=== block 1 ===
Fig. 1: block 1, clock wires, drivers and flops
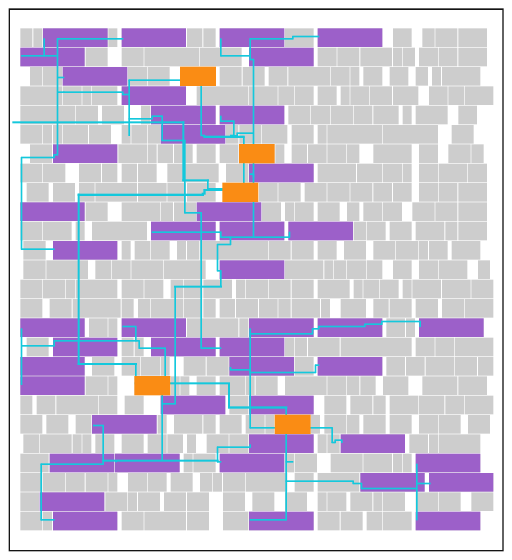

<file path="config.mk">
export PLATFORM = sky130hd
export DESIGN_NAME = of_interlock_unit_flat
export DESIGN_NICKNAME = d
export VERILOG_FILES = /design/src/rtl/of_interlock_if.sv /design/src/rtl/of_interlock_unit.sv /design/src/flat_wrapper.sv
export SDC_FILE = /design/constraint.sdc
export NUM_CORES = 1
export LEC_CHECK = 0
export CAP_MARGIN = 20
export CORE_ASPECT_RATIO = 1.1
export CORE_UTILIZATION = 53
export DETAILED_ROUTE_END_ITERATION = 8
export PLACE_DENSITY = 0.87
export REMOVE_ABC_BUFFERS = 1
export SLEW_MARGIN = 20
export SYNTH_ARGS = -nofsm -noshare
export SYNTH_HDL_FRONTEND = slang
export SYNTH_SLANG_ARGS = --single-unit
</file>
<file path="constraint.sdc">
create_clock -name clk -period 4 [get_ports clk]
set_input_delay 0.8 -clock clk [delete_from_list [all_inputs] [get_ports clk]]
set_output_delay 0.8 -clock clk [all_outputs]
set_load 0.02 [all_outputs]
</file>
<file path="src/rtl/of_interlock_if.sv">
// OF-stage interlock bundle: OF instruction and branch
// redirect in, stall/flush decisions and counters out.
interface of_interlock_if #(
  parameter int CNT_W = 16
);
  logic [31:0]      OF_IR;
  logic             isBranchTaken;
  logic             isDataInterLock;
  logic             isBranchInterLock;
  logic [CNT_W-1:0] stallCount;
  logic [CNT_W-1:0] flushCount;

  modport master (
    output OF_IR,
    output isBranchTaken,
    input  isDataInterLock,
    input  isBranchInterLock,
    input  stallCount,
    input  flushCount
  );

  modport slave (
    input  OF_IR,
    input  isBranchTaken,
    output isDataInterLock,
    output isBranchInterLock,
    output stallCount,
    output flushCount
  );
endinterface

</file>
<file path="src/rtl/of_interlock_unit.sv">
// OF hazard unit: 3-slot dest scoreboard (EX/MA/RW).
// OF_INTERLOCK_FORWARDING_EN: only load-use in EX stalls.
module of_interlock_unit #(
  parameter logic [31:0] NOP_IR = 32'h68000000,
  parameter int          CNT_W  = 16
) (
  input  logic          clk,
  input  logic          rst_n,
  of_interlock_if.slave bus
);
  typedef struct packed {
    logic       v;
    logic [3:0] rd;
    logic       ld;
  } slot_t;

  localparam logic [4:0] OP_ADD  = 5'd0;
  localparam logic [4:0] OP_SUB  = 5'd1;
  localparam logic [4:0] OP_MUL  = 5'd2;
  localparam logic [4:0] OP_DIV  = 5'd3;
  localparam logic [4:0] OP_MOD  = 5'd4;
  localparam logic [4:0] OP_CMP  = 5'd5;
  localparam logic [4:0] OP_AND  = 5'd6;
  localparam logic [4:0] OP_OR   = 5'd7;
  localparam logic [4:0] OP_NOT  = 5'd8;
  localparam logic [4:0] OP_MOV  = 5'd9;
  localparam logic [4:0] OP_LSL  = 5'd10;
  localparam logic [4:0] OP_LSR  = 5'd11;
  localparam logic [4:0] OP_ASR  = 5'd12;
  localparam logic [4:0] OP_LD   = 5'd14;
  localparam logic [4:0] OP_ST   = 5'd15;
  localparam logic [4:0] OP_CALL = 5'd19;
  localparam logic [4:0] OP_RET  = 5'd20;

  logic [4:0] opc;
  logic       imm;
  logic [3:0] rd, rs1, rs2;
  logic       live;
  logic       unused_low;

  assign opc        = bus.OF_IR[31:27];
  assign imm        = bus.OF_IR[26];
  assign rd         = bus.OF_IR[25:22];
  assign rs1        = bus.OF_IR[21:18];
  assign rs2        = bus.OF_IR[17:14];
  assign live       = (bus.OF_IR != NOP_IR);
  assign unused_low = ^bus.OF_IR[13:0];

  logic is_alu, is_cmp, is_mvn;
  logic is_ld, is_st, is_call, is_ret;

  assign is_alu  = live && (opc inside {OP_ADD, OP_SUB,
                   OP_MUL, OP_DIV, OP_MOD, OP_AND, OP_OR,
                   OP_LSL, OP_LSR, OP_ASR});
  assign is_cmp  = live && (opc == OP_CMP);
  assign is_mvn  = live && (opc inside {OP_MOV, OP_NOT});
  assign is_ld   = live && (opc == OP_LD);
  assign is_st   = live && (opc == OP_ST);
  assign is_call = live && (opc == OP_CALL);
  assign is_ret  = live && (opc == OP_RET);

  logic [2:0]       s_v;
  logic [2:0][3:0]  s_r;
  slot_t            d_new;

  // Decode OF sources and destination per opcode class.
  always_comb begin
    s_v   = '0;
    s_r   = '0;
    d_new = '0;
    unique case (1'b1)
      is_alu: begin
        s_v[0] = 1'b1;   s_r[0] = rs1;
        s_v[1] = !imm;   s_r[1] = rs2;
        d_new  = '{v: 1'b1, rd: rd, ld: 1'b0};
      end
      is_cmp: begin
        s_v[0] = 1'b1;   s_r[0] = rs1;
        s_v[1] = !imm;   s_r[1] = rs2;
      end
      is_mvn: begin
        s_v[1] = !imm;   s_r[1] = rs2;
        d_new  = '{v: 1'b1, rd: rd, ld: 1'b0};
      end
      is_ld: begin
        s_v[0] = 1'b1;   s_r[0] = rs1;
        d_new  = '{v: 1'b1, rd: rd, ld: 1'b1};
      end
      is_st: begin
        s_v[0] = 1'b1;   s_r[0] = rs1;
        s_v[2] = 1'b1;   s_r[2] = rd;
      end
      is_call: d_new = '{v: 1'b1, rd: 4'd15, ld: 1'b0};
      is_ret: begin
        s_v[0] = 1'b1;   s_r[0] = 4'd15;
      end
      default: ;
    endcase
  end

  slot_t [2:0] sb;
  logic  [2:0] hit;
  logic        hazard;

  // Match every live source against each valid slot.
  always_comb begin
    hit = '0;
    for (int k = 0; k < 3; k++) begin
      for (int s = 0; s < 3; s++) begin
        if (sb[k].v && s_v[s] && sb[k].rd == s_r[s])
          hit[k] = 1'b1;
      end
    end
  end

`ifdef OF_INTERLOCK_FORWARDING_EN
  assign hazard = hit[0] && sb[0].ld;
`else
  assign hazard = |hit;
`endif

  logic di, bi;

  assign bi = rst_n && bus.isBranchTaken;
  assign di = rst_n && hazard && !bus.isBranchTaken;

  assign bus.isDataInterLock   = di;
  assign bus.isBranchInterLock = bi;

  // Shift scoreboard; a stalled or flushed OF enters EX as a bubble.
  always_ff @(negedge clk or negedge rst_n) begin
    if (!rst_n) begin
      sb <= '0;
    end else begin
      sb[2] <= sb[1];
      sb[1] <= sb[0];
      sb[0] <= (di || bi) ? slot_t'('0) : d_new;
    end
  end

  logic [CNT_W-1:0] stall_q, flush_q;

  // Saturating stall and flush cycle counters.
  always_ff @(negedge clk or negedge rst_n) begin
    if (!rst_n) begin
      stall_q <= '0;
      flush_q <= '0;
    end else begin
      if (di && stall_q != '1) stall_q <= stall_q + 1'b1;
      if (bi && flush_q != '1) flush_q <= flush_q + 1'b1;
    end
  end

  assign bus.stallCount = stall_q;
  assign bus.flushCount = flush_q;
endmodule

</file>
<file path="src/flat_wrapper.sv">
// flat-port wrapper written by rule: the top's interface ports become plain ports
module of_interlock_unit_flat 
#(
  parameter logic [31:0] NOP_IR = 32'h68000000,
  parameter int          CNT_W  = 16
)
  (clk, rst_n, bus_OF_IR, bus_isBranchTaken, bus_isDataInterLock, bus_isBranchInterLock, bus_stallCount, bus_flushCount);
  of_interlock_if #(.CNT_W(CNT_W)) bus_i ();
  input  logic clk;
  input  logic rst_n;
  input wire logic [$bits(bus_i.OF_IR)-1:0] bus_OF_IR;
  input wire logic [$bits(bus_i.isBranchTaken)-1:0] bus_isBranchTaken;
  output wire logic [$bits(bus_i.isDataInterLock)-1:0] bus_isDataInterLock;
  output wire logic [$bits(bus_i.isBranchInterLock)-1:0] bus_isBranchInterLock;
  output wire logic [$bits(bus_i.stallCount)-1:0] bus_stallCount;
  output wire logic [$bits(bus_i.flushCount)-1:0] bus_flushCount;
  assign bus_i.OF_IR = bus_OF_IR;
  assign bus_i.isBranchTaken = bus_isBranchTaken;
  assign bus_isDataInterLock = bus_i.isDataInterLock;
  assign bus_isBranchInterLock = bus_i.isBranchInterLock;
  assign bus_stallCount = bus_i.stallCount;
  assign bus_flushCount = bus_i.flushCount;
  of_interlock_unit #(.NOP_IR(NOP_IR), .CNT_W(CNT_W)) u_core (.clk(clk), .rst_n(rst_n), .bus(bus_i));
endmodule
</file>
=== block 2 ===
--- config.mk ---
export PLATFORM = sky130hd
export DESIGN_NAME = cim_bitcell_seq
export DESIGN_NICKNAME = d
export VERILOG_FILES = /design/src/rtl/cim_seq_pkg.sv /design/src/rtl/cim_phase_timer.sv /design/src/rtl/cim_bitcell_seq.sv
export SDC_FILE = /design/constraint.sdc
export NUM_CORES = 1
export LEC_CHECK = 0
export ABC_AREA = 1
export CAP_MARGIN = 10
export CORE_UTILIZATION = 49
export CTS_CLUSTER_SIZE = 8
export DETAILED_ROUTE_END_ITERATION = 10
export GPL_ROUTABILITY_DRIVEN = 0
export PLACE_DENSITY_LB_ADDON = 0.12
export SETUP_SLACK_MARGIN = 0.1
export SYNTH_ARGS = -nofsm -noshare
export SYNTH_HDL_FRONTEND = slang
export SYNTH_SLANG_ARGS = --single-unit
--- constraint.sdc ---
create_clock -name clk -period 1.87 [get_ports clk]
set_clock_uncertainty 0.1 [all_clocks]
set_input_delay 0.2805 -clock clk [delete_from_list [all_inputs] [get_ports clk]]
set_output_delay 0.2805 -clock clk [all_outputs]
set_load 0.1 [all_outputs]
--- src/rtl/cim_seq_pkg.sv ---
// Shared types and constants for the one-bit CIM column sequencer.
package cim_seq_pkg;

  typedef enum logic [1:0] {
    OP_WRITE   = 2'b00,
    OP_READ_Q  = 2'b01,
    OP_READ_QB = 2'b10,
    OP_ILLEGAL = 2'b11
  } cim_op_e;

  typedef enum logic [2:0] {
    ST_IDLE  = 3'd0,
    ST_WRITE = 3'd1,
    ST_PRE   = 3'd2,
    ST_SMP   = 3'd3,
    ST_SA    = 3'd4,
    ST_SMPSA = 3'd5,
    ST_RST   = 3'd6
  } cim_seq_state_e;

  typedef struct packed {
    logic preb;
    logic w_en;
    logic sampleb;
    logic sae;
    logic wl;
    logic wlb;
  } cim_ctrl_t;

  // Column parked: precharge on, sampling off, no wordline or sense activity.
  localparam cim_ctrl_t CTRL_IDLE = '{preb: 1'b0, w_en: 1'b0, sampleb: 1'b1,
                                      sae: 1'b0, wl: 1'b0, wlb: 1'b0};

  function automatic int max5(input int a, input int b, input int c,
                              input int d, input int e);
    int m;
    m = a;
    if (b > m) m = b;
    if (c > m) m = c;
    if (d > m) m = d;
    if (e > m) m = e;
    return m;
  endfunction

endpackage

--- src/rtl/cim_phase_timer.sv ---
// Loadable down-counter timing one sequencer phase; done_o while the count is zero.
module cim_phase_timer #(
  parameter int W = 2
) (
  input  logic         clk,
  input  logic         rst_n,
  input  logic         load_i,
  input  logic [W-1:0] load_val_i,
  output logic         done_o
);

  logic [W-1:0] cnt_q;
  logic [W-1:0] cnt_d;

  // Load on phase entry, otherwise count down and park at zero.
  always_comb begin
    cnt_d = cnt_q;
    if (load_i) begin
      cnt_d = load_val_i;
    end else if (cnt_q != {W{1'b0}}) begin
      cnt_d = cnt_q - W'(1'b1);
    end else begin
      cnt_d = cnt_q;
    end
  end

  // Count register.
  always_ff @(posedge clk or negedge rst_n) begin
    if (!rst_n) begin
      cnt_q <= {W{1'b0}};
    end else begin
      cnt_q <= cnt_d;
    end
  end

  assign done_o = (cnt_q == {W{1'b0}});

endmodule

--- src/rtl/cim_bitcell_seq.sv ---
// Write/read phase sequencer for the one-bit CIM column; all column controls registered.
// Optional merged sample+sense path is built only when CIM_SEQ_MERGED_SENSE_EN is defined.
module cim_bitcell_seq
  import cim_seq_pkg::*;
#(
  parameter int T_WR  = 2,
  parameter int T_PRE = 2,
  parameter int T_SMP = 2,
  parameter int T_SA  = 2,
  parameter int T_RST = 2
) (
  input  logic       clk,
  input  logic       rst_n,
  input  logic       cmd_valid,
  output logic       cmd_ready,
  input  logic [1:0] cmd_op,
  input  logic       cmd_wdata,
  input  logic       cmd_merged,
  input  logic       sa_out,
  output logic       rsp_valid,
  output logic       rsp_data,
  output logic       rsp_err,
  output logic       preb,
  output logic       w_en,
  output logic       write_bit,
  output logic       sampleb,
  output logic       SAE,
  output logic       WL,
  output logic       WLB
);

  localparam int T_MAX = max5(T_WR, T_PRE, T_SMP, T_SA, T_RST);
  localparam int CW    = $clog2(T_MAX) + 1;

  localparam logic [CW-1:0] LD_WR  = CW'(T_WR - 1);
  localparam logic [CW-1:0] LD_PRE = CW'(T_PRE - 1);
  localparam logic [CW-1:0] LD_SMP = CW'(T_SMP - 1);
  localparam logic [CW-1:0] LD_SA  = CW'(T_SA - 1);
  localparam logic [CW-1:0] LD_RST = CW'(T_RST - 1);

  cim_seq_state_e state_q, state_d;
  cim_op_e        op_q, op_d;
  cim_op_e        cmd_op_s;
  cim_ctrl_t      ctrl_q, ctrl_d;
  logic           write_bit_q, write_bit_d;
  logic           cmd_ready_q, cmd_ready_d;
  logic           rsp_valid_q, rsp_valid_d;
  logic           rsp_data_q, rsp_data_d;
  logic           rsp_err_q, rsp_err_d;
  logic           accept_s;
  logic           ld_s;
  logic [CW-1:0]  ld_val_s;
  logic           done_s;

`ifdef CIM_SEQ_MERGED_SENSE_EN
  logic merged_q, merged_d;
`else
  logic unused_merged_s;
  assign unused_merged_s = cmd_merged;
`endif

  assign cmd_op_s = cim_op_e'(cmd_op);
  assign accept_s = cmd_valid & cmd_ready_q;

  cim_phase_timer #(.W(CW)) u_timer (
    .clk        (clk),
    .rst_n      (rst_n),
    .load_i     (ld_s),
    .load_val_i (ld_val_s),
    .done_o     (done_s)
  );

  // Phase sequencing, command latching and response generation.
  always_comb begin
    state_d     = state_q;
    op_d        = op_q;
    write_bit_d = write_bit_q;
    ld_s        = 1'b0;
    ld_val_s    = {CW{1'b0}};
    rsp_valid_d = 1'b0;
    rsp_data_d  = 1'b0;
    rsp_err_d   = 1'b0;
`ifdef CIM_SEQ_MERGED_SENSE_EN
    merged_d    = merged_q;
`endif
    case (state_q)
      ST_IDLE: begin
        if (accept_s) begin
          op_d = cmd_op_s;
`ifdef CIM_SEQ_MERGED_SENSE_EN
          merged_d = cmd_merged;
`endif
          case (cmd_op_s)
            OP_WRITE: begin
              state_d     = ST_WRITE;
              ld_s        = 1'b1;
              ld_val_s    = LD_WR;
              write_bit_d = cmd_wdata;
            end
            OP_READ_Q, OP_READ_QB: begin
              state_d  = ST_PRE;
              ld_s     = 1'b1;
              ld_val_s = LD_PRE;
            end
            default: begin
              // Illegal opcode: straight to RST, column never leaves the parked state.
              state_d     = ST_RST;
              ld_s        = 1'b1;
              ld_val_s    = LD_RST;
              rsp_valid_d = 1'b1;
              rsp_err_d   = 1'b1;
            end
          endcase
        end else begin
          state_d = ST_IDLE;
        end
      end
      ST_WRITE: begin
        if (done_s) begin
          state_d     = ST_RST;
          ld_s        = 1'b1;
          ld_val_s    = LD_RST;
          rsp_valid_d = 1'b1;
        end else begin
          state_d = ST_WRITE;
        end
      end
      ST_PRE: begin
        if (done_s) begin
          ld_s     = 1'b1;
          ld_val_s = LD_SMP;
`ifdef CIM_SEQ_MERGED_SENSE_EN
          if (merged_q) begin
            state_d = ST_SMPSA;
          end else begin
            state_d = ST_SMP;
          end
`else
          state_d = ST_SMP;
`endif
        end else begin
          state_d = ST_PRE;
        end
      end
      ST_SMP: begin
        if (done_s) begin
          state_d  = ST_SA;
          ld_s     = 1'b1;
          ld_val_s = LD_SA;
        end else begin
          state_d = ST_SMP;
        end
      end
`ifdef CIM_SEQ_MERGED_SENSE_EN
      ST_SA, ST_SMPSA: begin
`else
      ST_SA: begin
`endif
        if (done_s) begin
          state_d     = ST_RST;
          ld_s        = 1'b1;
          ld_val_s    = LD_RST;
          rsp_valid_d = 1'b1;
          rsp_data_d  = sa_out ^ (op_q == OP_READ_QB);
        end else begin
          state_d = state_q;
        end
      end
      ST_RST: begin
        if (done_s) begin
          state_d = ST_IDLE;
        end else begin
          state_d = ST_RST;
        end
      end
      default: begin
        state_d = ST_IDLE;
      end
    endcase
  end

  // Column control word for the state being entered, so outputs change with the state.
  always_comb begin
    ctrl_d = CTRL_IDLE;
    case (state_d)
      ST_WRITE: ctrl_d = '{preb: 1'b1, w_en: 1'b1, sampleb: 1'b1,
                           sae: 1'b0, wl: 1'b1, wlb: 1'b1};
      ST_SMP:   ctrl_d = '{preb: 1'b1, w_en: 1'b0, sampleb: 1'b0, sae: 1'b0,
                           wl: (op_d == OP_READ_Q), wlb: (op_d == OP_READ_QB)};
      ST_SA:    ctrl_d = '{preb: 1'b1, w_en: 1'b0, sampleb: 1'b1,
                           sae: 1'b1, wl: 1'b0, wlb: 1'b0};
`ifdef CIM_SEQ_MERGED_SENSE_EN
      ST_SMPSA: ctrl_d = '{preb: 1'b1, w_en: 1'b0, sampleb: 1'b0, sae: 1'b1,
                           wl: (op_d == OP_READ_Q), wlb: (op_d == OP_READ_QB)};
`endif
      default:  ctrl_d = CTRL_IDLE;
    endcase
    cmd_ready_d = (state_d == ST_IDLE);
  end

  // State and registered outputs; reset parks the column and drops any in-flight command.
  always_ff @(posedge clk or negedge rst_n) begin
    if (!rst_n) begin
      state_q     <= ST_IDLE;
      op_q        <= OP_WRITE;
      ctrl_q      <= CTRL_IDLE;
      write_bit_q <= 1'b0;
      cmd_ready_q <= 1'b0;
      rsp_valid_q <= 1'b0;
      rsp_data_q  <= 1'b0;
      rsp_err_q   <= 1'b0;
`ifdef CIM_SEQ_MERGED_SENSE_EN
      merged_q    <= 1'b0;
`endif
    end else begin
      state_q     <= state_d;
      op_q        <= op_d;
      ctrl_q      <= ctrl_d;
      write_bit_q <= write_bit_d;
      cmd_ready_q <= cmd_ready_d;
      rsp_valid_q <= rsp_valid_d;
      rsp_data_q  <= rsp_data_d;
      rsp_err_q   <= rsp_err_d;
`ifdef CIM_SEQ_MERGED_SENSE_EN
      merged_q    <= merged_d;
`endif
    end
  end

  assign cmd_ready = cmd_ready_q;
  assign rsp_valid = rsp_valid_q;
  assign rsp_data  = rsp_data_q;
  assign rsp_err   = rsp_err_q;
  assign preb      = ctrl_q.preb;
  assign w_en      = ctrl_q.w_en;
  assign write_bit = write_bit_q;
  assign sampleb   = ctrl_q.sampleb;
  assign SAE       = ctrl_q.sae;
  assign WL        = ctrl_q.wl;
  assign WLB       = ctrl_q.wlb;

endmodule

## Gallery

Where the registers sit.
Plate I
The bar under the picture is 20 µm long. Other sequential cells in the stronger gray, the rest of the logic in the fainter gray.
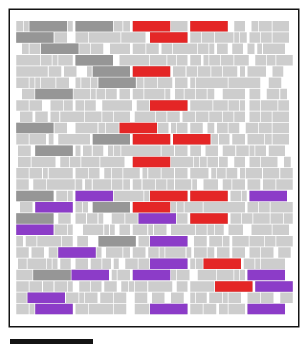
Plate II
The bar under the picture is 10 µm long. Other sequential cells in the stronger gray, the rest of the logic in the fainter gray.
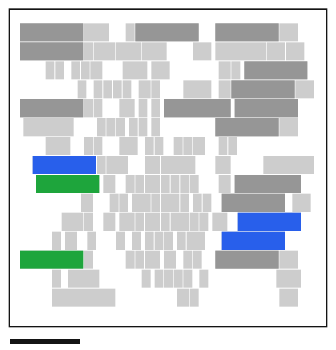
- most sequential cells: Plate I
| picture | from |
|---|---|
| Plate II | block 2 |
| Plate I | block 1 |

Fig. 2: block 2, the clock network
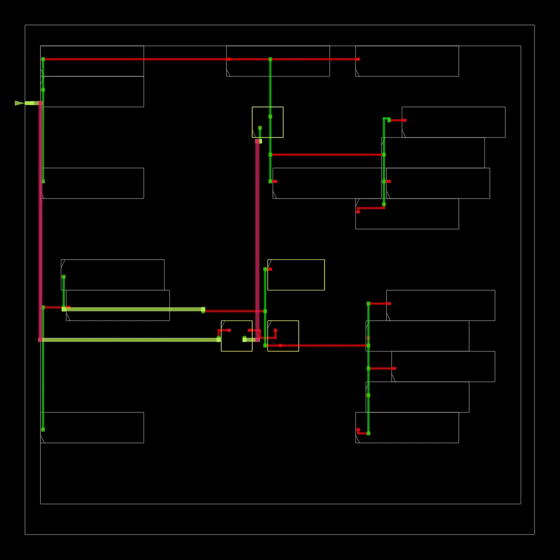
flop count: 18
Num CTS Buffers: 3
Clock Sinks: 18
clock buffers: 4

==> flow_summary.ini, block 2 <==
; generated from flow reports
[outcome]
status = finished clean

[final_timing]
setup_viol = 0
rsz0062_at_grt = no
hold_violations = 0
period_used_share = 0.8411
min_period_ps = 1573

[drt]
met2_length_um = 830
drt_first_pass_iters = 4
top_layer_used = met4
drc = 0
drt_iter0_markers = 24

[synthesis]
ys_warn_count = 0
ys_ff = 18
synth-main-ff-cell = dfrtp_1
yosys_cells = 119
xor_share = 0.01900
common_cells = 34 x nand2_1, 22 x nor2_1, 17 x dfrtp_1
yosys.area.top_type = dfrtp_1
syn_area_per_cell_um2 = 7.749
async_flop_share = 1.000

[grt]
use_met1 = 0.2317
antenna_found_initial = 0
globalRouteOverflowTotal = 0

[finish]
num-multi-input-gates = 85
lay_top_cells = 34 x nand2_1, 22 x nor2_1, 16 x dfrtp_1
largest_register_ffs = 3
largest_class = sequential cells
comb_share = 0.3546
antenna_cells = 0
layout.cells.non_filler = 164

[worst_setup_path]
path_delay_family = simple AND/OR/NAND/NOR gates
crit_arrival_ps = 1690

[clock_network]
cts_max_path_buffers = 2

[placement]
dp_slack_ps = 133.5
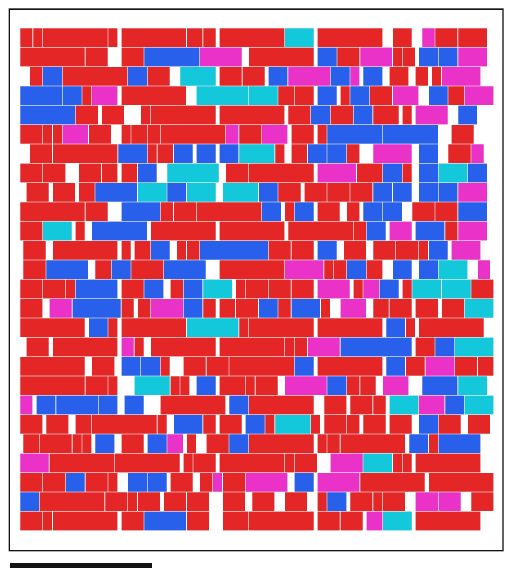
Fig. 3. Cells by drive strength (block 1).
The bar under the picture is 20 µm long.
Key: drive 6 and up = cyan [cells 25, share 6.0%]; drive 1 or less = red [cells 250, share 60%]; drive 2 = magenta [cells 44, share 11%]; drive 3 to 4 = blue [cells 97, share 23%]
area growth from synthesis to layout: 65.28%
PnR worst setup slack: -1354 ps
design area: 0.004359 mm²
Buffers excl. clock: 144

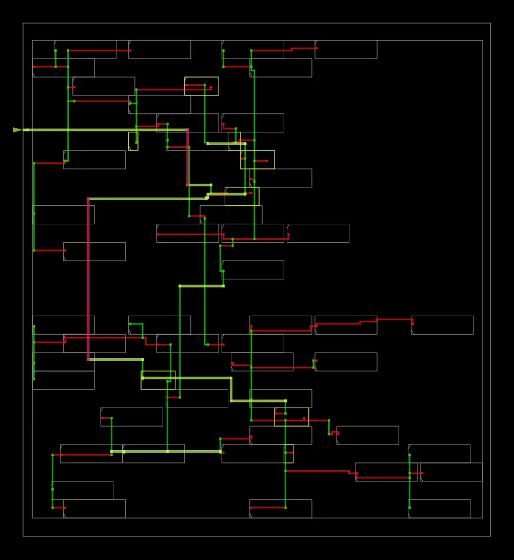
Fig. 4. The clock network (block 1).
clock buffers: 7

Notes on Fig. 1 above:
Key: clock wires = cyan [length 612 µm]; cells driving clock nets = orange [count 5]; flip-flops = purple [count 47]
Position of the flops: spread over the die.
Latency at later pin: 310 ps
clock skew: 5.311 ps

==> flow_summary.ini, block 1 <==
; generated from flow reports
[outcome]
failed_checks = setup timing
status = complete, but fails checks

[floorplan]
num_tap_cells = 56

[clock_network]
hold_buffers = 0

[final_timing]
rsz0062_at_grt = yes
setup_ws_ps = -1354
setup_viol = 24

[grt]
grt_pass1_vias = 3228
use_met1 = 0.4811

[finish]
inv_count = 15

[placement]
place_inst = 442

[synthesis]
common_cells = 47 x dfrtn_1, 31 x xor2_1, 24 x nand2_1, 24 x xnor2_1, 19 x nor2_1

[worst_setup_path]
path_max_fanout = 5
path_delay_family = simple AND/OR/NAND/NOR gates

=== block 3 ===
Fig. 5: block 3, where the registers sit
The bar under the picture is 20 µm long. Other sequential cells in the stronger gray, the rest of the logic in the fainter gray.
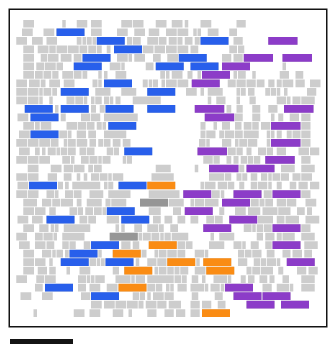

[config.mk]
export PLATFORM = sky130hd
export DESIGN_NAME = instr_encoder
export DESIGN_NICKNAME = d
export VERILOG_FILES = /design/src/rtl/instr_encoder.sv
export SDC_FILE = /design/constraint.sdc
export NUM_CORES = 1
export LEC_CHECK = 0
export CAP_MARGIN = 20
export CORE_MARGIN = 1.5
export CORE_UTILIZATION = 41
export DETAILED_ROUTE_END_ITERATION = 12
export PLACE_DENSITY = 0.77
export SYNTH_ARGS = -nofsm -noshare
export SYNTH_HDL_FRONTEND = slang
export SYNTH_SLANG_ARGS = --single-unit
[constraint.sdc]
create_clock -name clk -period 2 [get_ports clk]
set_input_delay 0.6 -clock clk [delete_from_list [all_inputs] [get_ports clk]]
set_output_delay 0.6 -clock clk [all_outputs]
set_load 0.02 [all_outputs]
[src/rtl/instr_encoder.sv]
// rtl/instr_encoder.sv - RV32I instruction encoder / instruction-memory program loader
//
// Packs an instruction class plus its fields into a 32-bit RV32I word and
// writes it to instruction memory at an auto-incrementing byte address.
// One word is accepted per valid/ready handshake and written on the
// following cycle, so throughput is one word every two cycles.
//
// Optional feature macro: ENC_RANGE_CHECK_EN
//   defined     : out-of-range / misaligned immediates are rejected (err_imm)
//   not defined : immediates are truncated by the packing, err_imm tied 0
//
// Ports:
//   clk, rst_n             clock (rising edge), asynchronous active-low reset
//   clear                  synchronous restart: address, count and errors
//   in_valid / in_ready    field handshake
//   in_type                0 R,1 I,2 STORE,3 LOAD,4 BRANCH,5 JAL,6 JALR,7 AUIPC,8 LUI
//   in_rd/in_rs1/in_rs2    register fields
//   in_funct3/in_funct7    function fields
//   in_imm                 immediate (byte offset for BRANCH/JAL, full value for U-type)
//   imem_we/addr/wdata     instruction memory write port
//   word_count, full       words written since reset/clear, count reached DEPTH
//   err_type, err_imm      sticky error flags
module instr_encoder #(
  parameter logic [31:0] BASE_ADDR = 32'h0000_0000,
  parameter int          DEPTH     = 256,
  localparam int         CW        = $clog2(DEPTH) + 1
) (
  input  logic          clk,
  input  logic          rst_n,
  input  logic          clear,
  input  logic          in_valid,
  output logic          in_ready,
  input  logic [3:0]    in_type,
  input  logic [4:0]    in_rd,
  input  logic [4:0]    in_rs1,
  input  logic [4:0]    in_rs2,
  input  logic [2:0]    in_funct3,
  input  logic [6:0]    in_funct7,
  input  logic [31:0]   in_imm,
  output logic          imem_we,
  output logic [31:0]   imem_addr,
  output logic [31:0]   imem_wdata,
  output logic [CW-1:0] word_count,
  output logic          full,
  output logic          err_type,
  output logic          err_imm
);

  localparam logic [6:0] OP_R     = 7'b0110011;
  localparam logic [6:0] OP_I     = 7'b0010011;
  localparam logic [6:0] OP_S     = 7'b0100011;
  localparam logic [6:0] OP_L     = 7'b0000011;
  localparam logic [6:0] OP_B     = 7'b1100011;
  localparam logic [6:0] OP_JAL   = 7'b1101111;
  localparam logic [6:0] OP_JALR  = 7'b1100111;
  localparam logic [6:0] OP_AUIPC = 7'b0010111;
  localparam logic [6:0] OP_LUI   = 7'b0110111;

  typedef enum logic [0:0] {
    IDLE  = 1'b0,
    WRITE = 1'b1
  } state_t;

  state_t      state, next_state;
  logic [31:0] enc_word;
  logic        type_ok;
  logic        imm_ok;
  logic        accept;

  // Field packing; type_ok drops for the reserved classes 9-15.
  always_comb begin
    enc_word = '0;
    type_ok  = 1'b1;
    unique case (in_type)
      4'd0: enc_word = {in_funct7, in_rs2, in_rs1, in_funct3, in_rd, OP_R};
      4'd1: enc_word = {in_imm[11:0], in_rs1, in_funct3, in_rd, OP_I};
      4'd2: enc_word = {in_imm[11:5], in_rs2, in_rs1, in_funct3, in_imm[4:0], OP_S};
      4'd3: enc_word = {in_imm[11:0], in_rs1, in_funct3, in_rd, OP_L};
      4'd4: enc_word = {in_imm[12], in_imm[10:5], in_rs2, in_rs1, in_funct3,
                        in_imm[4:1], in_imm[11], OP_B};
      4'd5: enc_word = {in_imm[20], in_imm[10:1], in_imm[11], in_imm[19:12], in_rd, OP_JAL};
      4'd6: enc_word = {in_imm[11:0], in_rs1, 3'b000, in_rd, OP_JALR};
      4'd7: enc_word = {in_imm[31:12], in_rd, OP_AUIPC};
      4'd8: enc_word = {in_imm[31:12], in_rd, OP_LUI};
      default: type_ok = 1'b0;
    endcase
  end

`ifdef ENC_RANGE_CHECK_EN
  // A value fits a signed N-bit field when every bit above N-1 equals bit N-1.
  logic fits12, fits13, fits21;
  assign fits12 = (in_imm[31:11] == {21{in_imm[11]}});
  assign fits13 = (in_imm[31:12] == {20{in_imm[12]}});
  assign fits21 = (in_imm[31:20] == {12{in_imm[20]}});

  always_comb begin
    imm_ok = 1'b1;
    case (in_type)
      4'd1, 4'd2, 4'd3, 4'd6: imm_ok = fits12;
      4'd4:                   imm_ok = fits13 && !in_imm[0];
      4'd5:                   imm_ok = fits21 && !in_imm[0];
      4'd7, 4'd8:             imm_ok = (in_imm[11:0] == 12'h000);
      default:                imm_ok = 1'b1;
    endcase
  end
`else
  assign imm_ok = 1'b1;
`endif

  assign full = (word_count == CW'(DEPTH));

  // clear wins over a coincident handshake: the word is dropped, not latched.
  assign accept = in_valid && in_ready && !clear;

  always_ff @(posedge clk or negedge rst_n) begin
    if (!rst_n) begin
      state <= IDLE;
    end else begin
      state <= next_state;
    end
  end

  // in_ready is qualified by rst_n so it reads 0 while reset is held.
  // imem_we comes straight from the async-reset state, so reset aborts a
  // pending write immediately; clear aborts it in the same cycle.
  always_comb begin
    next_state = state;
    in_ready   = 1'b0;
    imem_we    = 1'b0;
    case (state)
      IDLE: begin
        in_ready = rst_n && !full;
        if (accept && type_ok && imm_ok) begin
          next_state = WRITE;
        end
      end
      WRITE: begin
        imem_we    = !clear;
        next_state = IDLE;
      end
      default: next_state = IDLE;
    endcase
    if (clear) begin
      next_state = IDLE;
    end
  end

  always_ff @(posedge clk or negedge rst_n) begin
    if (!rst_n) begin
      imem_addr  <= BASE_ADDR;
      imem_wdata <= '0;
      word_count <= '0;
      err_type   <= 1'b0;
    end else if (clear) begin
      imem_addr  <= BASE_ADDR;
      word_count <= '0;
      err_type   <= 1'b0;
    end else if (state == WRITE) begin
      imem_addr  <= imem_addr + 32'd4;
      word_count <= word_count + 1'b1;
    end else if (accept) begin
      if (!type_ok) begin
        err_type <= 1'b1;
      end else if (imm_ok) begin
        imem_wdata <= enc_word;
      end
    end
  end

`ifdef ENC_RANGE_CHECK_EN
  // An illegal type takes precedence, so err_imm only flags legal classes.
  always_ff @(posedge clk or negedge rst_n) begin
    if (!rst_n) begin
      err_imm <= 1'b0;
    end else if (clear) begin
      err_imm <= 1'b0;
    end else if (state == IDLE && accept && type_ok && !imm_ok) begin
      err_imm <= 1'b1;
    end
  end
`else
  assign err_imm = 1'b0;
`endif

endmodule

=== block 4 ===
$ cat config.mk
export PLATFORM = sky130hd
export DESIGN_NAME = rename_free_list_flat
export DESIGN_NICKNAME = d
export VERILOG_FILES = /design/src/rtl/rename_free_list_if.sv /design/src/rtl/rename_free_list.sv /design/src/flat_wrapper.sv
export SDC_FILE = /design/constraint.sdc
export NUM_CORES = 1
export LEC_CHECK = 0
export CAP_MARGIN = 30
export CELL_PAD_IN_SITES_DETAIL_PLACEMENT = 0
export CELL_PAD_IN_SITES_GLOBAL_PLACEMENT = 1
export CORE_MARGIN = 3
export CORE_UTILIZATION = 53
export DETAILED_ROUTE_END_ITERATION = 8
export HOLD_SLACK_MARGIN = 0.05
export PLACE_DENSITY = 0.8
export SKIP_LAST_GASP = 1
export SYNTH_ARGS = -nofsm -noshare
export SYNTH_HDL_FRONTEND = slang
export SYNTH_SLANG_ARGS = --single-unit
$ cat constraint.sdc
create_clock -name clk -period 5 [get_ports clk]
set_clock_uncertainty 0.15 [all_clocks]
set_input_delay 1.25 -clock clk [delete_from_list [all_inputs] [get_ports clk]]
set_output_delay 1.25 -clock clk [all_outputs]
set_load 0.05 [all_outputs]
$ cat src/rtl/rename_free_list_if.sv
// Rename free-list port bundle.
//   Requester side (rename + retire) drives: alloc_req, free_valid, free_preg.
//   Free-list side drives: alloc_grant, alloc_preg (combinational),
//                          free_count, empty, overflow_err (registered).
//   master : requester view (rename stage / ROB retire port)
//   slave  : free-list view
interface rename_free_list_if #(
   parameter int unsigned PREG_W = 6
);
   logic              alloc_req;
   logic              alloc_grant;
   logic [PREG_W-1:0] alloc_preg;
   logic              free_valid;
   logic [PREG_W-1:0] free_preg;
   logic [PREG_W:0]   free_count;
   logic              empty;
   logic              overflow_err;

   modport master (
      output alloc_req,
      output free_valid,
      output free_preg,
      input  alloc_grant,
      input  alloc_preg,
      input  free_count,
      input  empty,
      input  overflow_err
   );

   modport slave (
      input  alloc_req,
      input  free_valid,
      input  free_preg,
      output alloc_grant,
      output alloc_preg,
      output free_count,
      output empty,
      output overflow_err
   );
endinterface

$ cat src/rtl/rename_free_list.sv
// rename_free_list: physical-register free list for the rename stage.
// Circular FIFO of unallocated physical tags. Rename pops one tag per cycle
// (first-word-fall-through head), retire pushes one tag per cycle.
// Ports:
//   clk  - clock, all state updates on posedge
//   rst  - synchronous active-high reset
//   fl   - rename_free_list_if.slave:
//            alloc_req/alloc_grant/alloc_preg  allocation (grant and tag combinational)
//            free_valid/free_preg              tag return from retire
//            free_count/empty/overflow_err     registered status
// Optional feature: define FREELIST_DUP_CHECK_EN to keep an in-list bitmap that
// drops (and flags via overflow_err) frees of tags already present in the list.
module rename_free_list #(
   parameter int unsigned PREG_COUNT = 64,
   parameter int unsigned PREG_W     = 6,
   parameter int unsigned ARCH_COUNT = 32
) (
   input logic               clk,
   input logic               rst,
   rename_free_list_if.slave fl
);
   localparam int unsigned CNT_W      = PREG_W + 1;
   localparam int unsigned INIT_COUNT = PREG_COUNT - ARCH_COUNT;

   logic [PREG_W-1:0] mem [PREG_COUNT];
   logic [PREG_W-1:0] head_q;
   logic [PREG_W-1:0] tail_q;
   logic [CNT_W-1:0]  count_q;
   logic              empty_q;
   logic              overflow_q;

   logic              pop_c;
   logic              free_req_c;
   logic              full_c;
   logic              dup_c;
   logic              push_c;
   logic              drop_c;
   logic [CNT_W-1:0]  count_next_c;
   logic [PREG_W-1:0] head_tag_c;

   // Head entry is always visible; only meaningful while the list is non-empty.
   assign head_tag_c = mem[head_q];

   // Qualified pop/push events; tag 0 is the hardwired x0 mapping and never enters the list.
   always_comb begin
      pop_c        = fl.alloc_req & ~empty_q;
      free_req_c   = fl.free_valid & (fl.free_preg != '0);
      full_c       = (count_q == CNT_W'(PREG_COUNT));
      push_c       = free_req_c & ~full_c & ~dup_c;
      drop_c       = free_req_c & (full_c | dup_c);
      count_next_c = count_q + CNT_W'(push_c) - CNT_W'(pop_c);
   end

`ifdef FREELIST_DUP_CHECK_EN
   logic [PREG_COUNT-1:0] in_list_q;

   // A tag leaving through the head this same cycle may legally be returned at once.
   assign dup_c = in_list_q[fl.free_preg] & ~(pop_c & (head_tag_c == fl.free_preg));

   // Membership bitmap; set after clear so a same-cycle pop+free of one tag stays listed.
   always_ff @(posedge clk) begin
      if (rst) begin
         for (int unsigned i = 0; i < PREG_COUNT; i++) begin
            in_list_q[i] <= (i >= ARCH_COUNT);
         end
      end else begin
         if (pop_c) begin
            in_list_q[head_tag_c] <= 1'b0;
         end
         if (push_c) begin
            in_list_q[fl.free_preg] <= 1'b1;
         end
      end
   end
`else
   assign dup_c = 1'b0;
`endif

   // Storage and pointers; reset preloads the tags not mapped to architectural registers.
   always_ff @(posedge clk) begin
      if (rst) begin
         for (int unsigned i = 0; i < PREG_COUNT; i++) begin
            mem[i] <= (i < INIT_COUNT) ? PREG_W'(ARCH_COUNT + i) : '0;
         end
         head_q <= '0;
         tail_q <= PREG_W'(INIT_COUNT);
      end else begin
         if (push_c) begin
            mem[tail_q] <= fl.free_preg;
            tail_q      <= tail_q + PREG_W'(1);
         end
         if (pop_c) begin
            head_q <= head_q + PREG_W'(1);
         end
      end
   end

   // Registered status outputs.
   always_ff @(posedge clk) begin
      if (rst) begin
         count_q    <= CNT_W'(INIT_COUNT);
         empty_q    <= (INIT_COUNT == 0);
         overflow_q <= 1'b0;
      end else begin
         count_q    <= count_next_c;
         empty_q    <= (count_next_c == '0);
         overflow_q <= drop_c;
      end
   end

   assign fl.alloc_grant  = pop_c;
   assign fl.alloc_preg   = head_tag_c;
   assign fl.free_count   = count_q;
   assign fl.empty        = empty_q;
   assign fl.overflow_err = overflow_q;

endmodule

$ cat src/flat_wrapper.sv
// flat-port wrapper written by rule: the top's interface ports become plain ports
module rename_free_list_flat 
#(
   parameter int unsigned PREG_COUNT = 64,
   parameter int unsigned PREG_W     = 6,
   parameter int unsigned ARCH_COUNT = 32
)
  (clk, rst, fl_alloc_req, fl_free_valid, fl_free_preg, fl_alloc_grant, fl_alloc_preg, fl_free_count, fl_empty, fl_overflow_err);
  rename_free_list_if #(.PREG_W(PREG_W)) fl_i ();
  input logic clk;
  input logic rst;
  input wire logic [$bits(fl_i.alloc_req)-1:0] fl_alloc_req;
  input wire logic [$bits(fl_i.free_valid)-1:0] fl_free_valid;
  input wire logic [$bits(fl_i.free_preg)-1:0] fl_free_preg;
  output wire logic [$bits(fl_i.alloc_grant)-1:0] fl_alloc_grant;
  output wire logic [$bits(fl_i.alloc_preg)-1:0] fl_alloc_preg;
  output wire logic [$bits(fl_i.free_count)-1:0] fl_free_count;
  output wire logic [$bits(fl_i.empty)-1:0] fl_empty;
  output wire logic [$bits(fl_i.overflow_err)-1:0] fl_overflow_err;
  assign fl_i.alloc_req = fl_alloc_req;
  assign fl_i.free_valid = fl_free_valid;
  assign fl_i.free_preg = fl_free_preg;
  assign fl_alloc_grant = fl_i.alloc_grant;
  assign fl_alloc_preg = fl_i.alloc_preg;
  assign fl_free_count = fl_i.free_count;
  assign fl_empty = fl_i.empty;
  assign fl_overflow_err = fl_i.overflow_err;
  rename_free_list #(.PREG_COUNT(PREG_COUNT), .PREG_W(PREG_W), .ARCH_COUNT(ARCH_COUNT)) u_core (.clk(clk), .rst(rst), .fl(fl_i));
endmodule
=== block 5 ===
$ cat config.mk
export PLATFORM = sky130hd
export DESIGN_NAME = sym_seq_gen
export DESIGN_NICKNAME = d
export VERILOG_FILES = /design/src/rtl/lab2_pkg.sv /design/src/rtl/sym_seq_gen.sv
export SDC_FILE = /design/constraint.sdc
export NUM_CORES = 1
export LEC_CHECK = 0
export CAP_MARGIN = 20
export CORE_MARGIN = 2
export CORE_UTILIZATION = 52
export DETAILED_ROUTE_END_ITERATION = 8
export PLACE_DENSITY = 0.77
export SLEW_MARGIN = 20
export SYNTH_ARGS = -nofsm -noshare
export SYNTH_HDL_FRONTEND = slang
export SYNTH_SLANG_ARGS = --single-unit
$ cat constraint.sdc
create_clock -name clk -period 2.4 [get_ports clk]
set_input_delay 0.48 -clock clk [delete_from_list [all_inputs] [get_ports clk]]
set_output_delay 0.48 -clock clk [all_outputs]
set_load 0.005 [all_outputs]
$ cat src/rtl/lab2_pkg.sv
// Shared types for the lab2 symbol generator and detector pair.
package lab2_pkg;

    typedef enum logic [1:0] {IDLE, SEND, GAP, DONE} gen_state_t;
    typedef logic [1:0] sym_t;

    localparam sym_t SYM_IDLE = 2'b00;

endpackage

$ cat src/rtl/sym_seq_gen.sv
// Moore 2-bit symbol sequence generator: plays PATTERN count times over a valid/ready link.
// Define SYM_SEQ_GEN_LOOP_EN for the `stop` input and loop-forever mode when count==0.
module sym_seq_gen
    import lab2_pkg::*;
#(
    parameter int                     PAT_LEN    = 4,
    parameter logic [2*PAT_LEN-1:0]   PATTERN    = 8'b00101101,
    parameter int                     GAP_CYCLES = 0,
    parameter int                     CNT_W      = 4
) (
    input  logic             clk,
    input  logic             rst,
    input  logic             start,
    input  logic [CNT_W-1:0] count,
    input  logic             ready,
`ifdef SYM_SEQ_GEN_LOOP_EN
    input  logic             stop,
`endif
    output logic [1:0]       a,
    output logic             valid,
    output logic             busy,
    output logic             done
);

    localparam int IDX_W = (PAT_LEN > 1) ? $clog2(PAT_LEN) : 1;
    localparam int GAP_W = (GAP_CYCLES > 0) ? $clog2(GAP_CYCLES + 1) : 1;
    localparam logic [IDX_W-1:0] IDX_LAST = IDX_W'(PAT_LEN - 1);
    localparam logic [GAP_W-1:0] GAP_LAST = GAP_W'(GAP_CYCLES - 1);

    gen_state_t       state_q, state_d;
    logic [IDX_W-1:0] idx_q, idx_d;
    logic [CNT_W-1:0] rep_q, rep_d;
    logic [CNT_W-1:0] cnt_q, cnt_d;
    logic [GAP_W-1:0] gap_q, gap_d;
    logic             stop_q, stop_d;
    logic             stop_req;
    logic             last_rep;

    always_ff @(posedge clk or posedge rst) begin
        if (rst) begin
            state_q <= IDLE;
            idx_q   <= '0;
            rep_q   <= '0;
            cnt_q   <= '0;
            gap_q   <= '0;
            stop_q  <= 1'b0;
        end else begin
            state_q <= state_d;
            idx_q   <= idx_d;
            rep_q   <= rep_d;
            cnt_q   <= cnt_d;
            gap_q   <= gap_d;
            stop_q  <= stop_d;
        end
    end

    // cnt_q==0 only survives into SEND in loop mode, where it means "never last".
    assign last_rep = (cnt_q != '0) && (rep_q == cnt_q - CNT_W'(1));

    always_comb begin
        state_d  = state_q;
        idx_d    = idx_q;
        rep_d    = rep_q;
        cnt_d    = cnt_q;
        gap_d    = gap_q;
        stop_d   = stop_q;
`ifdef SYM_SEQ_GEN_LOOP_EN
        stop_req = stop_q || stop;
        if (state_q == SEND || state_q == GAP) stop_d = stop_req;
`else
        stop_req = 1'b0;
`endif
        case (state_q)
            IDLE: begin
                if (start) begin
                    idx_d  = '0;
                    rep_d  = '0;
                    gap_d  = '0;
                    cnt_d  = count;
                    stop_d = 1'b0;
`ifdef SYM_SEQ_GEN_LOOP_EN
                    state_d = SEND;
`else
                    state_d = (count != '0) ? SEND : DONE;
`endif
                end
            end
            SEND: begin
                if (ready) begin
                    if (idx_q == IDX_LAST) begin
                        idx_d = '0;
                        if (last_rep || stop_req) begin
                            state_d = DONE;
                        end else begin
                            if (cnt_q != '0) rep_d = rep_q + CNT_W'(1);
                            if (GAP_CYCLES > 0) begin
                                state_d = GAP;
                                gap_d   = '0;
                            end
                        end
                    end else begin
                        idx_d = idx_q + IDX_W'(1);
                    end
                end
            end
            GAP: begin
                if (gap_q == GAP_LAST) begin
                    state_d = SEND;
                    gap_d   = '0;
                end else begin
                    gap_d = gap_q + GAP_W'(1);
                end
            end
            DONE:    state_d = IDLE;
            default: state_d = IDLE;
        endcase
    end

    always_comb begin
        valid = (state_q == SEND);
        busy  = (state_q == SEND) || (state_q == GAP);
        done  = (state_q == DONE);
        a     = valid ? PATTERN[{idx_q, 1'b0} +: 2] : SYM_IDLE;
    end

endmodule

Fig. 6: block 5, cells by drive strength
The bar under the picture is 10 µm long.
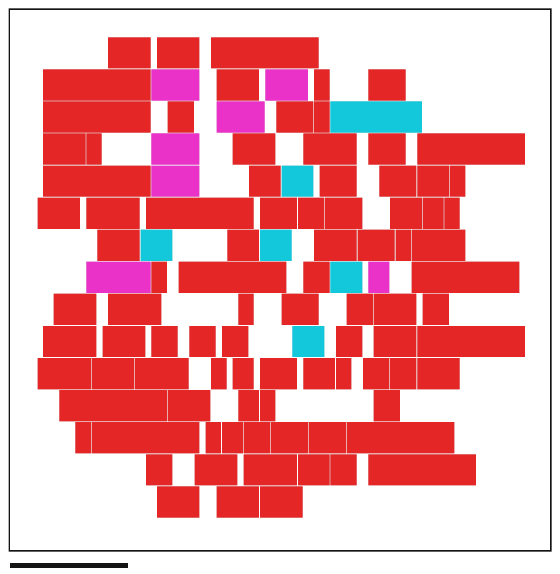
Key: drive 3 to 4 = cyan [cells 6, share 5.8%]; drive 2 = magenta [cells 7, share 6.8%]; drive 1 or less = red [cells 90, share 87%]
PnR worst setup slack: 112.6 ps
design area: 0.001084 mm²
area growth from synthesis to layout: 19.28%
Buffers excl. clock: 14

==> flow_summary.ini, block 5 <==
; generated from flow reports
[clock_network]
post_cts_buffers = 0
insertion_delay_ps = 280
cts_max_path_buffers = 2

[final_timing]
finalSetupTns_ps = 0
fmax_mhz = 437.2
finClkSkew_ps = 6.444
min_period_ps = 2287

[pwr]
powerComb_uw = 888
power_leakage_uw = 0.0004786
ir_drop_uv = 746.0
power_uw = 1462

[worst_setup_path]
crit_type = register to output port
cp_num_cells = 4

[outcome]
status = finished clean

[grt]
globalRouteOverflowTotal = 0
grt.total_usage = 0.1904
grt_pass1_vias = 661

[floorplan]
die_h_um = 45.80
chip_area_mm2 = 0.002097

[job]
warning_count = 31

[synthesis]
ys_seq_frac = 0.3581
ys_ff = 13
ys_types = 34
synth-edff-count = 0
yosys.area.top_type = dfrtp_1

[finish]
seq_share = 0.3002
clock_area_frac = 0.02540
inv_count = 7

[drt]
viasPerCell = 5.667

[placement]
dp_slack_ps = 169.4
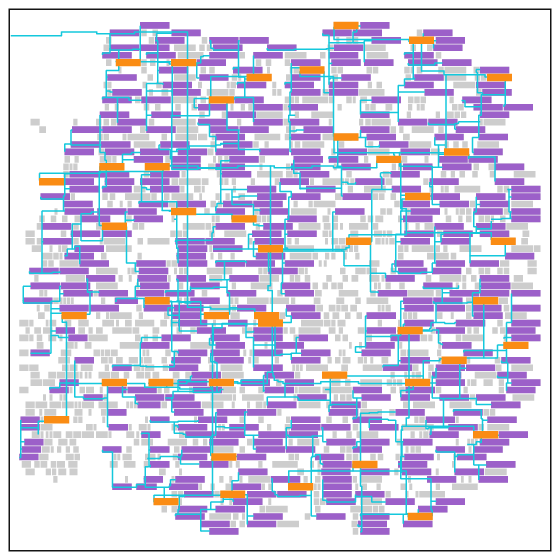
Fig. 7. Clock wires, drivers and flops (block 4).
Key: cells driving clock nets = orange [count 43]; flip-flops = purple [count 411]; clock wires = cyan [length 4870 µm]
There are 44 routed clock nets.
Latency at later pin: 550 ps
Clk pwr share: 0.375
Clk. pwr: 3070 µW

==> flow_summary.ini, block 4 <==
; generated from flow reports
[outcome]
status = finished clean

[synthesis]
yosys_cells = 1409
synth_nets = 1431
synth-main-ff-cell = edfxtp_1
top_cell_area_share = 0.5939
ys_types = 64
ys_area_mm2 = 0.01942
async_flop_share = 0
netlist_area_mm2 = 0.01942
ys_seq_frac = 0.6217
ys_warn_count = 0
ys_ff = 411

[grt]
grt_pass1_vias = 11880
grt_max_degree = 65
use_met1 = 0.3615
grt.met2_usage = 0.3909

[worst_setup_path]
worstSetupEndpoint = fl_alloc_preg[2]
r2r_end = u_core.mem[61][2]
r2r.worst_path.cells = 4
cp_num_cells = 6
end_kind = output port

[hold_path]
hold_depth = 2
hold_path.class = register to register

[clock_network]
cts_sinks = 411
clk_pin_slew_ps = 60
hold_buffers = 0
h-tree-depth = 2
post_cts_buffers = 0

[drt]
top_layer_used = met4

[pwr]
powerComb_uw = 1180
power_leakage_uw = 0.006578
power_uw = 8188

[placement]
dp_slack_ps = 288.9
dp_hpwl_um = 31360
numPortBuffers = 25

[finish]
seq_cell_count = 411
comb_share = 0.3064
nets = 1406
layout.cells.non_filler = 1877

[job]
warning_count = 28

[final_timing]
hold_ws_ps = 343.3
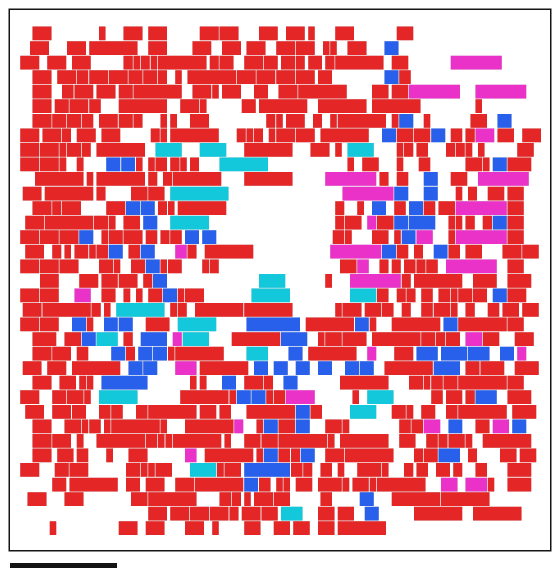
Fig. 8. Cells by drive strength (block 3).
The bar under the picture is 20 µm long.
Key: drive 3 to 4 = blue [cells 76, share 12%]; drive 1 or less = red [cells 501, share 80%]; drive 2 = magenta [cells 29, share 4.6%]; drive 6 and up = cyan [cells 19, share 3.0%]
area growth from synthesis to layout: 59.13%
PnR worst setup slack: -139.0 ps
Buffers excl. clock: 210

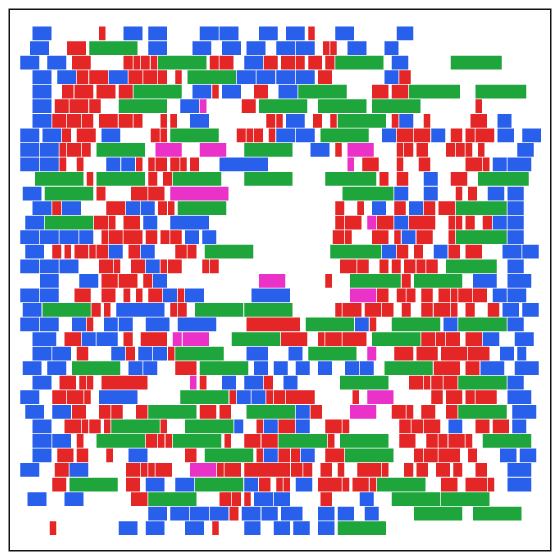
Fig. 9. Placed cells, one color a class (block 3).
Key: other buffers and delay cells = blue [cells 210]; clock drivers and dummy loads = magenta [cells 16]; all other logic = red [cells 327]; flip-flops = green [cells 72]
flop share of the area: 0.2900
Placeable Area: 0.009284 mm²
post-layout util: 0.6743

About Fig. 5:
Key: imem_wdata = blue [flops 31]; imem_addr = purple [flops 30]; word_count = orange [flops 9, where bottom center]
Another 2 sequential cells are not colored.
Register Area: 0.001815 mm²
seq pwr: 1700 µW

==> flow_summary.ini, block 3 <==
; generated from flow reports
[synthesis]
synthMuxAreaShare = 0.03626
ys_ff = 72
top_cells_by_area = dfrtp_1 46%, nor2_1 5.2%, a21oi_1 5.2%
netlist_area_mm2 = 0.003934
top_cell_area_share = 0.4580
adder_share = 0.009542
logic_family = simple AND/OR/NAND/NOR gates

[final_timing]
period_used_share = 1.070
setup_viol = 4
min_period_ps = 2139
setup_ws_ps = -139.0

[worst_setup_path]
path_buffers = 1
crit_path_cell_trace = nand4_1 > buf_4 > or4b_4 > or4_1 > a21oi_2
crit_arrival_ps = 2410
crit_path_top_delay_cell = or4_1
r2r_end = imem_addr[26]
cp-startpoint = imem_addr[11]

[pwr]
powerComb_uw = 1080
power_leakage_uw = 0.002891
power_per_cell_area_mw_per_mm2 = 621.1

[grt]
busiest_layer = met2
grt.total_usage = 0.2268

[outcome]
failed_checks = setup timing
status = complete, but fails checks

[finish]
stdcell_area_mm2 = 0.006260
comb_share = 0.3300
buffer_area_frac = 0.3194

[clock_network]
clk_pin_slew_ps = 80

[drt]
num_vias = 4147
viasPerCell = 5.500

[floorplan]
die_w_um = 101.0

[placement]
dp_slack_ps = -350.1

=== block 6 ===
$ cat src/rtl/bcd2bin_fsm_pkg.sv
// Shared definitions for the BCD/binary conversion blocks.
// Holds the default sizes, the FSM state encoding and the digit legality check.
package bcd2bin_fsm_pkg;

  localparam int DIGITS_DEF = 4;
  localparam int BIN_W_DEF  = 14;

  typedef enum logic [1:0] {
    S_IDLE  = 2'd0,
    S_SHIFT = 2'd1,
    S_DONE  = 2'd2
  } state_t;

  function automatic logic digit_ok(input logic [3:0] d);
    return (d <= 4'd9);
  endfunction

endpackage

$ cat src/rtl/bcd_digit_adj.sv
// Reverse double-dabble correction for one BCD digit after a right shift.
// A digit that reads 8 or more received a carry of 10 worth 8, so take 3 back.
module bcd_digit_adj (
  input  logic [3:0] digit,
  output logic [3:0] adjusted
);

  assign adjusted = (digit >= 4'd8) ? (digit - 4'd3) : digit;

endmodule

$ cat src/rtl/bcd2bin_fsm.sv
// Sequential BCD-to-binary converter using reverse double-dabble,
// one shift/adjust step per clock, with start/busy/done handshake and digit check.
module bcd2bin_fsm
  import bcd2bin_fsm_pkg::*;
#(
  parameter int DIGITS = DIGITS_DEF,
  parameter int BIN_W  = BIN_W_DEF
) (
  input  logic                clk100Mhz,
  input  logic                rst,
  input  logic                start,
  input  logic [4*DIGITS-1:0] bcd,
  output logic [BIN_W-1:0]    bin,
  output logic                busy,
  output logic                done,
  output logic                err
);

  localparam int SR_W  = 4*DIGITS + BIN_W;
  localparam int CNT_W = $clog2(BIN_W + 1);
  localparam logic [CNT_W-1:0] CNT_LAST = CNT_W'(BIN_W - 1);

  state_t             state_r, state_nxt_s;
  logic [SR_W-1:0]    sreg_r, sreg_nxt_s;
  logic [CNT_W-1:0]   cnt_r, cnt_nxt_s;
  logic [BIN_W-1:0]   bin_r, bin_nxt_s;
  logic               err_r, err_nxt_s;
  logic               busy_r, done_r;
  logic [SR_W-1:0]    shr_s, adj_s;
  logic               bcd_bad_s;

  assign shr_s = sreg_r >> 1;
  assign adj_s[BIN_W-1:0] = shr_s[BIN_W-1:0];

  for (genvar g = 0; g < DIGITS; g++) begin : g_adj
    bcd_digit_adj u_adj (
      .digit    (shr_s[BIN_W + 4*g +: 4]),
      .adjusted (adj_s[BIN_W + 4*g +: 4])
    );
  end

  // Flag any input digit outside 0..9.
  always_comb begin
    bcd_bad_s = 1'b0;
    for (int i = 0; i < DIGITS; i++) begin
      if (!digit_ok(bcd[4*i +: 4])) begin
        bcd_bad_s = 1'b1;
      end else begin
        bcd_bad_s = bcd_bad_s;
      end
    end
  end

  // Next-state and datapath update.
  always_comb begin
    state_nxt_s = state_r;
    sreg_nxt_s  = sreg_r;
    cnt_nxt_s   = cnt_r;
    bin_nxt_s   = bin_r;
    err_nxt_s   = err_r;
    case (state_r)
      S_IDLE: begin
        if (start) begin
          if (bcd_bad_s) begin
            err_nxt_s   = 1'b1;
            state_nxt_s = S_DONE;
          end else begin
            err_nxt_s   = 1'b0;
            sreg_nxt_s  = {bcd, {BIN_W{1'b0}}};
            cnt_nxt_s   = {CNT_W{1'b0}};
            state_nxt_s = S_SHIFT;
          end
        end else begin
          state_nxt_s = S_IDLE;
        end
      end
      S_SHIFT: begin
        sreg_nxt_s = adj_s;
        cnt_nxt_s  = cnt_r + CNT_W'(1);
        // The binary result has fully arrived in the low bits after the last step.
        if (cnt_r == CNT_LAST) begin
          bin_nxt_s   = adj_s[BIN_W-1:0];
          state_nxt_s = S_DONE;
        end else begin
          state_nxt_s = S_SHIFT;
        end
      end
      S_DONE: begin
        state_nxt_s = S_IDLE;
      end
      default: begin
        state_nxt_s = S_IDLE;
      end
    endcase
  end

  // State, datapath and registered handshake outputs.
  always_ff @(posedge clk100Mhz) begin
    if (rst) begin
      state_r <= S_IDLE;
      sreg_r  <= {SR_W{1'b0}};
      cnt_r   <= {CNT_W{1'b0}};
      bin_r   <= {BIN_W{1'b0}};
      err_r   <= 1'b0;
      busy_r  <= 1'b0;
      done_r  <= 1'b0;
    end else begin
      state_r <= state_nxt_s;
      sreg_r  <= sreg_nxt_s;
      cnt_r   <= cnt_nxt_s;
      bin_r   <= bin_nxt_s;
      err_r   <= err_nxt_s;
      busy_r  <= (state_r == S_SHIFT);
      done_r  <= (state_r == S_DONE);
    end
  end

  assign bin  = bin_r;
  assign busy = busy_r;
  assign done = done_r;
  assign err  = err_r;

endmodule

$ cat config.mk
export PLATFORM = sky130hd
export DESIGN_NAME = bcd2bin_fsm
export DESIGN_NICKNAME = d
export VERILOG_FILES = /design/src/rtl/bcd2bin_fsm_pkg.sv /design/src/rtl/bcd_digit_adj.sv /design/src/rtl/bcd2bin_fsm.sv
export SDC_FILE = /design/constraint.sdc
export NUM_CORES = 1
export LEC_CHECK = 0
export CAP_MARGIN = 20
export CORE_ASPECT_RATIO = 1.2
export CORE_MARGIN = 2
export CORE_UTILIZATION = 45
export CTS_CLUSTER_SIZE = 24
export DETAILED_ROUTE_END_ITERATION = 7
export PLACE_DENSITY_LB_ADDON = 0.25
export SYNTH_ARGS = -nofsm -noshare
export SYNTH_HDL_FRONTEND = slang
export SYNTH_SLANG_ARGS = --single-unit
$ cat constraint.sdc
create_clock -name clk100Mhz -period 1.67 [get_ports clk100Mhz]
set_input_delay 0.334 -clock clk100Mhz [delete_from_list [all_inputs] [get_ports clk100Mhz]]
set_output_delay 0.334 -clock clk100Mhz [all_outputs]
set_load 0.005 [all_outputs]
=== block 7 ===
`src/rtl/hazard_ctrl.sv`:
```
// hazard_ctrl: stall/flush sequencer for a 5-stage pipe.
// Covers load-use bubbles (ID vs EX), data-memory wait freezes and EX-resolved
// redirects. It also keeps saturating counters of stall cycles and redirect
// events. Control outputs are Mealy, meaning they are built from the current
// state and the current inputs. They are forced low while rst is high.
module hazard_ctrl #(
  parameter int LOADUSE_CYCLES = 1,  // bubbles per load-use hazard, 1..3
  parameter int FLUSH_CYCLES   = 1,  // flush cycles per redirect, 1..3
  parameter int CNT_W          = 16
) (
  input  logic             clk,
  input  logic             rst,
  input  logic [4:0]       id_rs1addr,
  input  logic [4:0]       id_rs2addr,
  input  logic             id_uses_rs1,
  input  logic             id_uses_rs2,
  input  logic [4:0]       ex_rdaddr,
  input  logic             ex_regwr,
  input  logic             ex_isload,
  input  logic             ex_willjmp,
  input  logic             dmem_busy,
  output logic             stall,
  output logic             if_hold,
  output logic             mem_hold,
  output logic             ifid_flush,
  output logic             idex_flush,
  output logic [CNT_W-1:0] stall_cnt,
  output logic [CNT_W-1:0] flush_cnt
);

  typedef enum logic [1:0] {RUN, LDUSE, FLUSH, MEMWAIT} state_t;

  // Reload values for the down-counter. The state that consumes a reload
  // value is only reachable when its cycle count is above 1, so the reload is
  // always at least 1.
  localparam logic [1:0] LU_RELOAD = 2'(LOADUSE_CYCLES - 1);
  localparam logic [1:0] FL_RELOAD = 2'(FLUSH_CYCLES - 1);

  state_t     state, state_nxt;
  logic [1:0] cnt, cnt_nxt;
  logic       lu;
  logic       stall_c, if_hold_c, mem_hold_c, ifid_flush_c, idex_flush_c;
  logic       redirect;

  // Load-use hazard: EX loads into a nonzero register that ID is about to read.
  always_comb begin
    lu = ex_isload && ex_regwr && (ex_rdaddr != 5'd0) &&
         ((id_uses_rs1 && (id_rs1addr == ex_rdaddr)) ||
          (id_uses_rs2 && (id_rs2addr == ex_rdaddr)));
  end

  // State and down-counter register.
  always_ff @(posedge clk) begin
    if (rst) begin
      state <= RUN;
      cnt   <= 2'd0;
    end else begin
      state <= state_nxt;
      cnt   <= cnt_nxt;
    end
  end

  // Next state and raw controls. The priority is the same in every state:
  // a dmem wait wins first, a redirect second, and only then does
  // state-specific work run. MEMWAIT with dmem_busy low evaluates like RUN.
  // So a hazard or redirect that was held in the frozen pipe is handled on
  // the first free cycle.
  always_comb begin
    state_nxt    = state;
    cnt_nxt      = cnt;
    stall_c      = 1'b0;
    if_hold_c    = 1'b0;
    mem_hold_c   = 1'b0;
    ifid_flush_c = 1'b0;
    idex_flush_c = 1'b0;
    redirect     = 1'b0;
    if (dmem_busy) begin
      // Freeze the whole pipe. Any remaining bubbles or flushes are dropped.
      stall_c    = 1'b1;
      if_hold_c  = 1'b1;
      mem_hold_c = 1'b1;
      state_nxt  = MEMWAIT;
    end else if (ex_willjmp) begin
      // A redirect kills the wrong-path instructions. It also kills any
      // pending load-use bubble, because the dependent ID instruction is
      // itself on the wrong path.
      ifid_flush_c = 1'b1;
      idex_flush_c = 1'b1;
      redirect     = 1'b1;
      if (FLUSH_CYCLES > 1) begin
        state_nxt = FLUSH;
        cnt_nxt   = FL_RELOAD;
      end else begin
        state_nxt = RUN;
      end
    end else begin
      case (state)
        LDUSE: begin
          stall_c   = 1'b1;
          if_hold_c = 1'b1;
          if (cnt == 2'd1) state_nxt = RUN;
          else             cnt_nxt   = cnt - 2'd1;
        end
        FLUSH: begin
          ifid_flush_c = 1'b1;
          idex_flush_c = 1'b1;
          if (cnt == 2'd1) state_nxt = RUN;
          else             cnt_nxt   = cnt - 2'd1;
        end
        default: begin
          // RUN, or MEMWAIT on the cycle the memory releases.
          state_nxt = RUN;
          if (lu) begin
            stall_c   = 1'b1;
            if_hold_c = 1'b1;
            if (LOADUSE_CYCLES > 1) begin
              state_nxt = LDUSE;
              cnt_nxt   = LU_RELOAD;
            end
          end
        end
      endcase
    end
  end

  // Controls are held low throughout a reset cycle, whatever the inputs are.
  assign stall      = ~rst & stall_c;
  assign if_hold    = ~rst & if_hold_c;
  assign mem_hold   = ~rst & mem_hold_c;
  assign ifid_flush = ~rst & ifid_flush_c;
  assign idex_flush = ~rst & idex_flush_c;

  // Saturating performance counters: stall cycles and redirect events.
  always_ff @(posedge clk) begin
    if (rst) begin
      stall_cnt <= '0;
      flush_cnt <= '0;
    end else begin
      if (stall_c && (stall_cnt != {CNT_W{1'b1}}))
        stall_cnt <= stall_cnt + 1'b1;
      if (redirect && (flush_cnt != {CNT_W{1'b1}}))
        flush_cnt <= flush_cnt + 1'b1;
    end
  end

endmodule
```
`config.mk`:
```
export PLATFORM = sky130hd
export DESIGN_NAME = hazard_ctrl
export DESIGN_NICKNAME = d
export VERILOG_FILES = /design/src/rtl/hazard_ctrl.sv
export SDC_FILE = /design/constraint.sdc
export NUM_CORES = 1
export LEC_CHECK = 0
export ABC_AREA = 1
export ABC_CLOCK_PERIOD_IN_PS = 4050
export CAP_MARGIN = 20
export CORE_MARGIN = 1.5
export CORE_UTILIZATION = 40
export CTS_CLUSTER_SIZE = 25
export DETAILED_ROUTE_END_ITERATION = 6
export GPL_TIMING_DRIVEN = 1
export PLACE_DENSITY = 0.69
export REMOVE_ABC_BUFFERS = 1
export SETUP_SLACK_MARGIN = 0.05
export SYNTH_ARGS = -nofsm -noshare
export SYNTH_HDL_FRONTEND = slang
export SYNTH_SLANG_ARGS = --single-unit
```
`constraint.sdc`:
```
create_clock -name clk -period 4.05 [get_ports clk]
set_clock_uncertainty 0.1 [all_clocks]
set_input_delay 0.405 -clock clk [delete_from_list [all_inputs] [get_ports clk]]
set_output_delay 0.405 -clock clk [all_outputs]
set_load 0.005 [all_outputs]
```

==> gallery <==
Placed cells, one color a class.
(a)
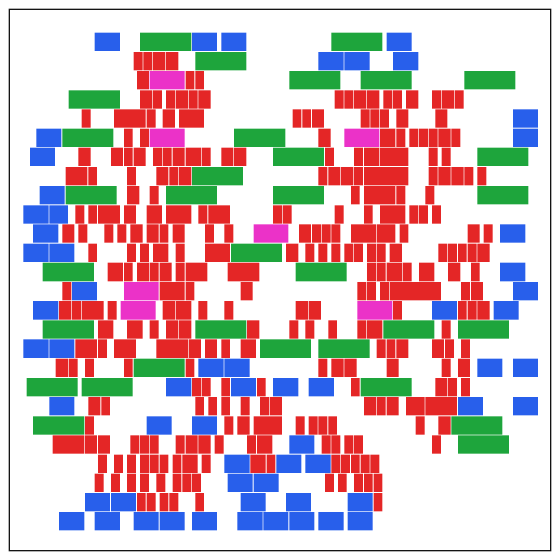
(b)
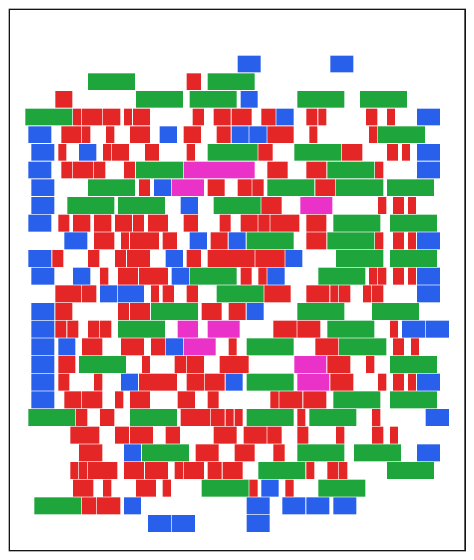
(b): block 6
(a): block 7
The one with the most sequential cells is (b).
The one with the most cells is (a).

Key to (b):
Key: clock drivers and dummy loads = magenta [cells 8]; all other logic = red [cells 184]; other buffers and delay cells = blue [cells 60]; flip-flops = green [cells 52]

Fig. 10: block 6, the clock network
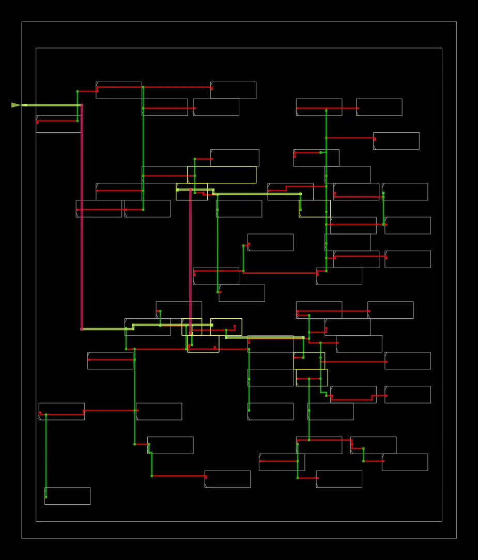
Clk. pwr: 910 µW
Latency at later pin: 300 ps
Clock Sinks: 52

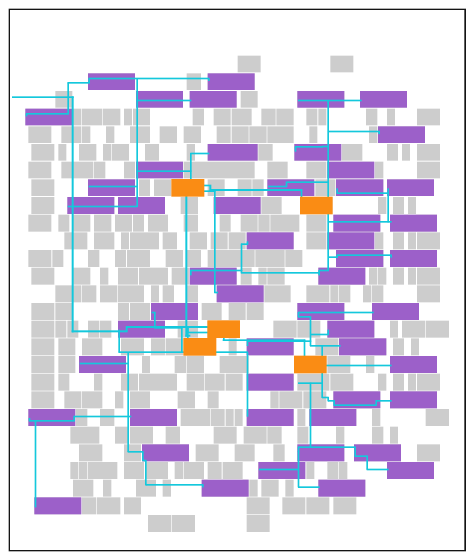
Fig. 11. Clock wires, drivers and flops (block 6).
Key: clock wires = cyan [length 610 µm]; cells driving clock nets = orange [count 5]; flip-flops = purple [count 52]
There are 6 routed clock nets.
clock skew: 4.073 ps
Clk pwr share: 0.362

==> flow_summary.ini, block 6 <==
; generated from flow reports
[outcome]
status = finished clean

[floorplan]
die_h_um = 83.12
chip_area_mm2 = 0.005812

[pwr]
p_int_uw = 1924
swShare = 0.2357
largestPowerGroup = registers
powerComb_uw = 303
p_comb_frac = 0.120

[finish]
fin_util = 0.6029
nets = 330
stdcell_area_mm2 = 0.002999
syn2layout_area_growth_pct = 27.77
fillCellCount = 463
antenna_cells = 0
seq_area_mm2 = 0.001042

[clock_network]
post_cts_resized = 3
cts_made_buffers = 5

[synthesis]
synth-main-ff-cell = dfxtp_1
ys_seq_frac = 0.4435
synth_nets = 280
ys_ff = 52
ys_types = 36
netlist_area_mm2 = 0.002347
yosys.area.top_type = dfxtp_1
synthMuxAreaShare = 0.04318
synth-edff-count = 0
top_cell = dfxtp_1

[final_timing]
setup_ws_ps = 91.51
period_used_share = 0.9452

[worst_setup_path]
r2r.worst_path.cells = 5
worstSetupEndpoint = sreg_r[16]
end_kind = register
cp_num_cells = 6

[drt]
met2_length_um = 2315
wl_met1_um = 2202
top_layer_used = met4
drt_iter0_markers = 89
drc = 0

[hold_path]
min_from = bin[4]

[placement]
dp_hpwl_um = 3342

[job]
warning_count = 33
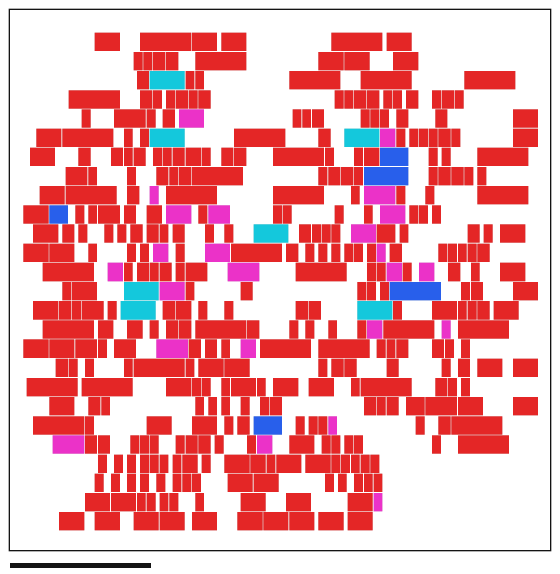
Fig. 12. Cells by drive strength (block 7).
The bar under the picture is 20 µm long.
Key: drive 1 or less = red [cells 362, share 91%]; drive 3 to 4 = blue [cells 5, share 1.3%]; drive 2 = magenta [cells 24, share 6.0%]; drive 6 and up = cyan [cells 7, share 1.8%]
Buffers excl. clock: 60
PnR worst setup slack: 1404 ps
design area: 0.002853 mm²
area growth from synthesis to layout: 31.64%

==> flow_summary.ini, block 7 <==
; generated from flow reports
[drt]
drt_first_pass_iters = 4
top_layer_used = met4

[clock_network]
cts_tree = yes

[grt]
busiest_layer = met2
grt.total_usage = 0.1877
use_met1 = 0.2271
grt_max_degree = 32

[floorplan]
coreArea_mm2 = 0.005172
chip_area_mm2 = 0.005868
die_w_um = 76.61

[pwr]
power_per_cell_area_mw_per_mm2 = 235.9

[final_timing]
hold_ws_ps = 412.4

[finish]
seq_share = 0.2246
seq_area_um2 = 640.6
num-multi-input-gates = 250
layout.cells.non_filler = 468
layout-drive-gt1-share = 0.09045

[synthesis]
yosys.area.top_type = dfxtp_1
logic_family = simple AND/OR/NAND/NOR gates

[worst_setup_path]
r2r_setup_slack_ps = 1960
r2r_start = flush_cnt[0]

[outcome]
status = finished clean

[placement]
dp_hpwl_um = 3866

=== block 8 ===
Fig. 13: block 8, the clock network
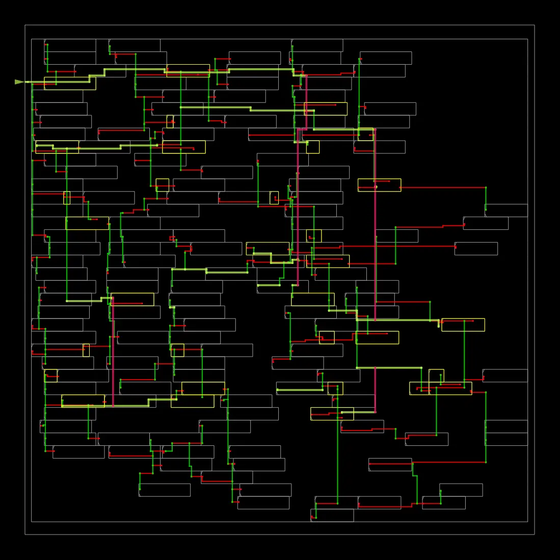

===== src/rtl/mch_tx_ctl.sv =====
// mch_tx_ctl: Manchester frame transmitter with a 14-byte frame buffer.
// A frame is 24 sync bits, 112 data bits (byte 0 first, MSB first) and a
// 34-bit-period idle-high guard. Each bit period is 50 clk.
// Optional feature macro: MCH_TX_CRC_EN. When it is defined, the host loads
// 13 bytes and data byte 13 is a serial CRC-8 (poly 0x07, init 0x00).
//
// Strobe protocol: tx_wr and tx_start are single-cycle strobes sampled on
// the rising clk edge. There is no ready signal. tx_wr is taken only in
// IDLE with tx_full low. tx_start is taken only in IDLE with tx_full high,
// and tx_full is sampled before any write in that same cycle.
module mch_tx_ctl (
    input  logic       clk,
    input  logic       rst,
    input  logic [7:0] tx_data,
    input  logic       tx_wr,
    input  logic       tx_start,
    output logic       tx_full,
    output logic       tx_busy,
    output logic       tx_done,
    output logic       txsd,
    output logic [1:0] dbg_state
);

    typedef enum logic [1:0] {
        IDLE  = 2'd0,
        SYNC  = 2'd1,
        DATA  = 2'd2,
        GUARD = 2'd3
    } state_t;

    localparam logic [5:0] BIT_LAST   = 6'd49;
    localparam logic [5:0] HALF       = 6'd25;
    localparam logic [6:0] SYNC_LAST  = 7'd23;
    localparam logic [6:0] DATA_LAST  = 7'd111;
    localparam logic [6:0] GUARD_LAST = 7'd33;
`ifdef MCH_TX_CRC_EN
    localparam logic [3:0] PAYLOAD_LEN   = 4'd13;
    localparam logic [6:0] CRC_FIRST_BIT = 7'd104;
`else
    localparam logic [3:0] PAYLOAD_LEN   = 4'd14;
`endif

    state_t     state, state_d;
    logic [5:0] cnt, cnt_d;
    logic [6:0] bit_idx, bit_d;
    logic [6:0] last_bit;
    logic [3:0] ptr;
    logic       done_d;
    logic       txsd_d;
    logic       level_bit;
    logic       data_bit_d;
    logic       wr_ok;
    logic       start_ok;
    logic [7:0] sel_byte;
    logic [7:0] buf_mem [0:13];

    assign tx_full   = (ptr == PAYLOAD_LEN);
    assign tx_busy   = (state != IDLE);
    assign dbg_state = state;
    assign wr_ok     = tx_wr && (state == IDLE) && !tx_full;
    assign start_ok  = tx_start && (state == IDLE) && tx_full;

    // Next-state logic: bit-period counter and per-state bit index
    always_comb begin
        state_d = state;
        cnt_d   = cnt;
        bit_d   = bit_idx;
        done_d  = 1'b0;
        case (state)
            SYNC:    last_bit = SYNC_LAST;
            DATA:    last_bit = DATA_LAST;
            default: last_bit = GUARD_LAST;
        endcase
        if (state == IDLE) begin
            if (start_ok) begin
                state_d = SYNC;
                cnt_d   = 6'd0;
                bit_d   = 7'd0;
            end
        end else if (cnt == BIT_LAST) begin
            cnt_d = 6'd0;
            if (bit_idx == last_bit) begin
                bit_d = 7'd0;
                case (state)
                    SYNC:    state_d = DATA;
                    DATA:    state_d = GUARD;
                    default: begin
                        state_d = IDLE;
                        done_d  = 1'b1;
                    end
                endcase
            end else begin
                bit_d = bit_idx + 7'd1;
            end
        end else begin
            cnt_d = cnt + 6'd1;
        end
    end

`ifdef MCH_TX_CRC_EN
    logic [7:0] crc, crc_d;
    logic [7:0] cur_byte;
    logic       cur_bit;
    logic       crc_fb;

    // Serial CRC over data bytes 0..12, one update at the end of each bit period
    always_comb begin
        cur_byte = buf_mem[bit_idx[6:3]];
        cur_bit  = cur_byte[3'd7 - bit_idx[2:0]];
        crc_fb   = crc[7] ^ cur_bit;
        crc_d    = crc;
        if (state == IDLE) begin
            crc_d = 8'h00;
        end else if (state == DATA && cnt == BIT_LAST && bit_idx < CRC_FIRST_BIT) begin
            crc_d = {crc[6:0], 1'b0} ^ (crc_fb ? 8'h07 : 8'h00);
        end
    end

    // CRC register
    always_ff @(posedge clk or negedge rst) begin
        if (!rst) crc <= 8'h00;
        else      crc <= crc_d;
    end
`endif

    // Line level for the upcoming cycle, derived from next-state values
    always_comb begin
        sel_byte   = buf_mem[bit_d[6:3]];
        data_bit_d = sel_byte[3'd7 - bit_d[2:0]];
`ifdef MCH_TX_CRC_EN
        if (bit_d >= CRC_FIRST_BIT) data_bit_d = crc_d[3'd7 - bit_d[2:0]];
`endif
        level_bit = (state_d == SYNC) ? bit_d[2] : data_bit_d;
        txsd_d    = 1'b1;
        if (state_d == SYNC || state_d == DATA)
            txsd_d = (cnt_d < HALF) ? level_bit : ~level_bit;
    end

    // Control state, write pointer and registered line output
    always_ff @(posedge clk or negedge rst) begin
        if (!rst) begin
            state   <= IDLE;
            cnt     <= 6'd0;
            bit_idx <= 7'd0;
            ptr     <= 4'd0;
            txsd    <= 1'b1;
            tx_done <= 1'b0;
        end else begin
            state   <= state_d;
            cnt     <= cnt_d;
            bit_idx <= bit_d;
            txsd    <= txsd_d;
            tx_done <= done_d;
            if (done_d)     ptr <= 4'd0;
            else if (wr_ok) ptr <= ptr + 4'd1;
        end
    end

    // Frame buffer: data only, no reset needed
    always_ff @(posedge clk) begin
        if (wr_ok) buf_mem[ptr] <= tx_data;
    end

endmodule

===== config.mk =====
export PLATFORM = sky130hd
export DESIGN_NAME = mch_tx_ctl
export DESIGN_NICKNAME = d
export VERILOG_FILES = /design/src/rtl/mch_tx_ctl.sv
export SDC_FILE = /design/constraint.sdc
export NUM_CORES = 1
export LEC_CHECK = 0
export CAP_MARGIN = 20
export CORE_UTILIZATION = 53
export CTS_CLUSTER_SIZE = 20
export DETAILED_ROUTE_END_ITERATION = 16
export GPL_TIMING_DRIVEN = 0
export PLACE_DENSITY_LB_ADDON = 0.3
export REMOVE_ABC_BUFFERS = 1
export SLEW_MARGIN = 0
export SYNTH_ARGS = -nofsm -noshare
export SYNTH_HDL_FRONTEND = slang
export SYNTH_SLANG_ARGS = --single-unit

===== constraint.sdc =====
create_clock -name clk -period 3.24 [get_ports clk]
set_input_delay 0.648 -clock clk [delete_from_list [all_inputs] [get_ports clk]]
set_output_delay 0.648 -clock clk [all_outputs]
set_load 0.005 [all_outputs]

=== block 9 ===
--- src/rtl/otter_rfile_sb.sv ---
`default_nettype none
// ============================================================================
//  Module   : otter_rfile_sb
//  Purpose  : OTTER integer register file with two combinational read ports,
//             one synchronous write port and a per-register pending-write
//             scoreboard (issue sets, writeback clears, issue wins on a tie).
//             Exposes per-source busy flags, a WAW indication and a
//             registered pending-register count.
//  Options  : OTTER_RFILE_BYPASS_EN - write-through forwarding of the
//             writeback port onto the read ports and busy flags.
//  Revision : 1.0 - initial release
// ============================================================================
module otter_rfile_sb #(
    parameter int XLEN  = 32,
    parameter int NREGS = 32,
    localparam int AW   = $clog2(NREGS)
) (
    input  logic            clk,
    input  logic            rst_n,
    input  logic [AW-1:0]   r_addr1,
    input  logic [AW-1:0]   r_addr2,
    output logic [XLEN-1:0] r_rs1,
    output logic [XLEN-1:0] r_rs2,
    output logic            rs1_busy,
    output logic            rs2_busy,
    input  logic            w_en,
    input  logic [AW-1:0]   w_addr,
    input  logic [XLEN-1:0] w_data,
    input  logic            iss_en,
    input  logic [AW-1:0]   iss_addr,
    output logic            iss_waw,
    output logic [AW:0]     pend_cnt
);

    localparam logic [AW-1:0] c_x0 = '0;

    logic [XLEN-1:0] rfile_q [NREGS];
    logic [XLEN-1:0] rfile_d [NREGS];
    logic [NREGS-1:0] pend_q;
    logic [NREGS-1:0] pend_d;
    logic [AW:0]      cnt_q;
    logic [AW:0]      cnt_d;

    logic             w_wr_ok;
    logic             w_iss_ok;

    assign w_wr_ok  = w_en   && (w_addr   != c_x0);
    assign w_iss_ok = iss_en && (iss_addr != c_x0);

    // Next-state register contents: one write per cycle, x0 stays zero.
    always_comb begin
        rfile_d = rfile_q;
        if (w_wr_ok) begin
            rfile_d[w_addr] = w_data;
        end
        rfile_d[0] = '0;
    end

    // Next-state scoreboard: writeback clears, a same-cycle issue re-sets
    // the bit because the newer producer still has to write back.
    always_comb begin
        pend_d = pend_q;
        if (w_wr_ok) begin
            pend_d[w_addr] = 1'b0;
        end
        if (w_iss_ok) begin
            pend_d[iss_addr] = 1'b1;
        end
        pend_d[0] = 1'b0;
    end

    // Population count of the next-state pending vector.
    always_comb begin
        cnt_d = '0;
        for (int i = 0; i < NREGS; i++) begin
            cnt_d = cnt_d + {{AW{1'b0}}, pend_d[i]};
        end
    end

    // State registers; reset clears data, scoreboard and count immediately.
    always_ff @(posedge clk or negedge rst_n) begin
        if (!rst_n) begin
            for (int i = 0; i < NREGS; i++) begin
                rfile_q[i] <= '0;
            end
            pend_q <= '0;
            cnt_q  <= '0;
        end else begin
            rfile_q <= rfile_d;
            pend_q  <= pend_d;
            cnt_q   <= cnt_d;
        end
    end

    // Read port 1: registered data and busy, optionally forwarded from writeback.
    always_comb begin
        r_rs1    = rfile_q[r_addr1];
        rs1_busy = pend_q[r_addr1];
`ifdef OTTER_RFILE_BYPASS_EN
        if (w_wr_ok && (r_addr1 == w_addr)) begin
            r_rs1    = w_data;
            rs1_busy = iss_en && (iss_addr == w_addr);
        end
`endif
    end

    // Read port 2: same behaviour as port 1.
    always_comb begin
        r_rs2    = rfile_q[r_addr2];
        rs2_busy = pend_q[r_addr2];
`ifdef OTTER_RFILE_BYPASS_EN
        if (w_wr_ok && (r_addr2 == w_addr)) begin
            r_rs2    = w_data;
            rs2_busy = iss_en && (iss_addr == w_addr);
        end
`endif
    end

    assign iss_waw  = w_iss_ok && pend_q[iss_addr];
    assign pend_cnt = cnt_q;

endmodule
`default_nettype wire

--- config.mk ---
export PLATFORM = sky130hd
export DESIGN_NAME = otter_rfile_sb
export DESIGN_NICKNAME = d
export VERILOG_FILES = /design/src/rtl/otter_rfile_sb.sv
export SDC_FILE = /design/constraint.sdc
export NUM_CORES = 2
export LEC_CHECK = 0
export ABC_AREA = 1
export CAP_MARGIN = 0
export CELL_PAD_IN_SITES_DETAIL_PLACEMENT = 1
export CELL_PAD_IN_SITES_GLOBAL_PLACEMENT = 2
export CORE_MARGIN = 1
export CORE_UTILIZATION = 33
export DETAILED_ROUTE_END_ITERATION = 6
export HOLD_SLACK_MARGIN = 0.15
export PLACE_DENSITY = 0.76
export SLEW_MARGIN = 20
export SYNTH_ARGS = -nofsm -noshare
export SYNTH_HDL_FRONTEND = slang
export SYNTH_SLANG_ARGS = --single-unit
--- constraint.sdc ---
create_clock -name clk -period 4.3 [get_ports clk]
set_input_delay 0.645 -clock clk [delete_from_list [all_inputs] [get_ports clk]]
set_output_delay 0.645 -clock clk [all_outputs]
set_load 0.02 [all_outputs]
=== block 10 ===
$ cat src/rtl/itof_pipe_if.sv
// Operand/result handshake bundle for the integer-to-float pipeline.
// slave = converter side, master = issue/writeback side.
interface itof_pipe_if #(
    parameter int TAG_W = 5
);
    logic             in_valid;
    logic             in_ready;
    logic [31:0]      in_data;
    logic [TAG_W-1:0] in_tag;
    logic             out_valid;
    logic             out_ready;
    logic [31:0]      out_data;
    logic [TAG_W-1:0] out_tag;

    modport slave (
        input  in_valid, in_data, in_tag, out_ready,
        output in_ready, out_valid, out_data, out_tag
    );

    modport master (
        output in_valid, in_data, in_tag, out_ready,
        input  in_ready, out_valid, out_data, out_tag
    );
endinterface

$ cat src/rtl/itof_pipe.sv
// Three-stage signed int32 -> IEEE-754 single converter with valid/ready on both sides.
// Define ITOF_RNE_EN for round-to-nearest-even; default rounds half away from zero.
module itof_pipe #(
    parameter int TAG_W = 5
) (
    input  logic        clk,
    input  logic        rstn,
    input  logic        flush,
    output logic        busy,
    itof_pipe_if.slave  bus
);

    typedef struct packed {
        logic             s;
        logic             z;
        logic [31:0]      u;
        logic [TAG_W-1:0] tag;
    } s1_t;

    // frac holds n[30:7]: 23 mantissa bits followed by the guard bit
    typedef struct packed {
        logic             s;
        logic             z;
        logic [4:0]       p;
        logic [23:0]      frac;
`ifdef ITOF_RNE_EN
        logic             st;
`endif
        logic [TAG_W-1:0] tag;
    } s2_t;

    typedef struct packed {
        logic [31:0]      f;
        logic [TAG_W-1:0] tag;
    } s3_t;

    logic [3:1] vld_pipe;
    logic       ld1, ld2, ld3;
    s1_t        s1_d, s1_q;
    s2_t        s2_d, s2_q;
    s3_t        s3_d, s3_q;
    logic [4:0] p1, sh1;
    logic       rnd;
    logic [23:0] msum;
    logic [7:0] expo;

    function automatic logic [4:0] msb_idx(input logic [31:0] v);
        msb_idx = '0;
        for (int i = 0; i < 32; i++)
            if (v[i]) msb_idx = 5'(i);
    endfunction

    // stage k may load when empty or when its successor takes its contents
    assign ld3 = !vld_pipe[3] || bus.out_ready;
    assign ld2 = !vld_pipe[2] || ld3;
    assign ld1 = !vld_pipe[1] || ld2;

    assign bus.in_ready  = !flush && ld1;
    assign bus.out_valid = vld_pipe[3];
    assign bus.out_data  = s3_q.f;
    assign bus.out_tag   = s3_q.tag;
    assign busy          = |vld_pipe;

    always_ff @(posedge clk or negedge rstn) begin
        if (!rstn) begin
            vld_pipe <= '0;
        end else if (flush) begin
            vld_pipe <= '0;
        end else begin
            if (ld1) vld_pipe[1] <= bus.in_valid;
            if (ld2) vld_pipe[2] <= vld_pipe[1];
            if (ld3) vld_pipe[3] <= vld_pipe[2];
        end
    end

    always_ff @(posedge clk or negedge rstn) begin
        if (!rstn) begin
            s1_q <= '0;
            s2_q <= '0;
            s3_q <= '0;
        end else begin
            if (ld1 && bus.in_valid) s1_q <= s1_d;
            if (ld2 && vld_pipe[1])  s2_q <= s2_d;
            if (ld3 && vld_pipe[2])  s3_q <= s3_d;
        end
    end

    // S1: sign/magnitude split; 0x80000000 negates to itself, which is right unsigned
    always_comb begin
        s1_d.s   = bus.in_data[31];
        s1_d.u   = bus.in_data[31] ? (~bus.in_data + 32'd1) : bus.in_data;
        s1_d.z   = (bus.in_data == 32'd0);
        s1_d.tag = bus.in_tag;
    end

    // S2: normalise so the leading one sits at bit 31
    always_comb begin
        p1        = msb_idx(s1_q.u);
        sh1       = 5'd31 - p1;
        s2_d.s    = s1_q.s;
        s2_d.z    = s1_q.z;
        s2_d.p    = p1;
        s2_d.frac = 24'((s1_q.u << sh1) >> 7);
`ifdef ITOF_RNE_EN
        s2_d.st   = |(7'(s1_q.u << sh1));
`endif
        s2_d.tag  = s1_q.tag;
    end

    // S3: round, fold mantissa carry into the exponent, pack
    always_comb begin
`ifdef ITOF_RNE_EN
        rnd = s2_q.frac[0] && (s2_q.st || s2_q.frac[1]);
`else
        rnd = s2_q.frac[0];
`endif
        msum     = {1'b0, s2_q.frac[23:1]} + {23'd0, rnd};
        expo     = 8'd127 + {3'd0, s2_q.p} + {7'd0, msum[23]};
        s3_d.f   = s2_q.z ? 32'd0 : {s2_q.s, expo, msum[22:0]};
        s3_d.tag = s2_q.tag;
    end

endmodule
$ cat src/flat_wrapper.sv
// flat-port wrapper written by rule: the top's interface ports become plain ports
module itof_pipe_flat 
#(
    parameter int TAG_W = 5
)
  (clk, rstn, flush, busy, bus_in_valid, bus_in_data, bus_in_tag, bus_out_ready, bus_in_ready, bus_out_valid, bus_out_data, bus_out_tag);
  itof_pipe_if #(.TAG_W(TAG_W)) bus_i ();
  input  logic clk;
  input  logic rstn;
  input  logic flush;
  output logic busy;
  input wire logic [$bits(bus_i.in_valid)-1:0] bus_in_valid;
  input wire logic [$bits(bus_i.in_data)-1:0] bus_in_data;
  input wire logic [$bits(bus_i.in_tag)-1:0] bus_in_tag;
  input wire logic [$bits(bus_i.out_ready)-1:0] bus_out_ready;
  output wire logic [$bits(bus_i.in_ready)-1:0] bus_in_ready;
  output wire logic [$bits(bus_i.out_valid)-1:0] bus_out_valid;
  output wire logic [$bits(bus_i.out_data)-1:0] bus_out_data;
  output wire logic [$bits(bus_i.out_tag)-1:0] bus_out_tag;
  assign bus_i.in_valid = bus_in_valid;
  assign bus_i.in_data = bus_in_data;
  assign bus_i.in_tag = bus_in_tag;
  assign bus_i.out_ready = bus_out_ready;
  assign bus_in_ready = bus_i.in_ready;
  assign bus_out_valid = bus_i.out_valid;
  assign bus_out_data = bus_i.out_data;
  assign bus_out_tag = bus_i.out_tag;
  itof_pipe #(.TAG_W(TAG_W)) u_core (.clk(clk), .rstn(rstn), .flush(flush), .busy(busy), .bus(bus_i));
endmodule
$ cat config.mk
export PLATFORM = sky130hd
export DESIGN_NAME = itof_pipe_flat
export DESIGN_NICKNAME = d
export VERILOG_FILES = /design/src/rtl/itof_pipe_if.sv /design/src/rtl/itof_pipe.sv /design/src/flat_wrapper.sv
export SDC_FILE = /design/constraint.sdc
export NUM_CORES = 1
export LEC_CHECK = 0
export CORE_ASPECT_RATIO = 0.9
export CORE_MARGIN = 8
export CORE_UTILIZATION = 45
export DETAILED_ROUTE_END_ITERATION = 10
export PLACE_DENSITY_LB_ADDON = 0.05
export SLEW_MARGIN = 10
export SYNTH_ARGS = -nofsm -noshare
export SYNTH_HDL_FRONTEND = slang
export SYNTH_SLANG_ARGS = --single-unit
$ cat constraint.sdc
create_clock -name clk -period 3.9 [get_ports clk]
set_input_delay 0.78 -clock clk [delete_from_list [all_inputs] [get_ports clk]]
set_output_delay 0.78 -clock clk [all_outputs]
set_load 0.1 [all_outputs]
=== block 11 ===
--- config.mk ---
export PLATFORM = sky130hd
export DESIGN_NAME = fir_coef_loader_flat
export DESIGN_NICKNAME = d
export VERILOG_FILES = /design/src/rtl/fir_coef_loader_if.sv /design/src/rtl/fir_coef_loader.sv /design/src/flat_wrapper.sv
export SDC_FILE = /design/constraint.sdc
export NUM_CORES = 1
export LEC_CHECK = 0
export CORE_MARGIN = 5
export CORE_UTILIZATION = 39
export CTS_CLUSTER_SIZE = 40
export DETAILED_ROUTE_END_ITERATION = 8
export GPL_TIMING_DRIVEN = 0
export PLACE_DENSITY = 0.68
export SLEW_MARGIN = 20
export SYNTH_ARGS = -nofsm -noshare
export SYNTH_HDL_FRONTEND = slang
export SYNTH_SLANG_ARGS = --single-unit
--- constraint.sdc ---
create_clock -name clk -period 38.9 [get_ports clk]
set_input_delay 7.78 -clock clk [delete_from_list [all_inputs] [get_ports clk]]
set_output_delay 7.78 -clock clk [all_outputs]
set_load 0.02 [all_outputs]
--- src/rtl/fir_coef_loader_if.sv ---
// Coefficient beat stream: valid/ready handshake carrying signed
// coefficient beats, with a last marker on the final beat of a load.
interface fir_coef_loader_if #(
    parameter int WIDTH_B = 32
);
    logic               s_valid;
    logic [WIDTH_B-1:0] s_data;
    logic               s_last;
    logic               s_ready;

    modport master (
        output s_valid,
        output s_data,
        output s_last,
        input  s_ready
    );

    modport slave (
        input  s_valid,
        input  s_data,
        input  s_last,
        output s_ready
    );
endinterface

--- src/rtl/fir_coef_loader.sv ---
// Double-buffered FIR coefficient loader. Beats fill a shadow bank; a
// complete, correctly terminated load is copied to the active bank in a
// single edge, so the filter never sees a partially loaded set.
module fir_coef_loader #(
    parameter int WIDTH_B = 32,
    parameter int TAPS    = 8
) (
    input  logic                    clk,
    input  logic                    rst,
    input  logic                    ena,
    input  logic                    start,
    fir_coef_loader_if.slave        s,
    output logic [TAPS*WIDTH_B-1:0] coef_flat,
    output logic                    busy,
    output logic                    done,
    output logic                    err
);
    localparam int unsigned    NT       = TAPS;
    localparam int             CW       = (TAPS > 1) ? $clog2(TAPS) : 1;
    localparam logic [CW-1:0]  LAST_IDX = CW'(TAPS - 1);

    typedef enum logic [1:0] {
        IDLE,
        LOAD,
        COMMIT
    } state_t;

    state_t                    state;
    state_t                    state_next;
    logic [CW-1:0]             count;
    logic [WIDTH_B-1:0]        shadow [TAPS];
    logic [TAPS*WIDTH_B-1:0]   active;

    logic                      ready;
    logic                      load_start;
    logic                      accept;
    logic                      abort;
    logic                      do_commit;

    // State register.
    always_ff @(posedge clk or posedge rst) begin
        if (rst) begin
            state <= IDLE;
        end else begin
            state <= state_next;
        end
    end

    // Next-state and handshake decode; every transition is qualified by ena.
    always_comb begin
        state_next = state;
        ready      = 1'b0;
        busy       = 1'b0;
        load_start = 1'b0;
        accept     = 1'b0;
        abort      = 1'b0;
        do_commit  = 1'b0;
        case (state)
            IDLE: begin
                if (ena && start) begin
                    load_start = 1'b1;
                    state_next = LOAD;
                end
            end
            LOAD: begin
                busy  = 1'b1;
                ready = ena;
                if (ena && s.s_valid) begin
                    accept = 1'b1;
                    if (count == LAST_IDX) begin
                        if (s.s_last) begin
                            state_next = COMMIT;
                        end else begin
                            abort      = 1'b1;
                            state_next = IDLE;
                        end
                    end else if (s.s_last) begin
                        abort      = 1'b1;
                        state_next = IDLE;
                    end
                end
            end
            COMMIT: begin
                busy = 1'b1;
                if (ena) begin
                    do_commit  = 1'b1;
                    state_next = IDLE;
                end
            end
            default: state_next = IDLE;
        endcase
    end

    assign s.s_ready = ready;

    // Beat counter and status pulses; the counter stops at the last index
    // so it can never wrap, overrun being caught by the FSM instead.
    always_ff @(posedge clk or posedge rst) begin
        if (rst) begin
            count <= '0;
            done  <= 1'b0;
            err   <= 1'b0;
        end else begin
            done <= do_commit;
            err  <= abort;
            if (load_start) begin
                count <= '0;
            end else if (accept && (count != LAST_IDX)) begin
                count <= count + CW'(1);
            end
        end
    end

    // Shadow bank: accepted beats are stored bit-exact at the current index.
    always_ff @(posedge clk or posedge rst) begin
        if (rst) begin
            for (int unsigned k = 0; k < NT; k++) begin
                shadow[k] <= '0;
            end
        end else if (accept) begin
            shadow[count] <= s.s_data;
        end
    end

    // Active bank: whole-set copy on commit so all taps change on one edge.
    always_ff @(posedge clk or posedge rst) begin
        if (rst) begin
            active <= '0;
        end else if (do_commit) begin
            for (int unsigned k = 0; k < NT; k++) begin
                active[k*WIDTH_B +: WIDTH_B] <= shadow[k];
            end
        end
    end

    assign coef_flat = active;

endmodule

--- src/flat_wrapper.sv ---
// flat-port wrapper written by rule: the top's interface ports become plain ports
module fir_coef_loader_flat 
#(
    parameter int WIDTH_B = 32,
    parameter int TAPS    = 8
)
  (clk, rst, ena, start, coef_flat, busy, done, err, s_s_valid, s_s_data, s_s_last, s_s_ready);
  fir_coef_loader_if #(.WIDTH_B(WIDTH_B)) s_i ();
  input  logic clk;
  input  logic rst;
  input  logic ena;
  input  logic start;
  output logic [TAPS*WIDTH_B-1:0] coef_flat;
  output logic busy;
  output logic done;
  output logic err;
  input wire logic [$bits(s_i.s_valid)-1:0] s_s_valid;
  input wire logic [$bits(s_i.s_data)-1:0] s_s_data;
  input wire logic [$bits(s_i.s_last)-1:0] s_s_last;
  output wire logic [$bits(s_i.s_ready)-1:0] s_s_ready;
  assign s_i.s_valid = s_s_valid;
  assign s_i.s_data = s_s_data;
  assign s_i.s_last = s_s_last;
  assign s_s_ready = s_i.s_ready;
  fir_coef_loader #(.WIDTH_B(WIDTH_B), .TAPS(TAPS)) u_core (.clk(clk), .rst(rst), .ena(ena), .start(start), .s(s_i), .coef_flat(coef_flat), .busy(busy), .done(done), .err(err));
endmodule
Fig. 14: block 10, where the registers sit
The bar under the picture is 50 µm long. Other sequential cells in the stronger gray, the rest of the logic in the fainter gray.
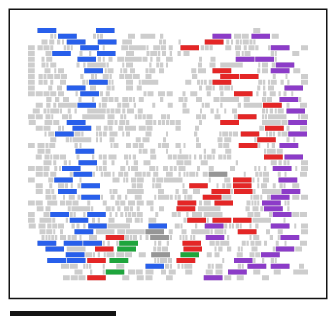
Key: u_core.bus.out_tag = green [flops 5]; u_core.s2_q = red [flops 35]; u_core.bus.out_data = purple [flops 32, where a column on the right]; u_core.s1_q = blue [flops 39, where a column on the left]
Another 4 sequential cells are not colored.
post-layout util: 0.5588
flop share of the area: 0.3237
Register Area: 0.002878 mm²
seq pwr: 1700 µW

==> flow_summary.ini, block 10 <==
; generated from flow reports
[synthesis]
netlist_area_mm2 = 0.007227
adder_share = 0.008657
synth_nets = 876
async_flop_share = 1.000
top_cells_by_area = dfrtp_1 40%, nand2_1 7.5%, o21ai_0 6.4%

[finish]
nClkBuffers = 20
buffers = 105
fillCellCount = 1436
lay_top_cells = 144 x nand2_1, 115 x dfrtp_1, 92 x o21ai_0
nets = 951
seq_cell_count = 115
clock_area_frac = 0.07036

[floorplan]
die_h_um = 136.2
num_tap_cells = 207
die_w_um = 149.6
coreArea_mm2 = 0.01591

[final_timing]
setup_ws_ps = 521.4
rsz0062_at_grt = no
finClkSkew_ps = 8.442
min_period_ps = 3379

[clock_network]
hold_buffers = 0
clk_pin_slew_ps = 60

[pwr]
power_leakage_uw = 0.003677
largestPowerGroup = combinational cells
ir_drop_uv = 498.8

[worst_setup_path]
path_max_fanout = 5
r2r.worst_path.cells = 10
end_kind = register
cp-startpoint = bus_in_data[2]
path_buffers = 1

[outcome]
status = finished clean

[placement]
gp_congestion = 0.8607
dp_slack_ps = 103.1
place_inst = 1092

[drt]
viasPerCell = 5.753
met2_length_um = 9396
wl_per_cell_um = 17.63

[grt]
busiest_layer = met2
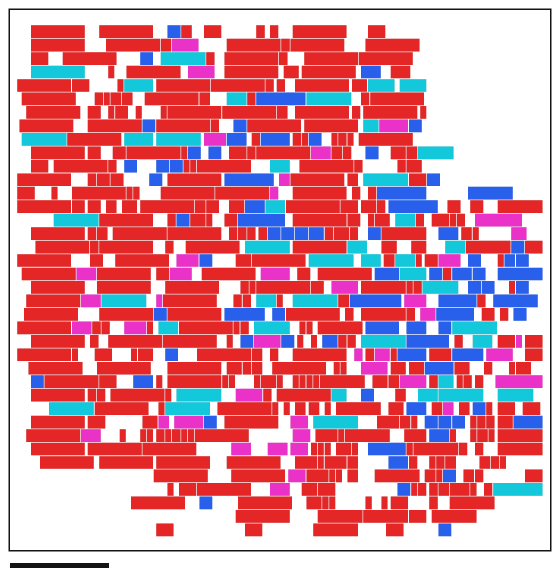
Fig. 15. Cells by drive strength (block 8).
The bar under the picture is 20 µm long.
Key: drive 1 or less = red [cells 405, share 71%]; drive 6 and up = cyan [cells 43, share 7.6%]; drive 2 = magenta [cells 41, share 7.2%]; drive 3 to 4 = blue [cells 80, share 14%]
PnR worst setup slack: -88.50 ps
design area: 0.007886 mm²
area growth from synthesis to layout: 29.74%
Buffers excl. clock: 74

Notes on Fig. 13 above:
Clock Sinks: 133
Latency at later pin: 430 ps
clock skew: 14.02 ps
Clk. pwr: 1830 µW
clock buffers: 18

==> flow_summary.ini, block 8 <==
; generated from flow reports
[outcome]
status = complete, but fails checks
failed_checks = setup timing

[worst_setup_path]
crit_path_cell_trace = inv_2 > ha_2 > or3_4 > a21boi_4 > a31oi_4 > buf_12 > buf_8 > buf_12 > a21boi_0 > a211oi_2 > o22ai_2 > a211oi_2 > o211a_1 > a32o_1 > a21oi_1
start_kind = register

[finish]
seq_area_mm2 = 0.003895
mostFrequentLayoutCell = edfxtp_1
seq_share = 0.4939
nets = 579
lay_top_cells = 112 x edfxtp_1, 47 x nand2_1, 40 x buf_4

[grt]
grt_max_degree = 31
antenna_found_initial = 0

[synthesis]
ys_seq_frac = 0.6400
logic_family = simple AND/OR/NAND/NOR gates
common_cells = 112 x edfxtp_1, 48 x nand2_1, 36 x o21ai_0
netlist_area_mm2 = 0.006078

[floorplan]
fp_util = 0.5534
num_tap_cells = 140
die_w_um = 109.1

[placement]
numPortBuffers = 17
dp_hpwl_um = 9071

[pwr]
p_comb_frac = 0.011

[drt]
finalWirelength_um = 17150

[final_timing]
setup_viol = 1
setup_ws_ps = -88.50

[clock_network]
clk_pin_slew_ps = 70
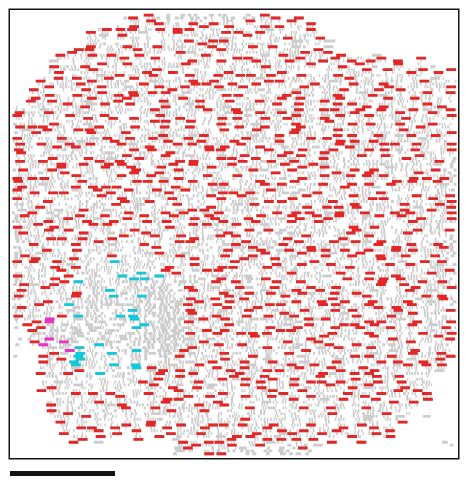
Fig. 16. Where the registers sit (block 9).
The bar under the picture is 100 µm long. Other cells in gray.
Key: rfile_q = red [flops 992, where spread over the die]; pend_cnt = magenta [flops 6, where lower left]; pend_q = cyan [flops 31]
Register Area: 0.02575 mm²
seq pwr: 13100 µW
flop share of the area: 0.3718
post-layout util: 0.3912

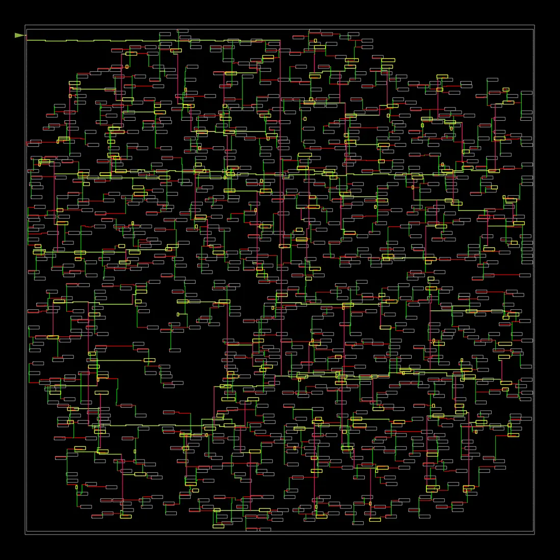
Fig. 17. The clock network (block 9).
clock skew: 22.85 ps
Latency at later pin: 800 ps
Clk. pwr: 11700 µW
Clock Sinks: 1029

==> flow_summary.ini, block 9 <==
; generated from flow reports
[outcome]
status = complete, but fails checks
failed_checks = setup timing

[synthesis]
async_flop_share = 1.000
synth-main-ff-cell = dfrtp_1
synth_nets = 8679
ys_warn_count = 0
ys_types = 27
ys_area_mm2 = 0.05909
netlist_area_mm2 = 0.05909
simple_gate_area_frac = 0.3064

[pwr]
ir_drop_uv = 1351
p_comb_frac = 0.328

[drt]
met2_length_um = 134200
drc = 0
drt_iter0_markers = 5962
top_layer_used = met5

[finish]
fillCellCount = 22030
mostFrequentLayoutCell = nand2_1
nClkBuffers = 193

[final_timing]
setup_ws_ps = -760.6
hold_ws_ps = 350.1
setup_viol = 6
fmax_mhz = 197.6

[grt]
grtUsageMet3 = 0.03612

[floorplan]
row_count = 154

[clock_network]
post_cts_buffers = 10
h-tree-depth = 4

[hold_path]
hold_depth = 5

[job]
warning_count = 48

[worst_setup_path]
crit_path_cell_trace = buf_12 > clkinv_8 > nand3_4 > o21ai_4 > clkinv_4 > buf_12 > nand2_8 > nor2_4 > nor2_2 > nor2_2 > fa_1 > fa_1 > fa_1 > inv_1 > fa_1 > fa_1 > fa_1 > inv_2 > fa_2 > inv_2 > fa_2 > nand3_2 > nand3_2 > xor2_1
start_kind = input port

[placement]
dp_hpwl_um = 170100
dp_slack_ps = -2177
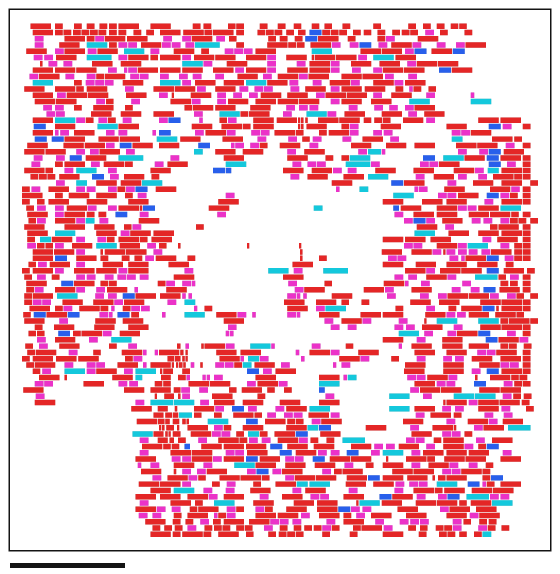
Fig. 18. Cells by drive strength (block 11).
The bar under the picture is 50 µm long.
Key: drive 1 or less = red [cells 885, share 58%]; drive 6 and up = cyan [cells 84, share 5.5%]; drive 3 to 4 = blue [cells 64, share 4.2%]; drive 2 = magenta [cells 498, share 33%]
PnR worst setup slack: 22410 ps
Buffers excl. clock: 355
design area: 0.02537 mm²
area growth from synthesis to layout: 29.45%

==> flow_summary.ini, block 11 <==
; generated from flow reports
[outcome]
status = finished clean

[worst_setup_path]
crit_path_top_delay_cell = clkdlybuf4s50_1
r2r_start = u_core.state[0]
r2r_setup_slack_ps = 36010
cp-startpoint = ena
r2r.worst_path.cells = 7
worstSetupEndpoint = s_s_ready
end_kind = output port
r2r_end = u_core.coef_flat[171]

[finish]
largest_class = sequential cells
layout.cells.non_filler = 2203
layout-drive-gt1-share = 0.4219
seq_cell_count = 519
nClkBuffers = 78
fin_util = 0.5077
mostFrequentLayoutCell = dfrtp_1

[floorplan]
chip_area_mm2 = 0.05483
row_count = 82
die_w_um = 234.2

[pwr]
powerComb_uw = 109
swShare = 0.2252

[synthesis]
top_cell = dfrtp_1
ys_ff = 519
synth_nets = 1175
netlist_area_mm2 = 0.01960
yosys.area.top_type = dfrtp_1
top_cell_area_share = 0.6628
ys_seq_frac = 0.6628

[clock_network]
root_buffer = clkbuf_16
cts_made_buffers = 54
h-tree-depth = 2

[grt]
busiest_layer = met2
use_met1 = 0.2313

[placement]
dp_hpwl_um = 33780

[hold_path]
hold_path.class = register to register

[final_timing]
period_used_share = 0.4239

[drt]
drt_first_pass_iters = 4

==> layout pictures side by side <==
Placed cells, one color a class.
shot_01.png
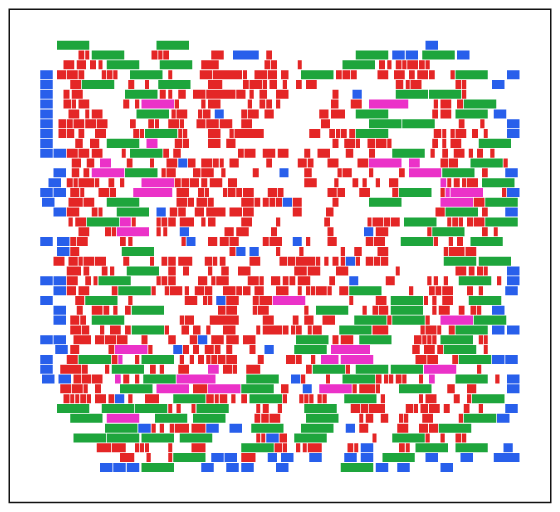
shot_02.png
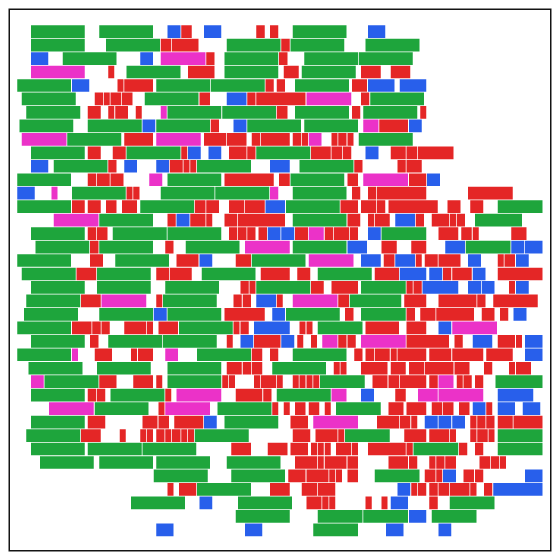
shot_03.png
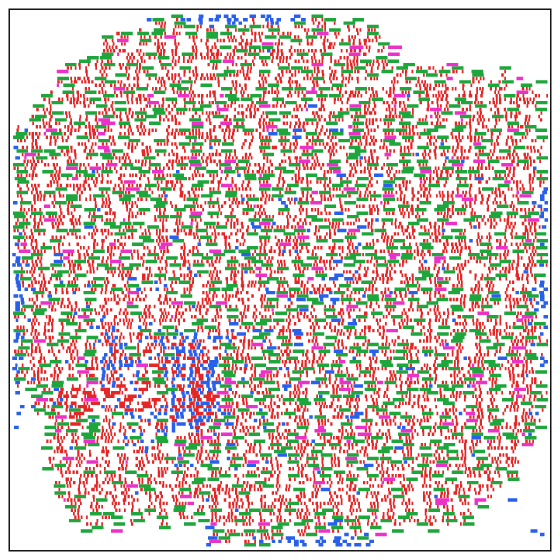
shot_04.png
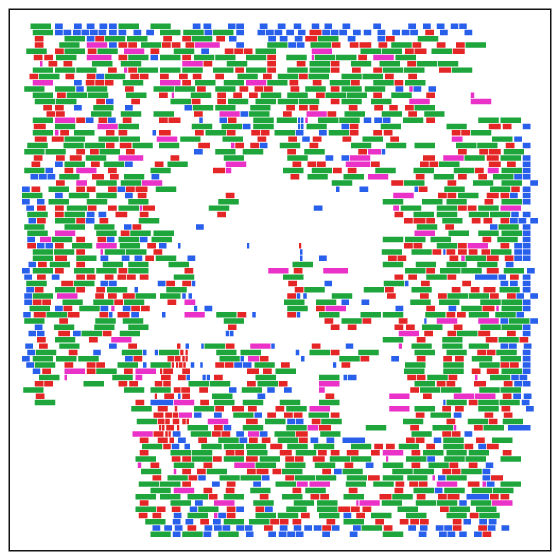
block 9: shot_03.png
block 8: shot_02.png
block 10: shot_01.png
block 11: shot_04.png

Key to shot_02.png:
Key: other buffers and delay cells = blue [cells 74]; flip-flops = green [cells 133]; all other logic = red [cells 330]; clock drivers and dummy loads = magenta [cells 32]



==> gallery <==
Where the registers sit.
panel A
The bar under the picture is 20 µm long. Other sequential cells in the stronger gray, the rest of the logic in the fainter gray.
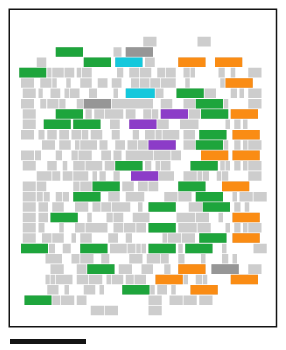
panel B
The bar under the picture is 50 µm long. Other sequential cells in the stronger gray, the rest of the logic in the fainter gray.
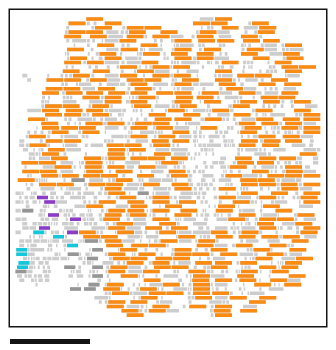
panel C
The bar under the picture is 20 µm long. Other sequential cells in the stronger gray, the rest of the logic in the fainter gray.
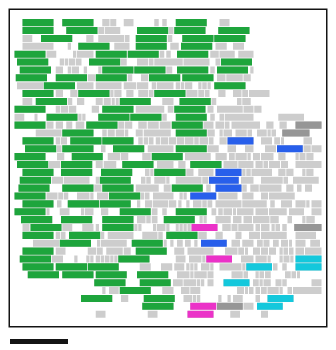
panel D
The bar under the picture is 10 µm long. Other sequential cells in the stronger gray, the rest of the logic in the fainter gray.
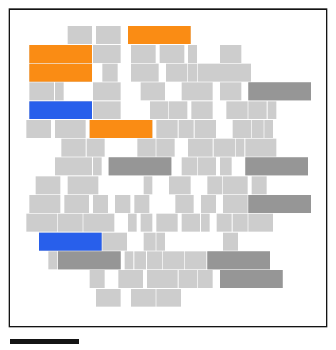
panel E
The bar under the picture is 50 µm long. Other sequential cells in the stronger gray, the rest of the logic in the fainter gray.
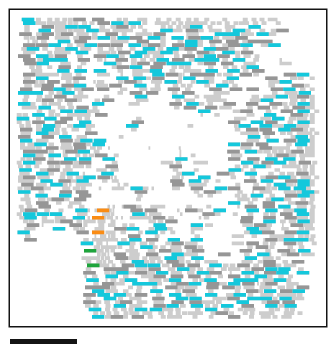
- most cells: panel E
- most sequential cells: panel E
Block 8 is panel C.
Block 5 is panel D.
Block 11 is panel E.
Block 6 is panel A.
Block 4 is panel B.

Key to panel C:
Key: cnt = cyan [flops 6, where lower right]; bit_idx = blue [flops 7]; ptr = magenta [flops 4, where bottom center]; buf_mem = green [flops 112]
Another 4 sequential cells are not colored.


==> layout pictures side by side <==
The clock network.
image #1
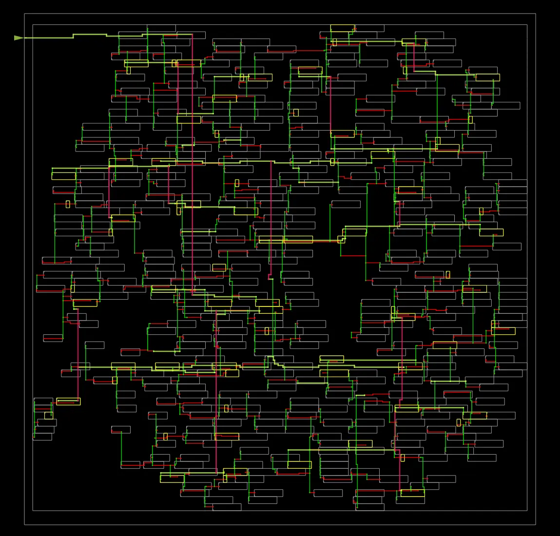
image #2
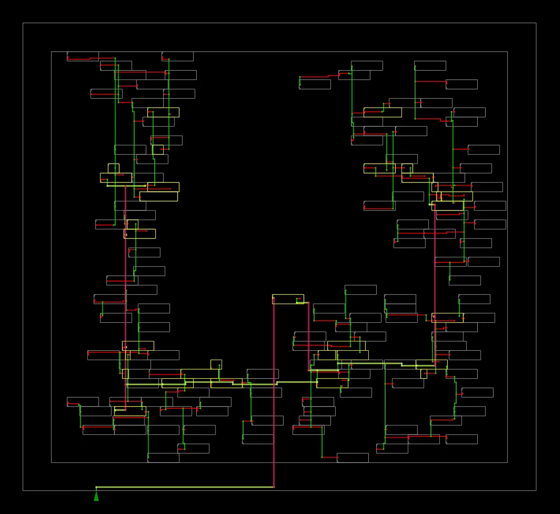
image #3
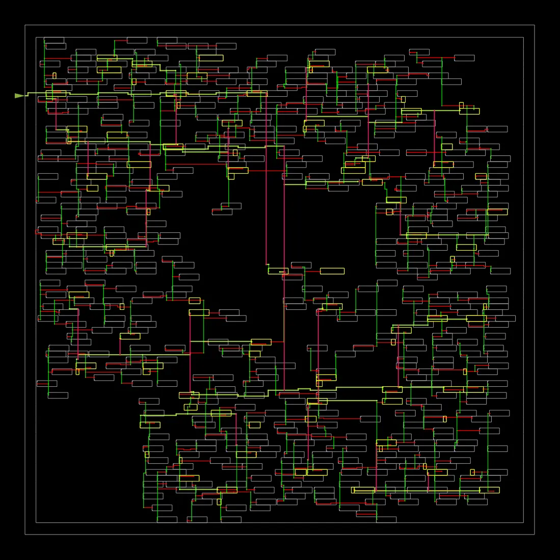
image #4
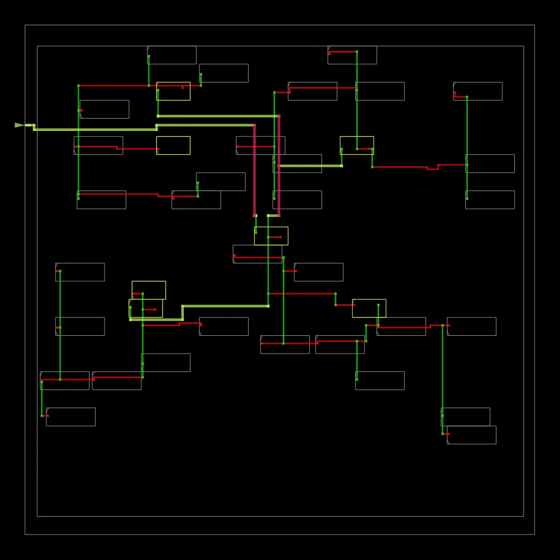
image #5
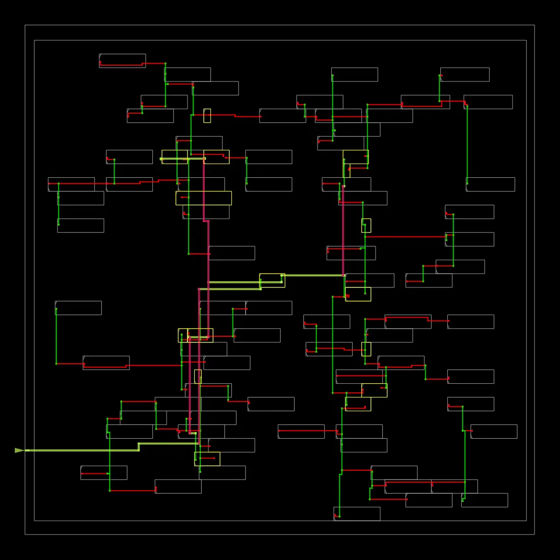
image #6
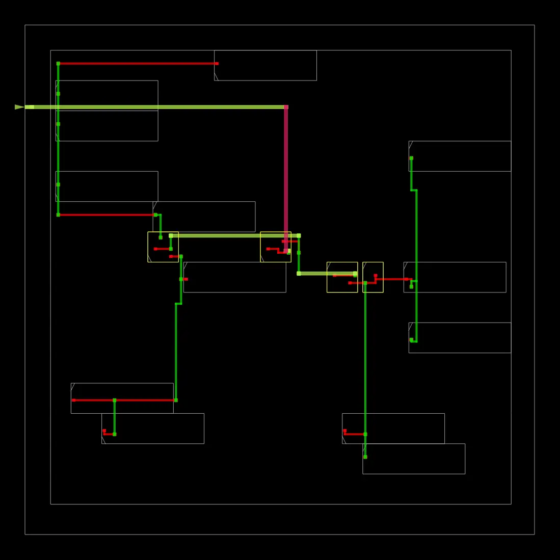
The one with the most clock buffers is image #3.
The one with the fewest sequential cells is image #6.
- block 10 = image #2
- block 3 = image #5
- block 4 = image #1
- block 11 = image #3
- block 5 = image #6
- block 7 = image #4

No activity file was given, so power comes from the tool's default toggle rates.
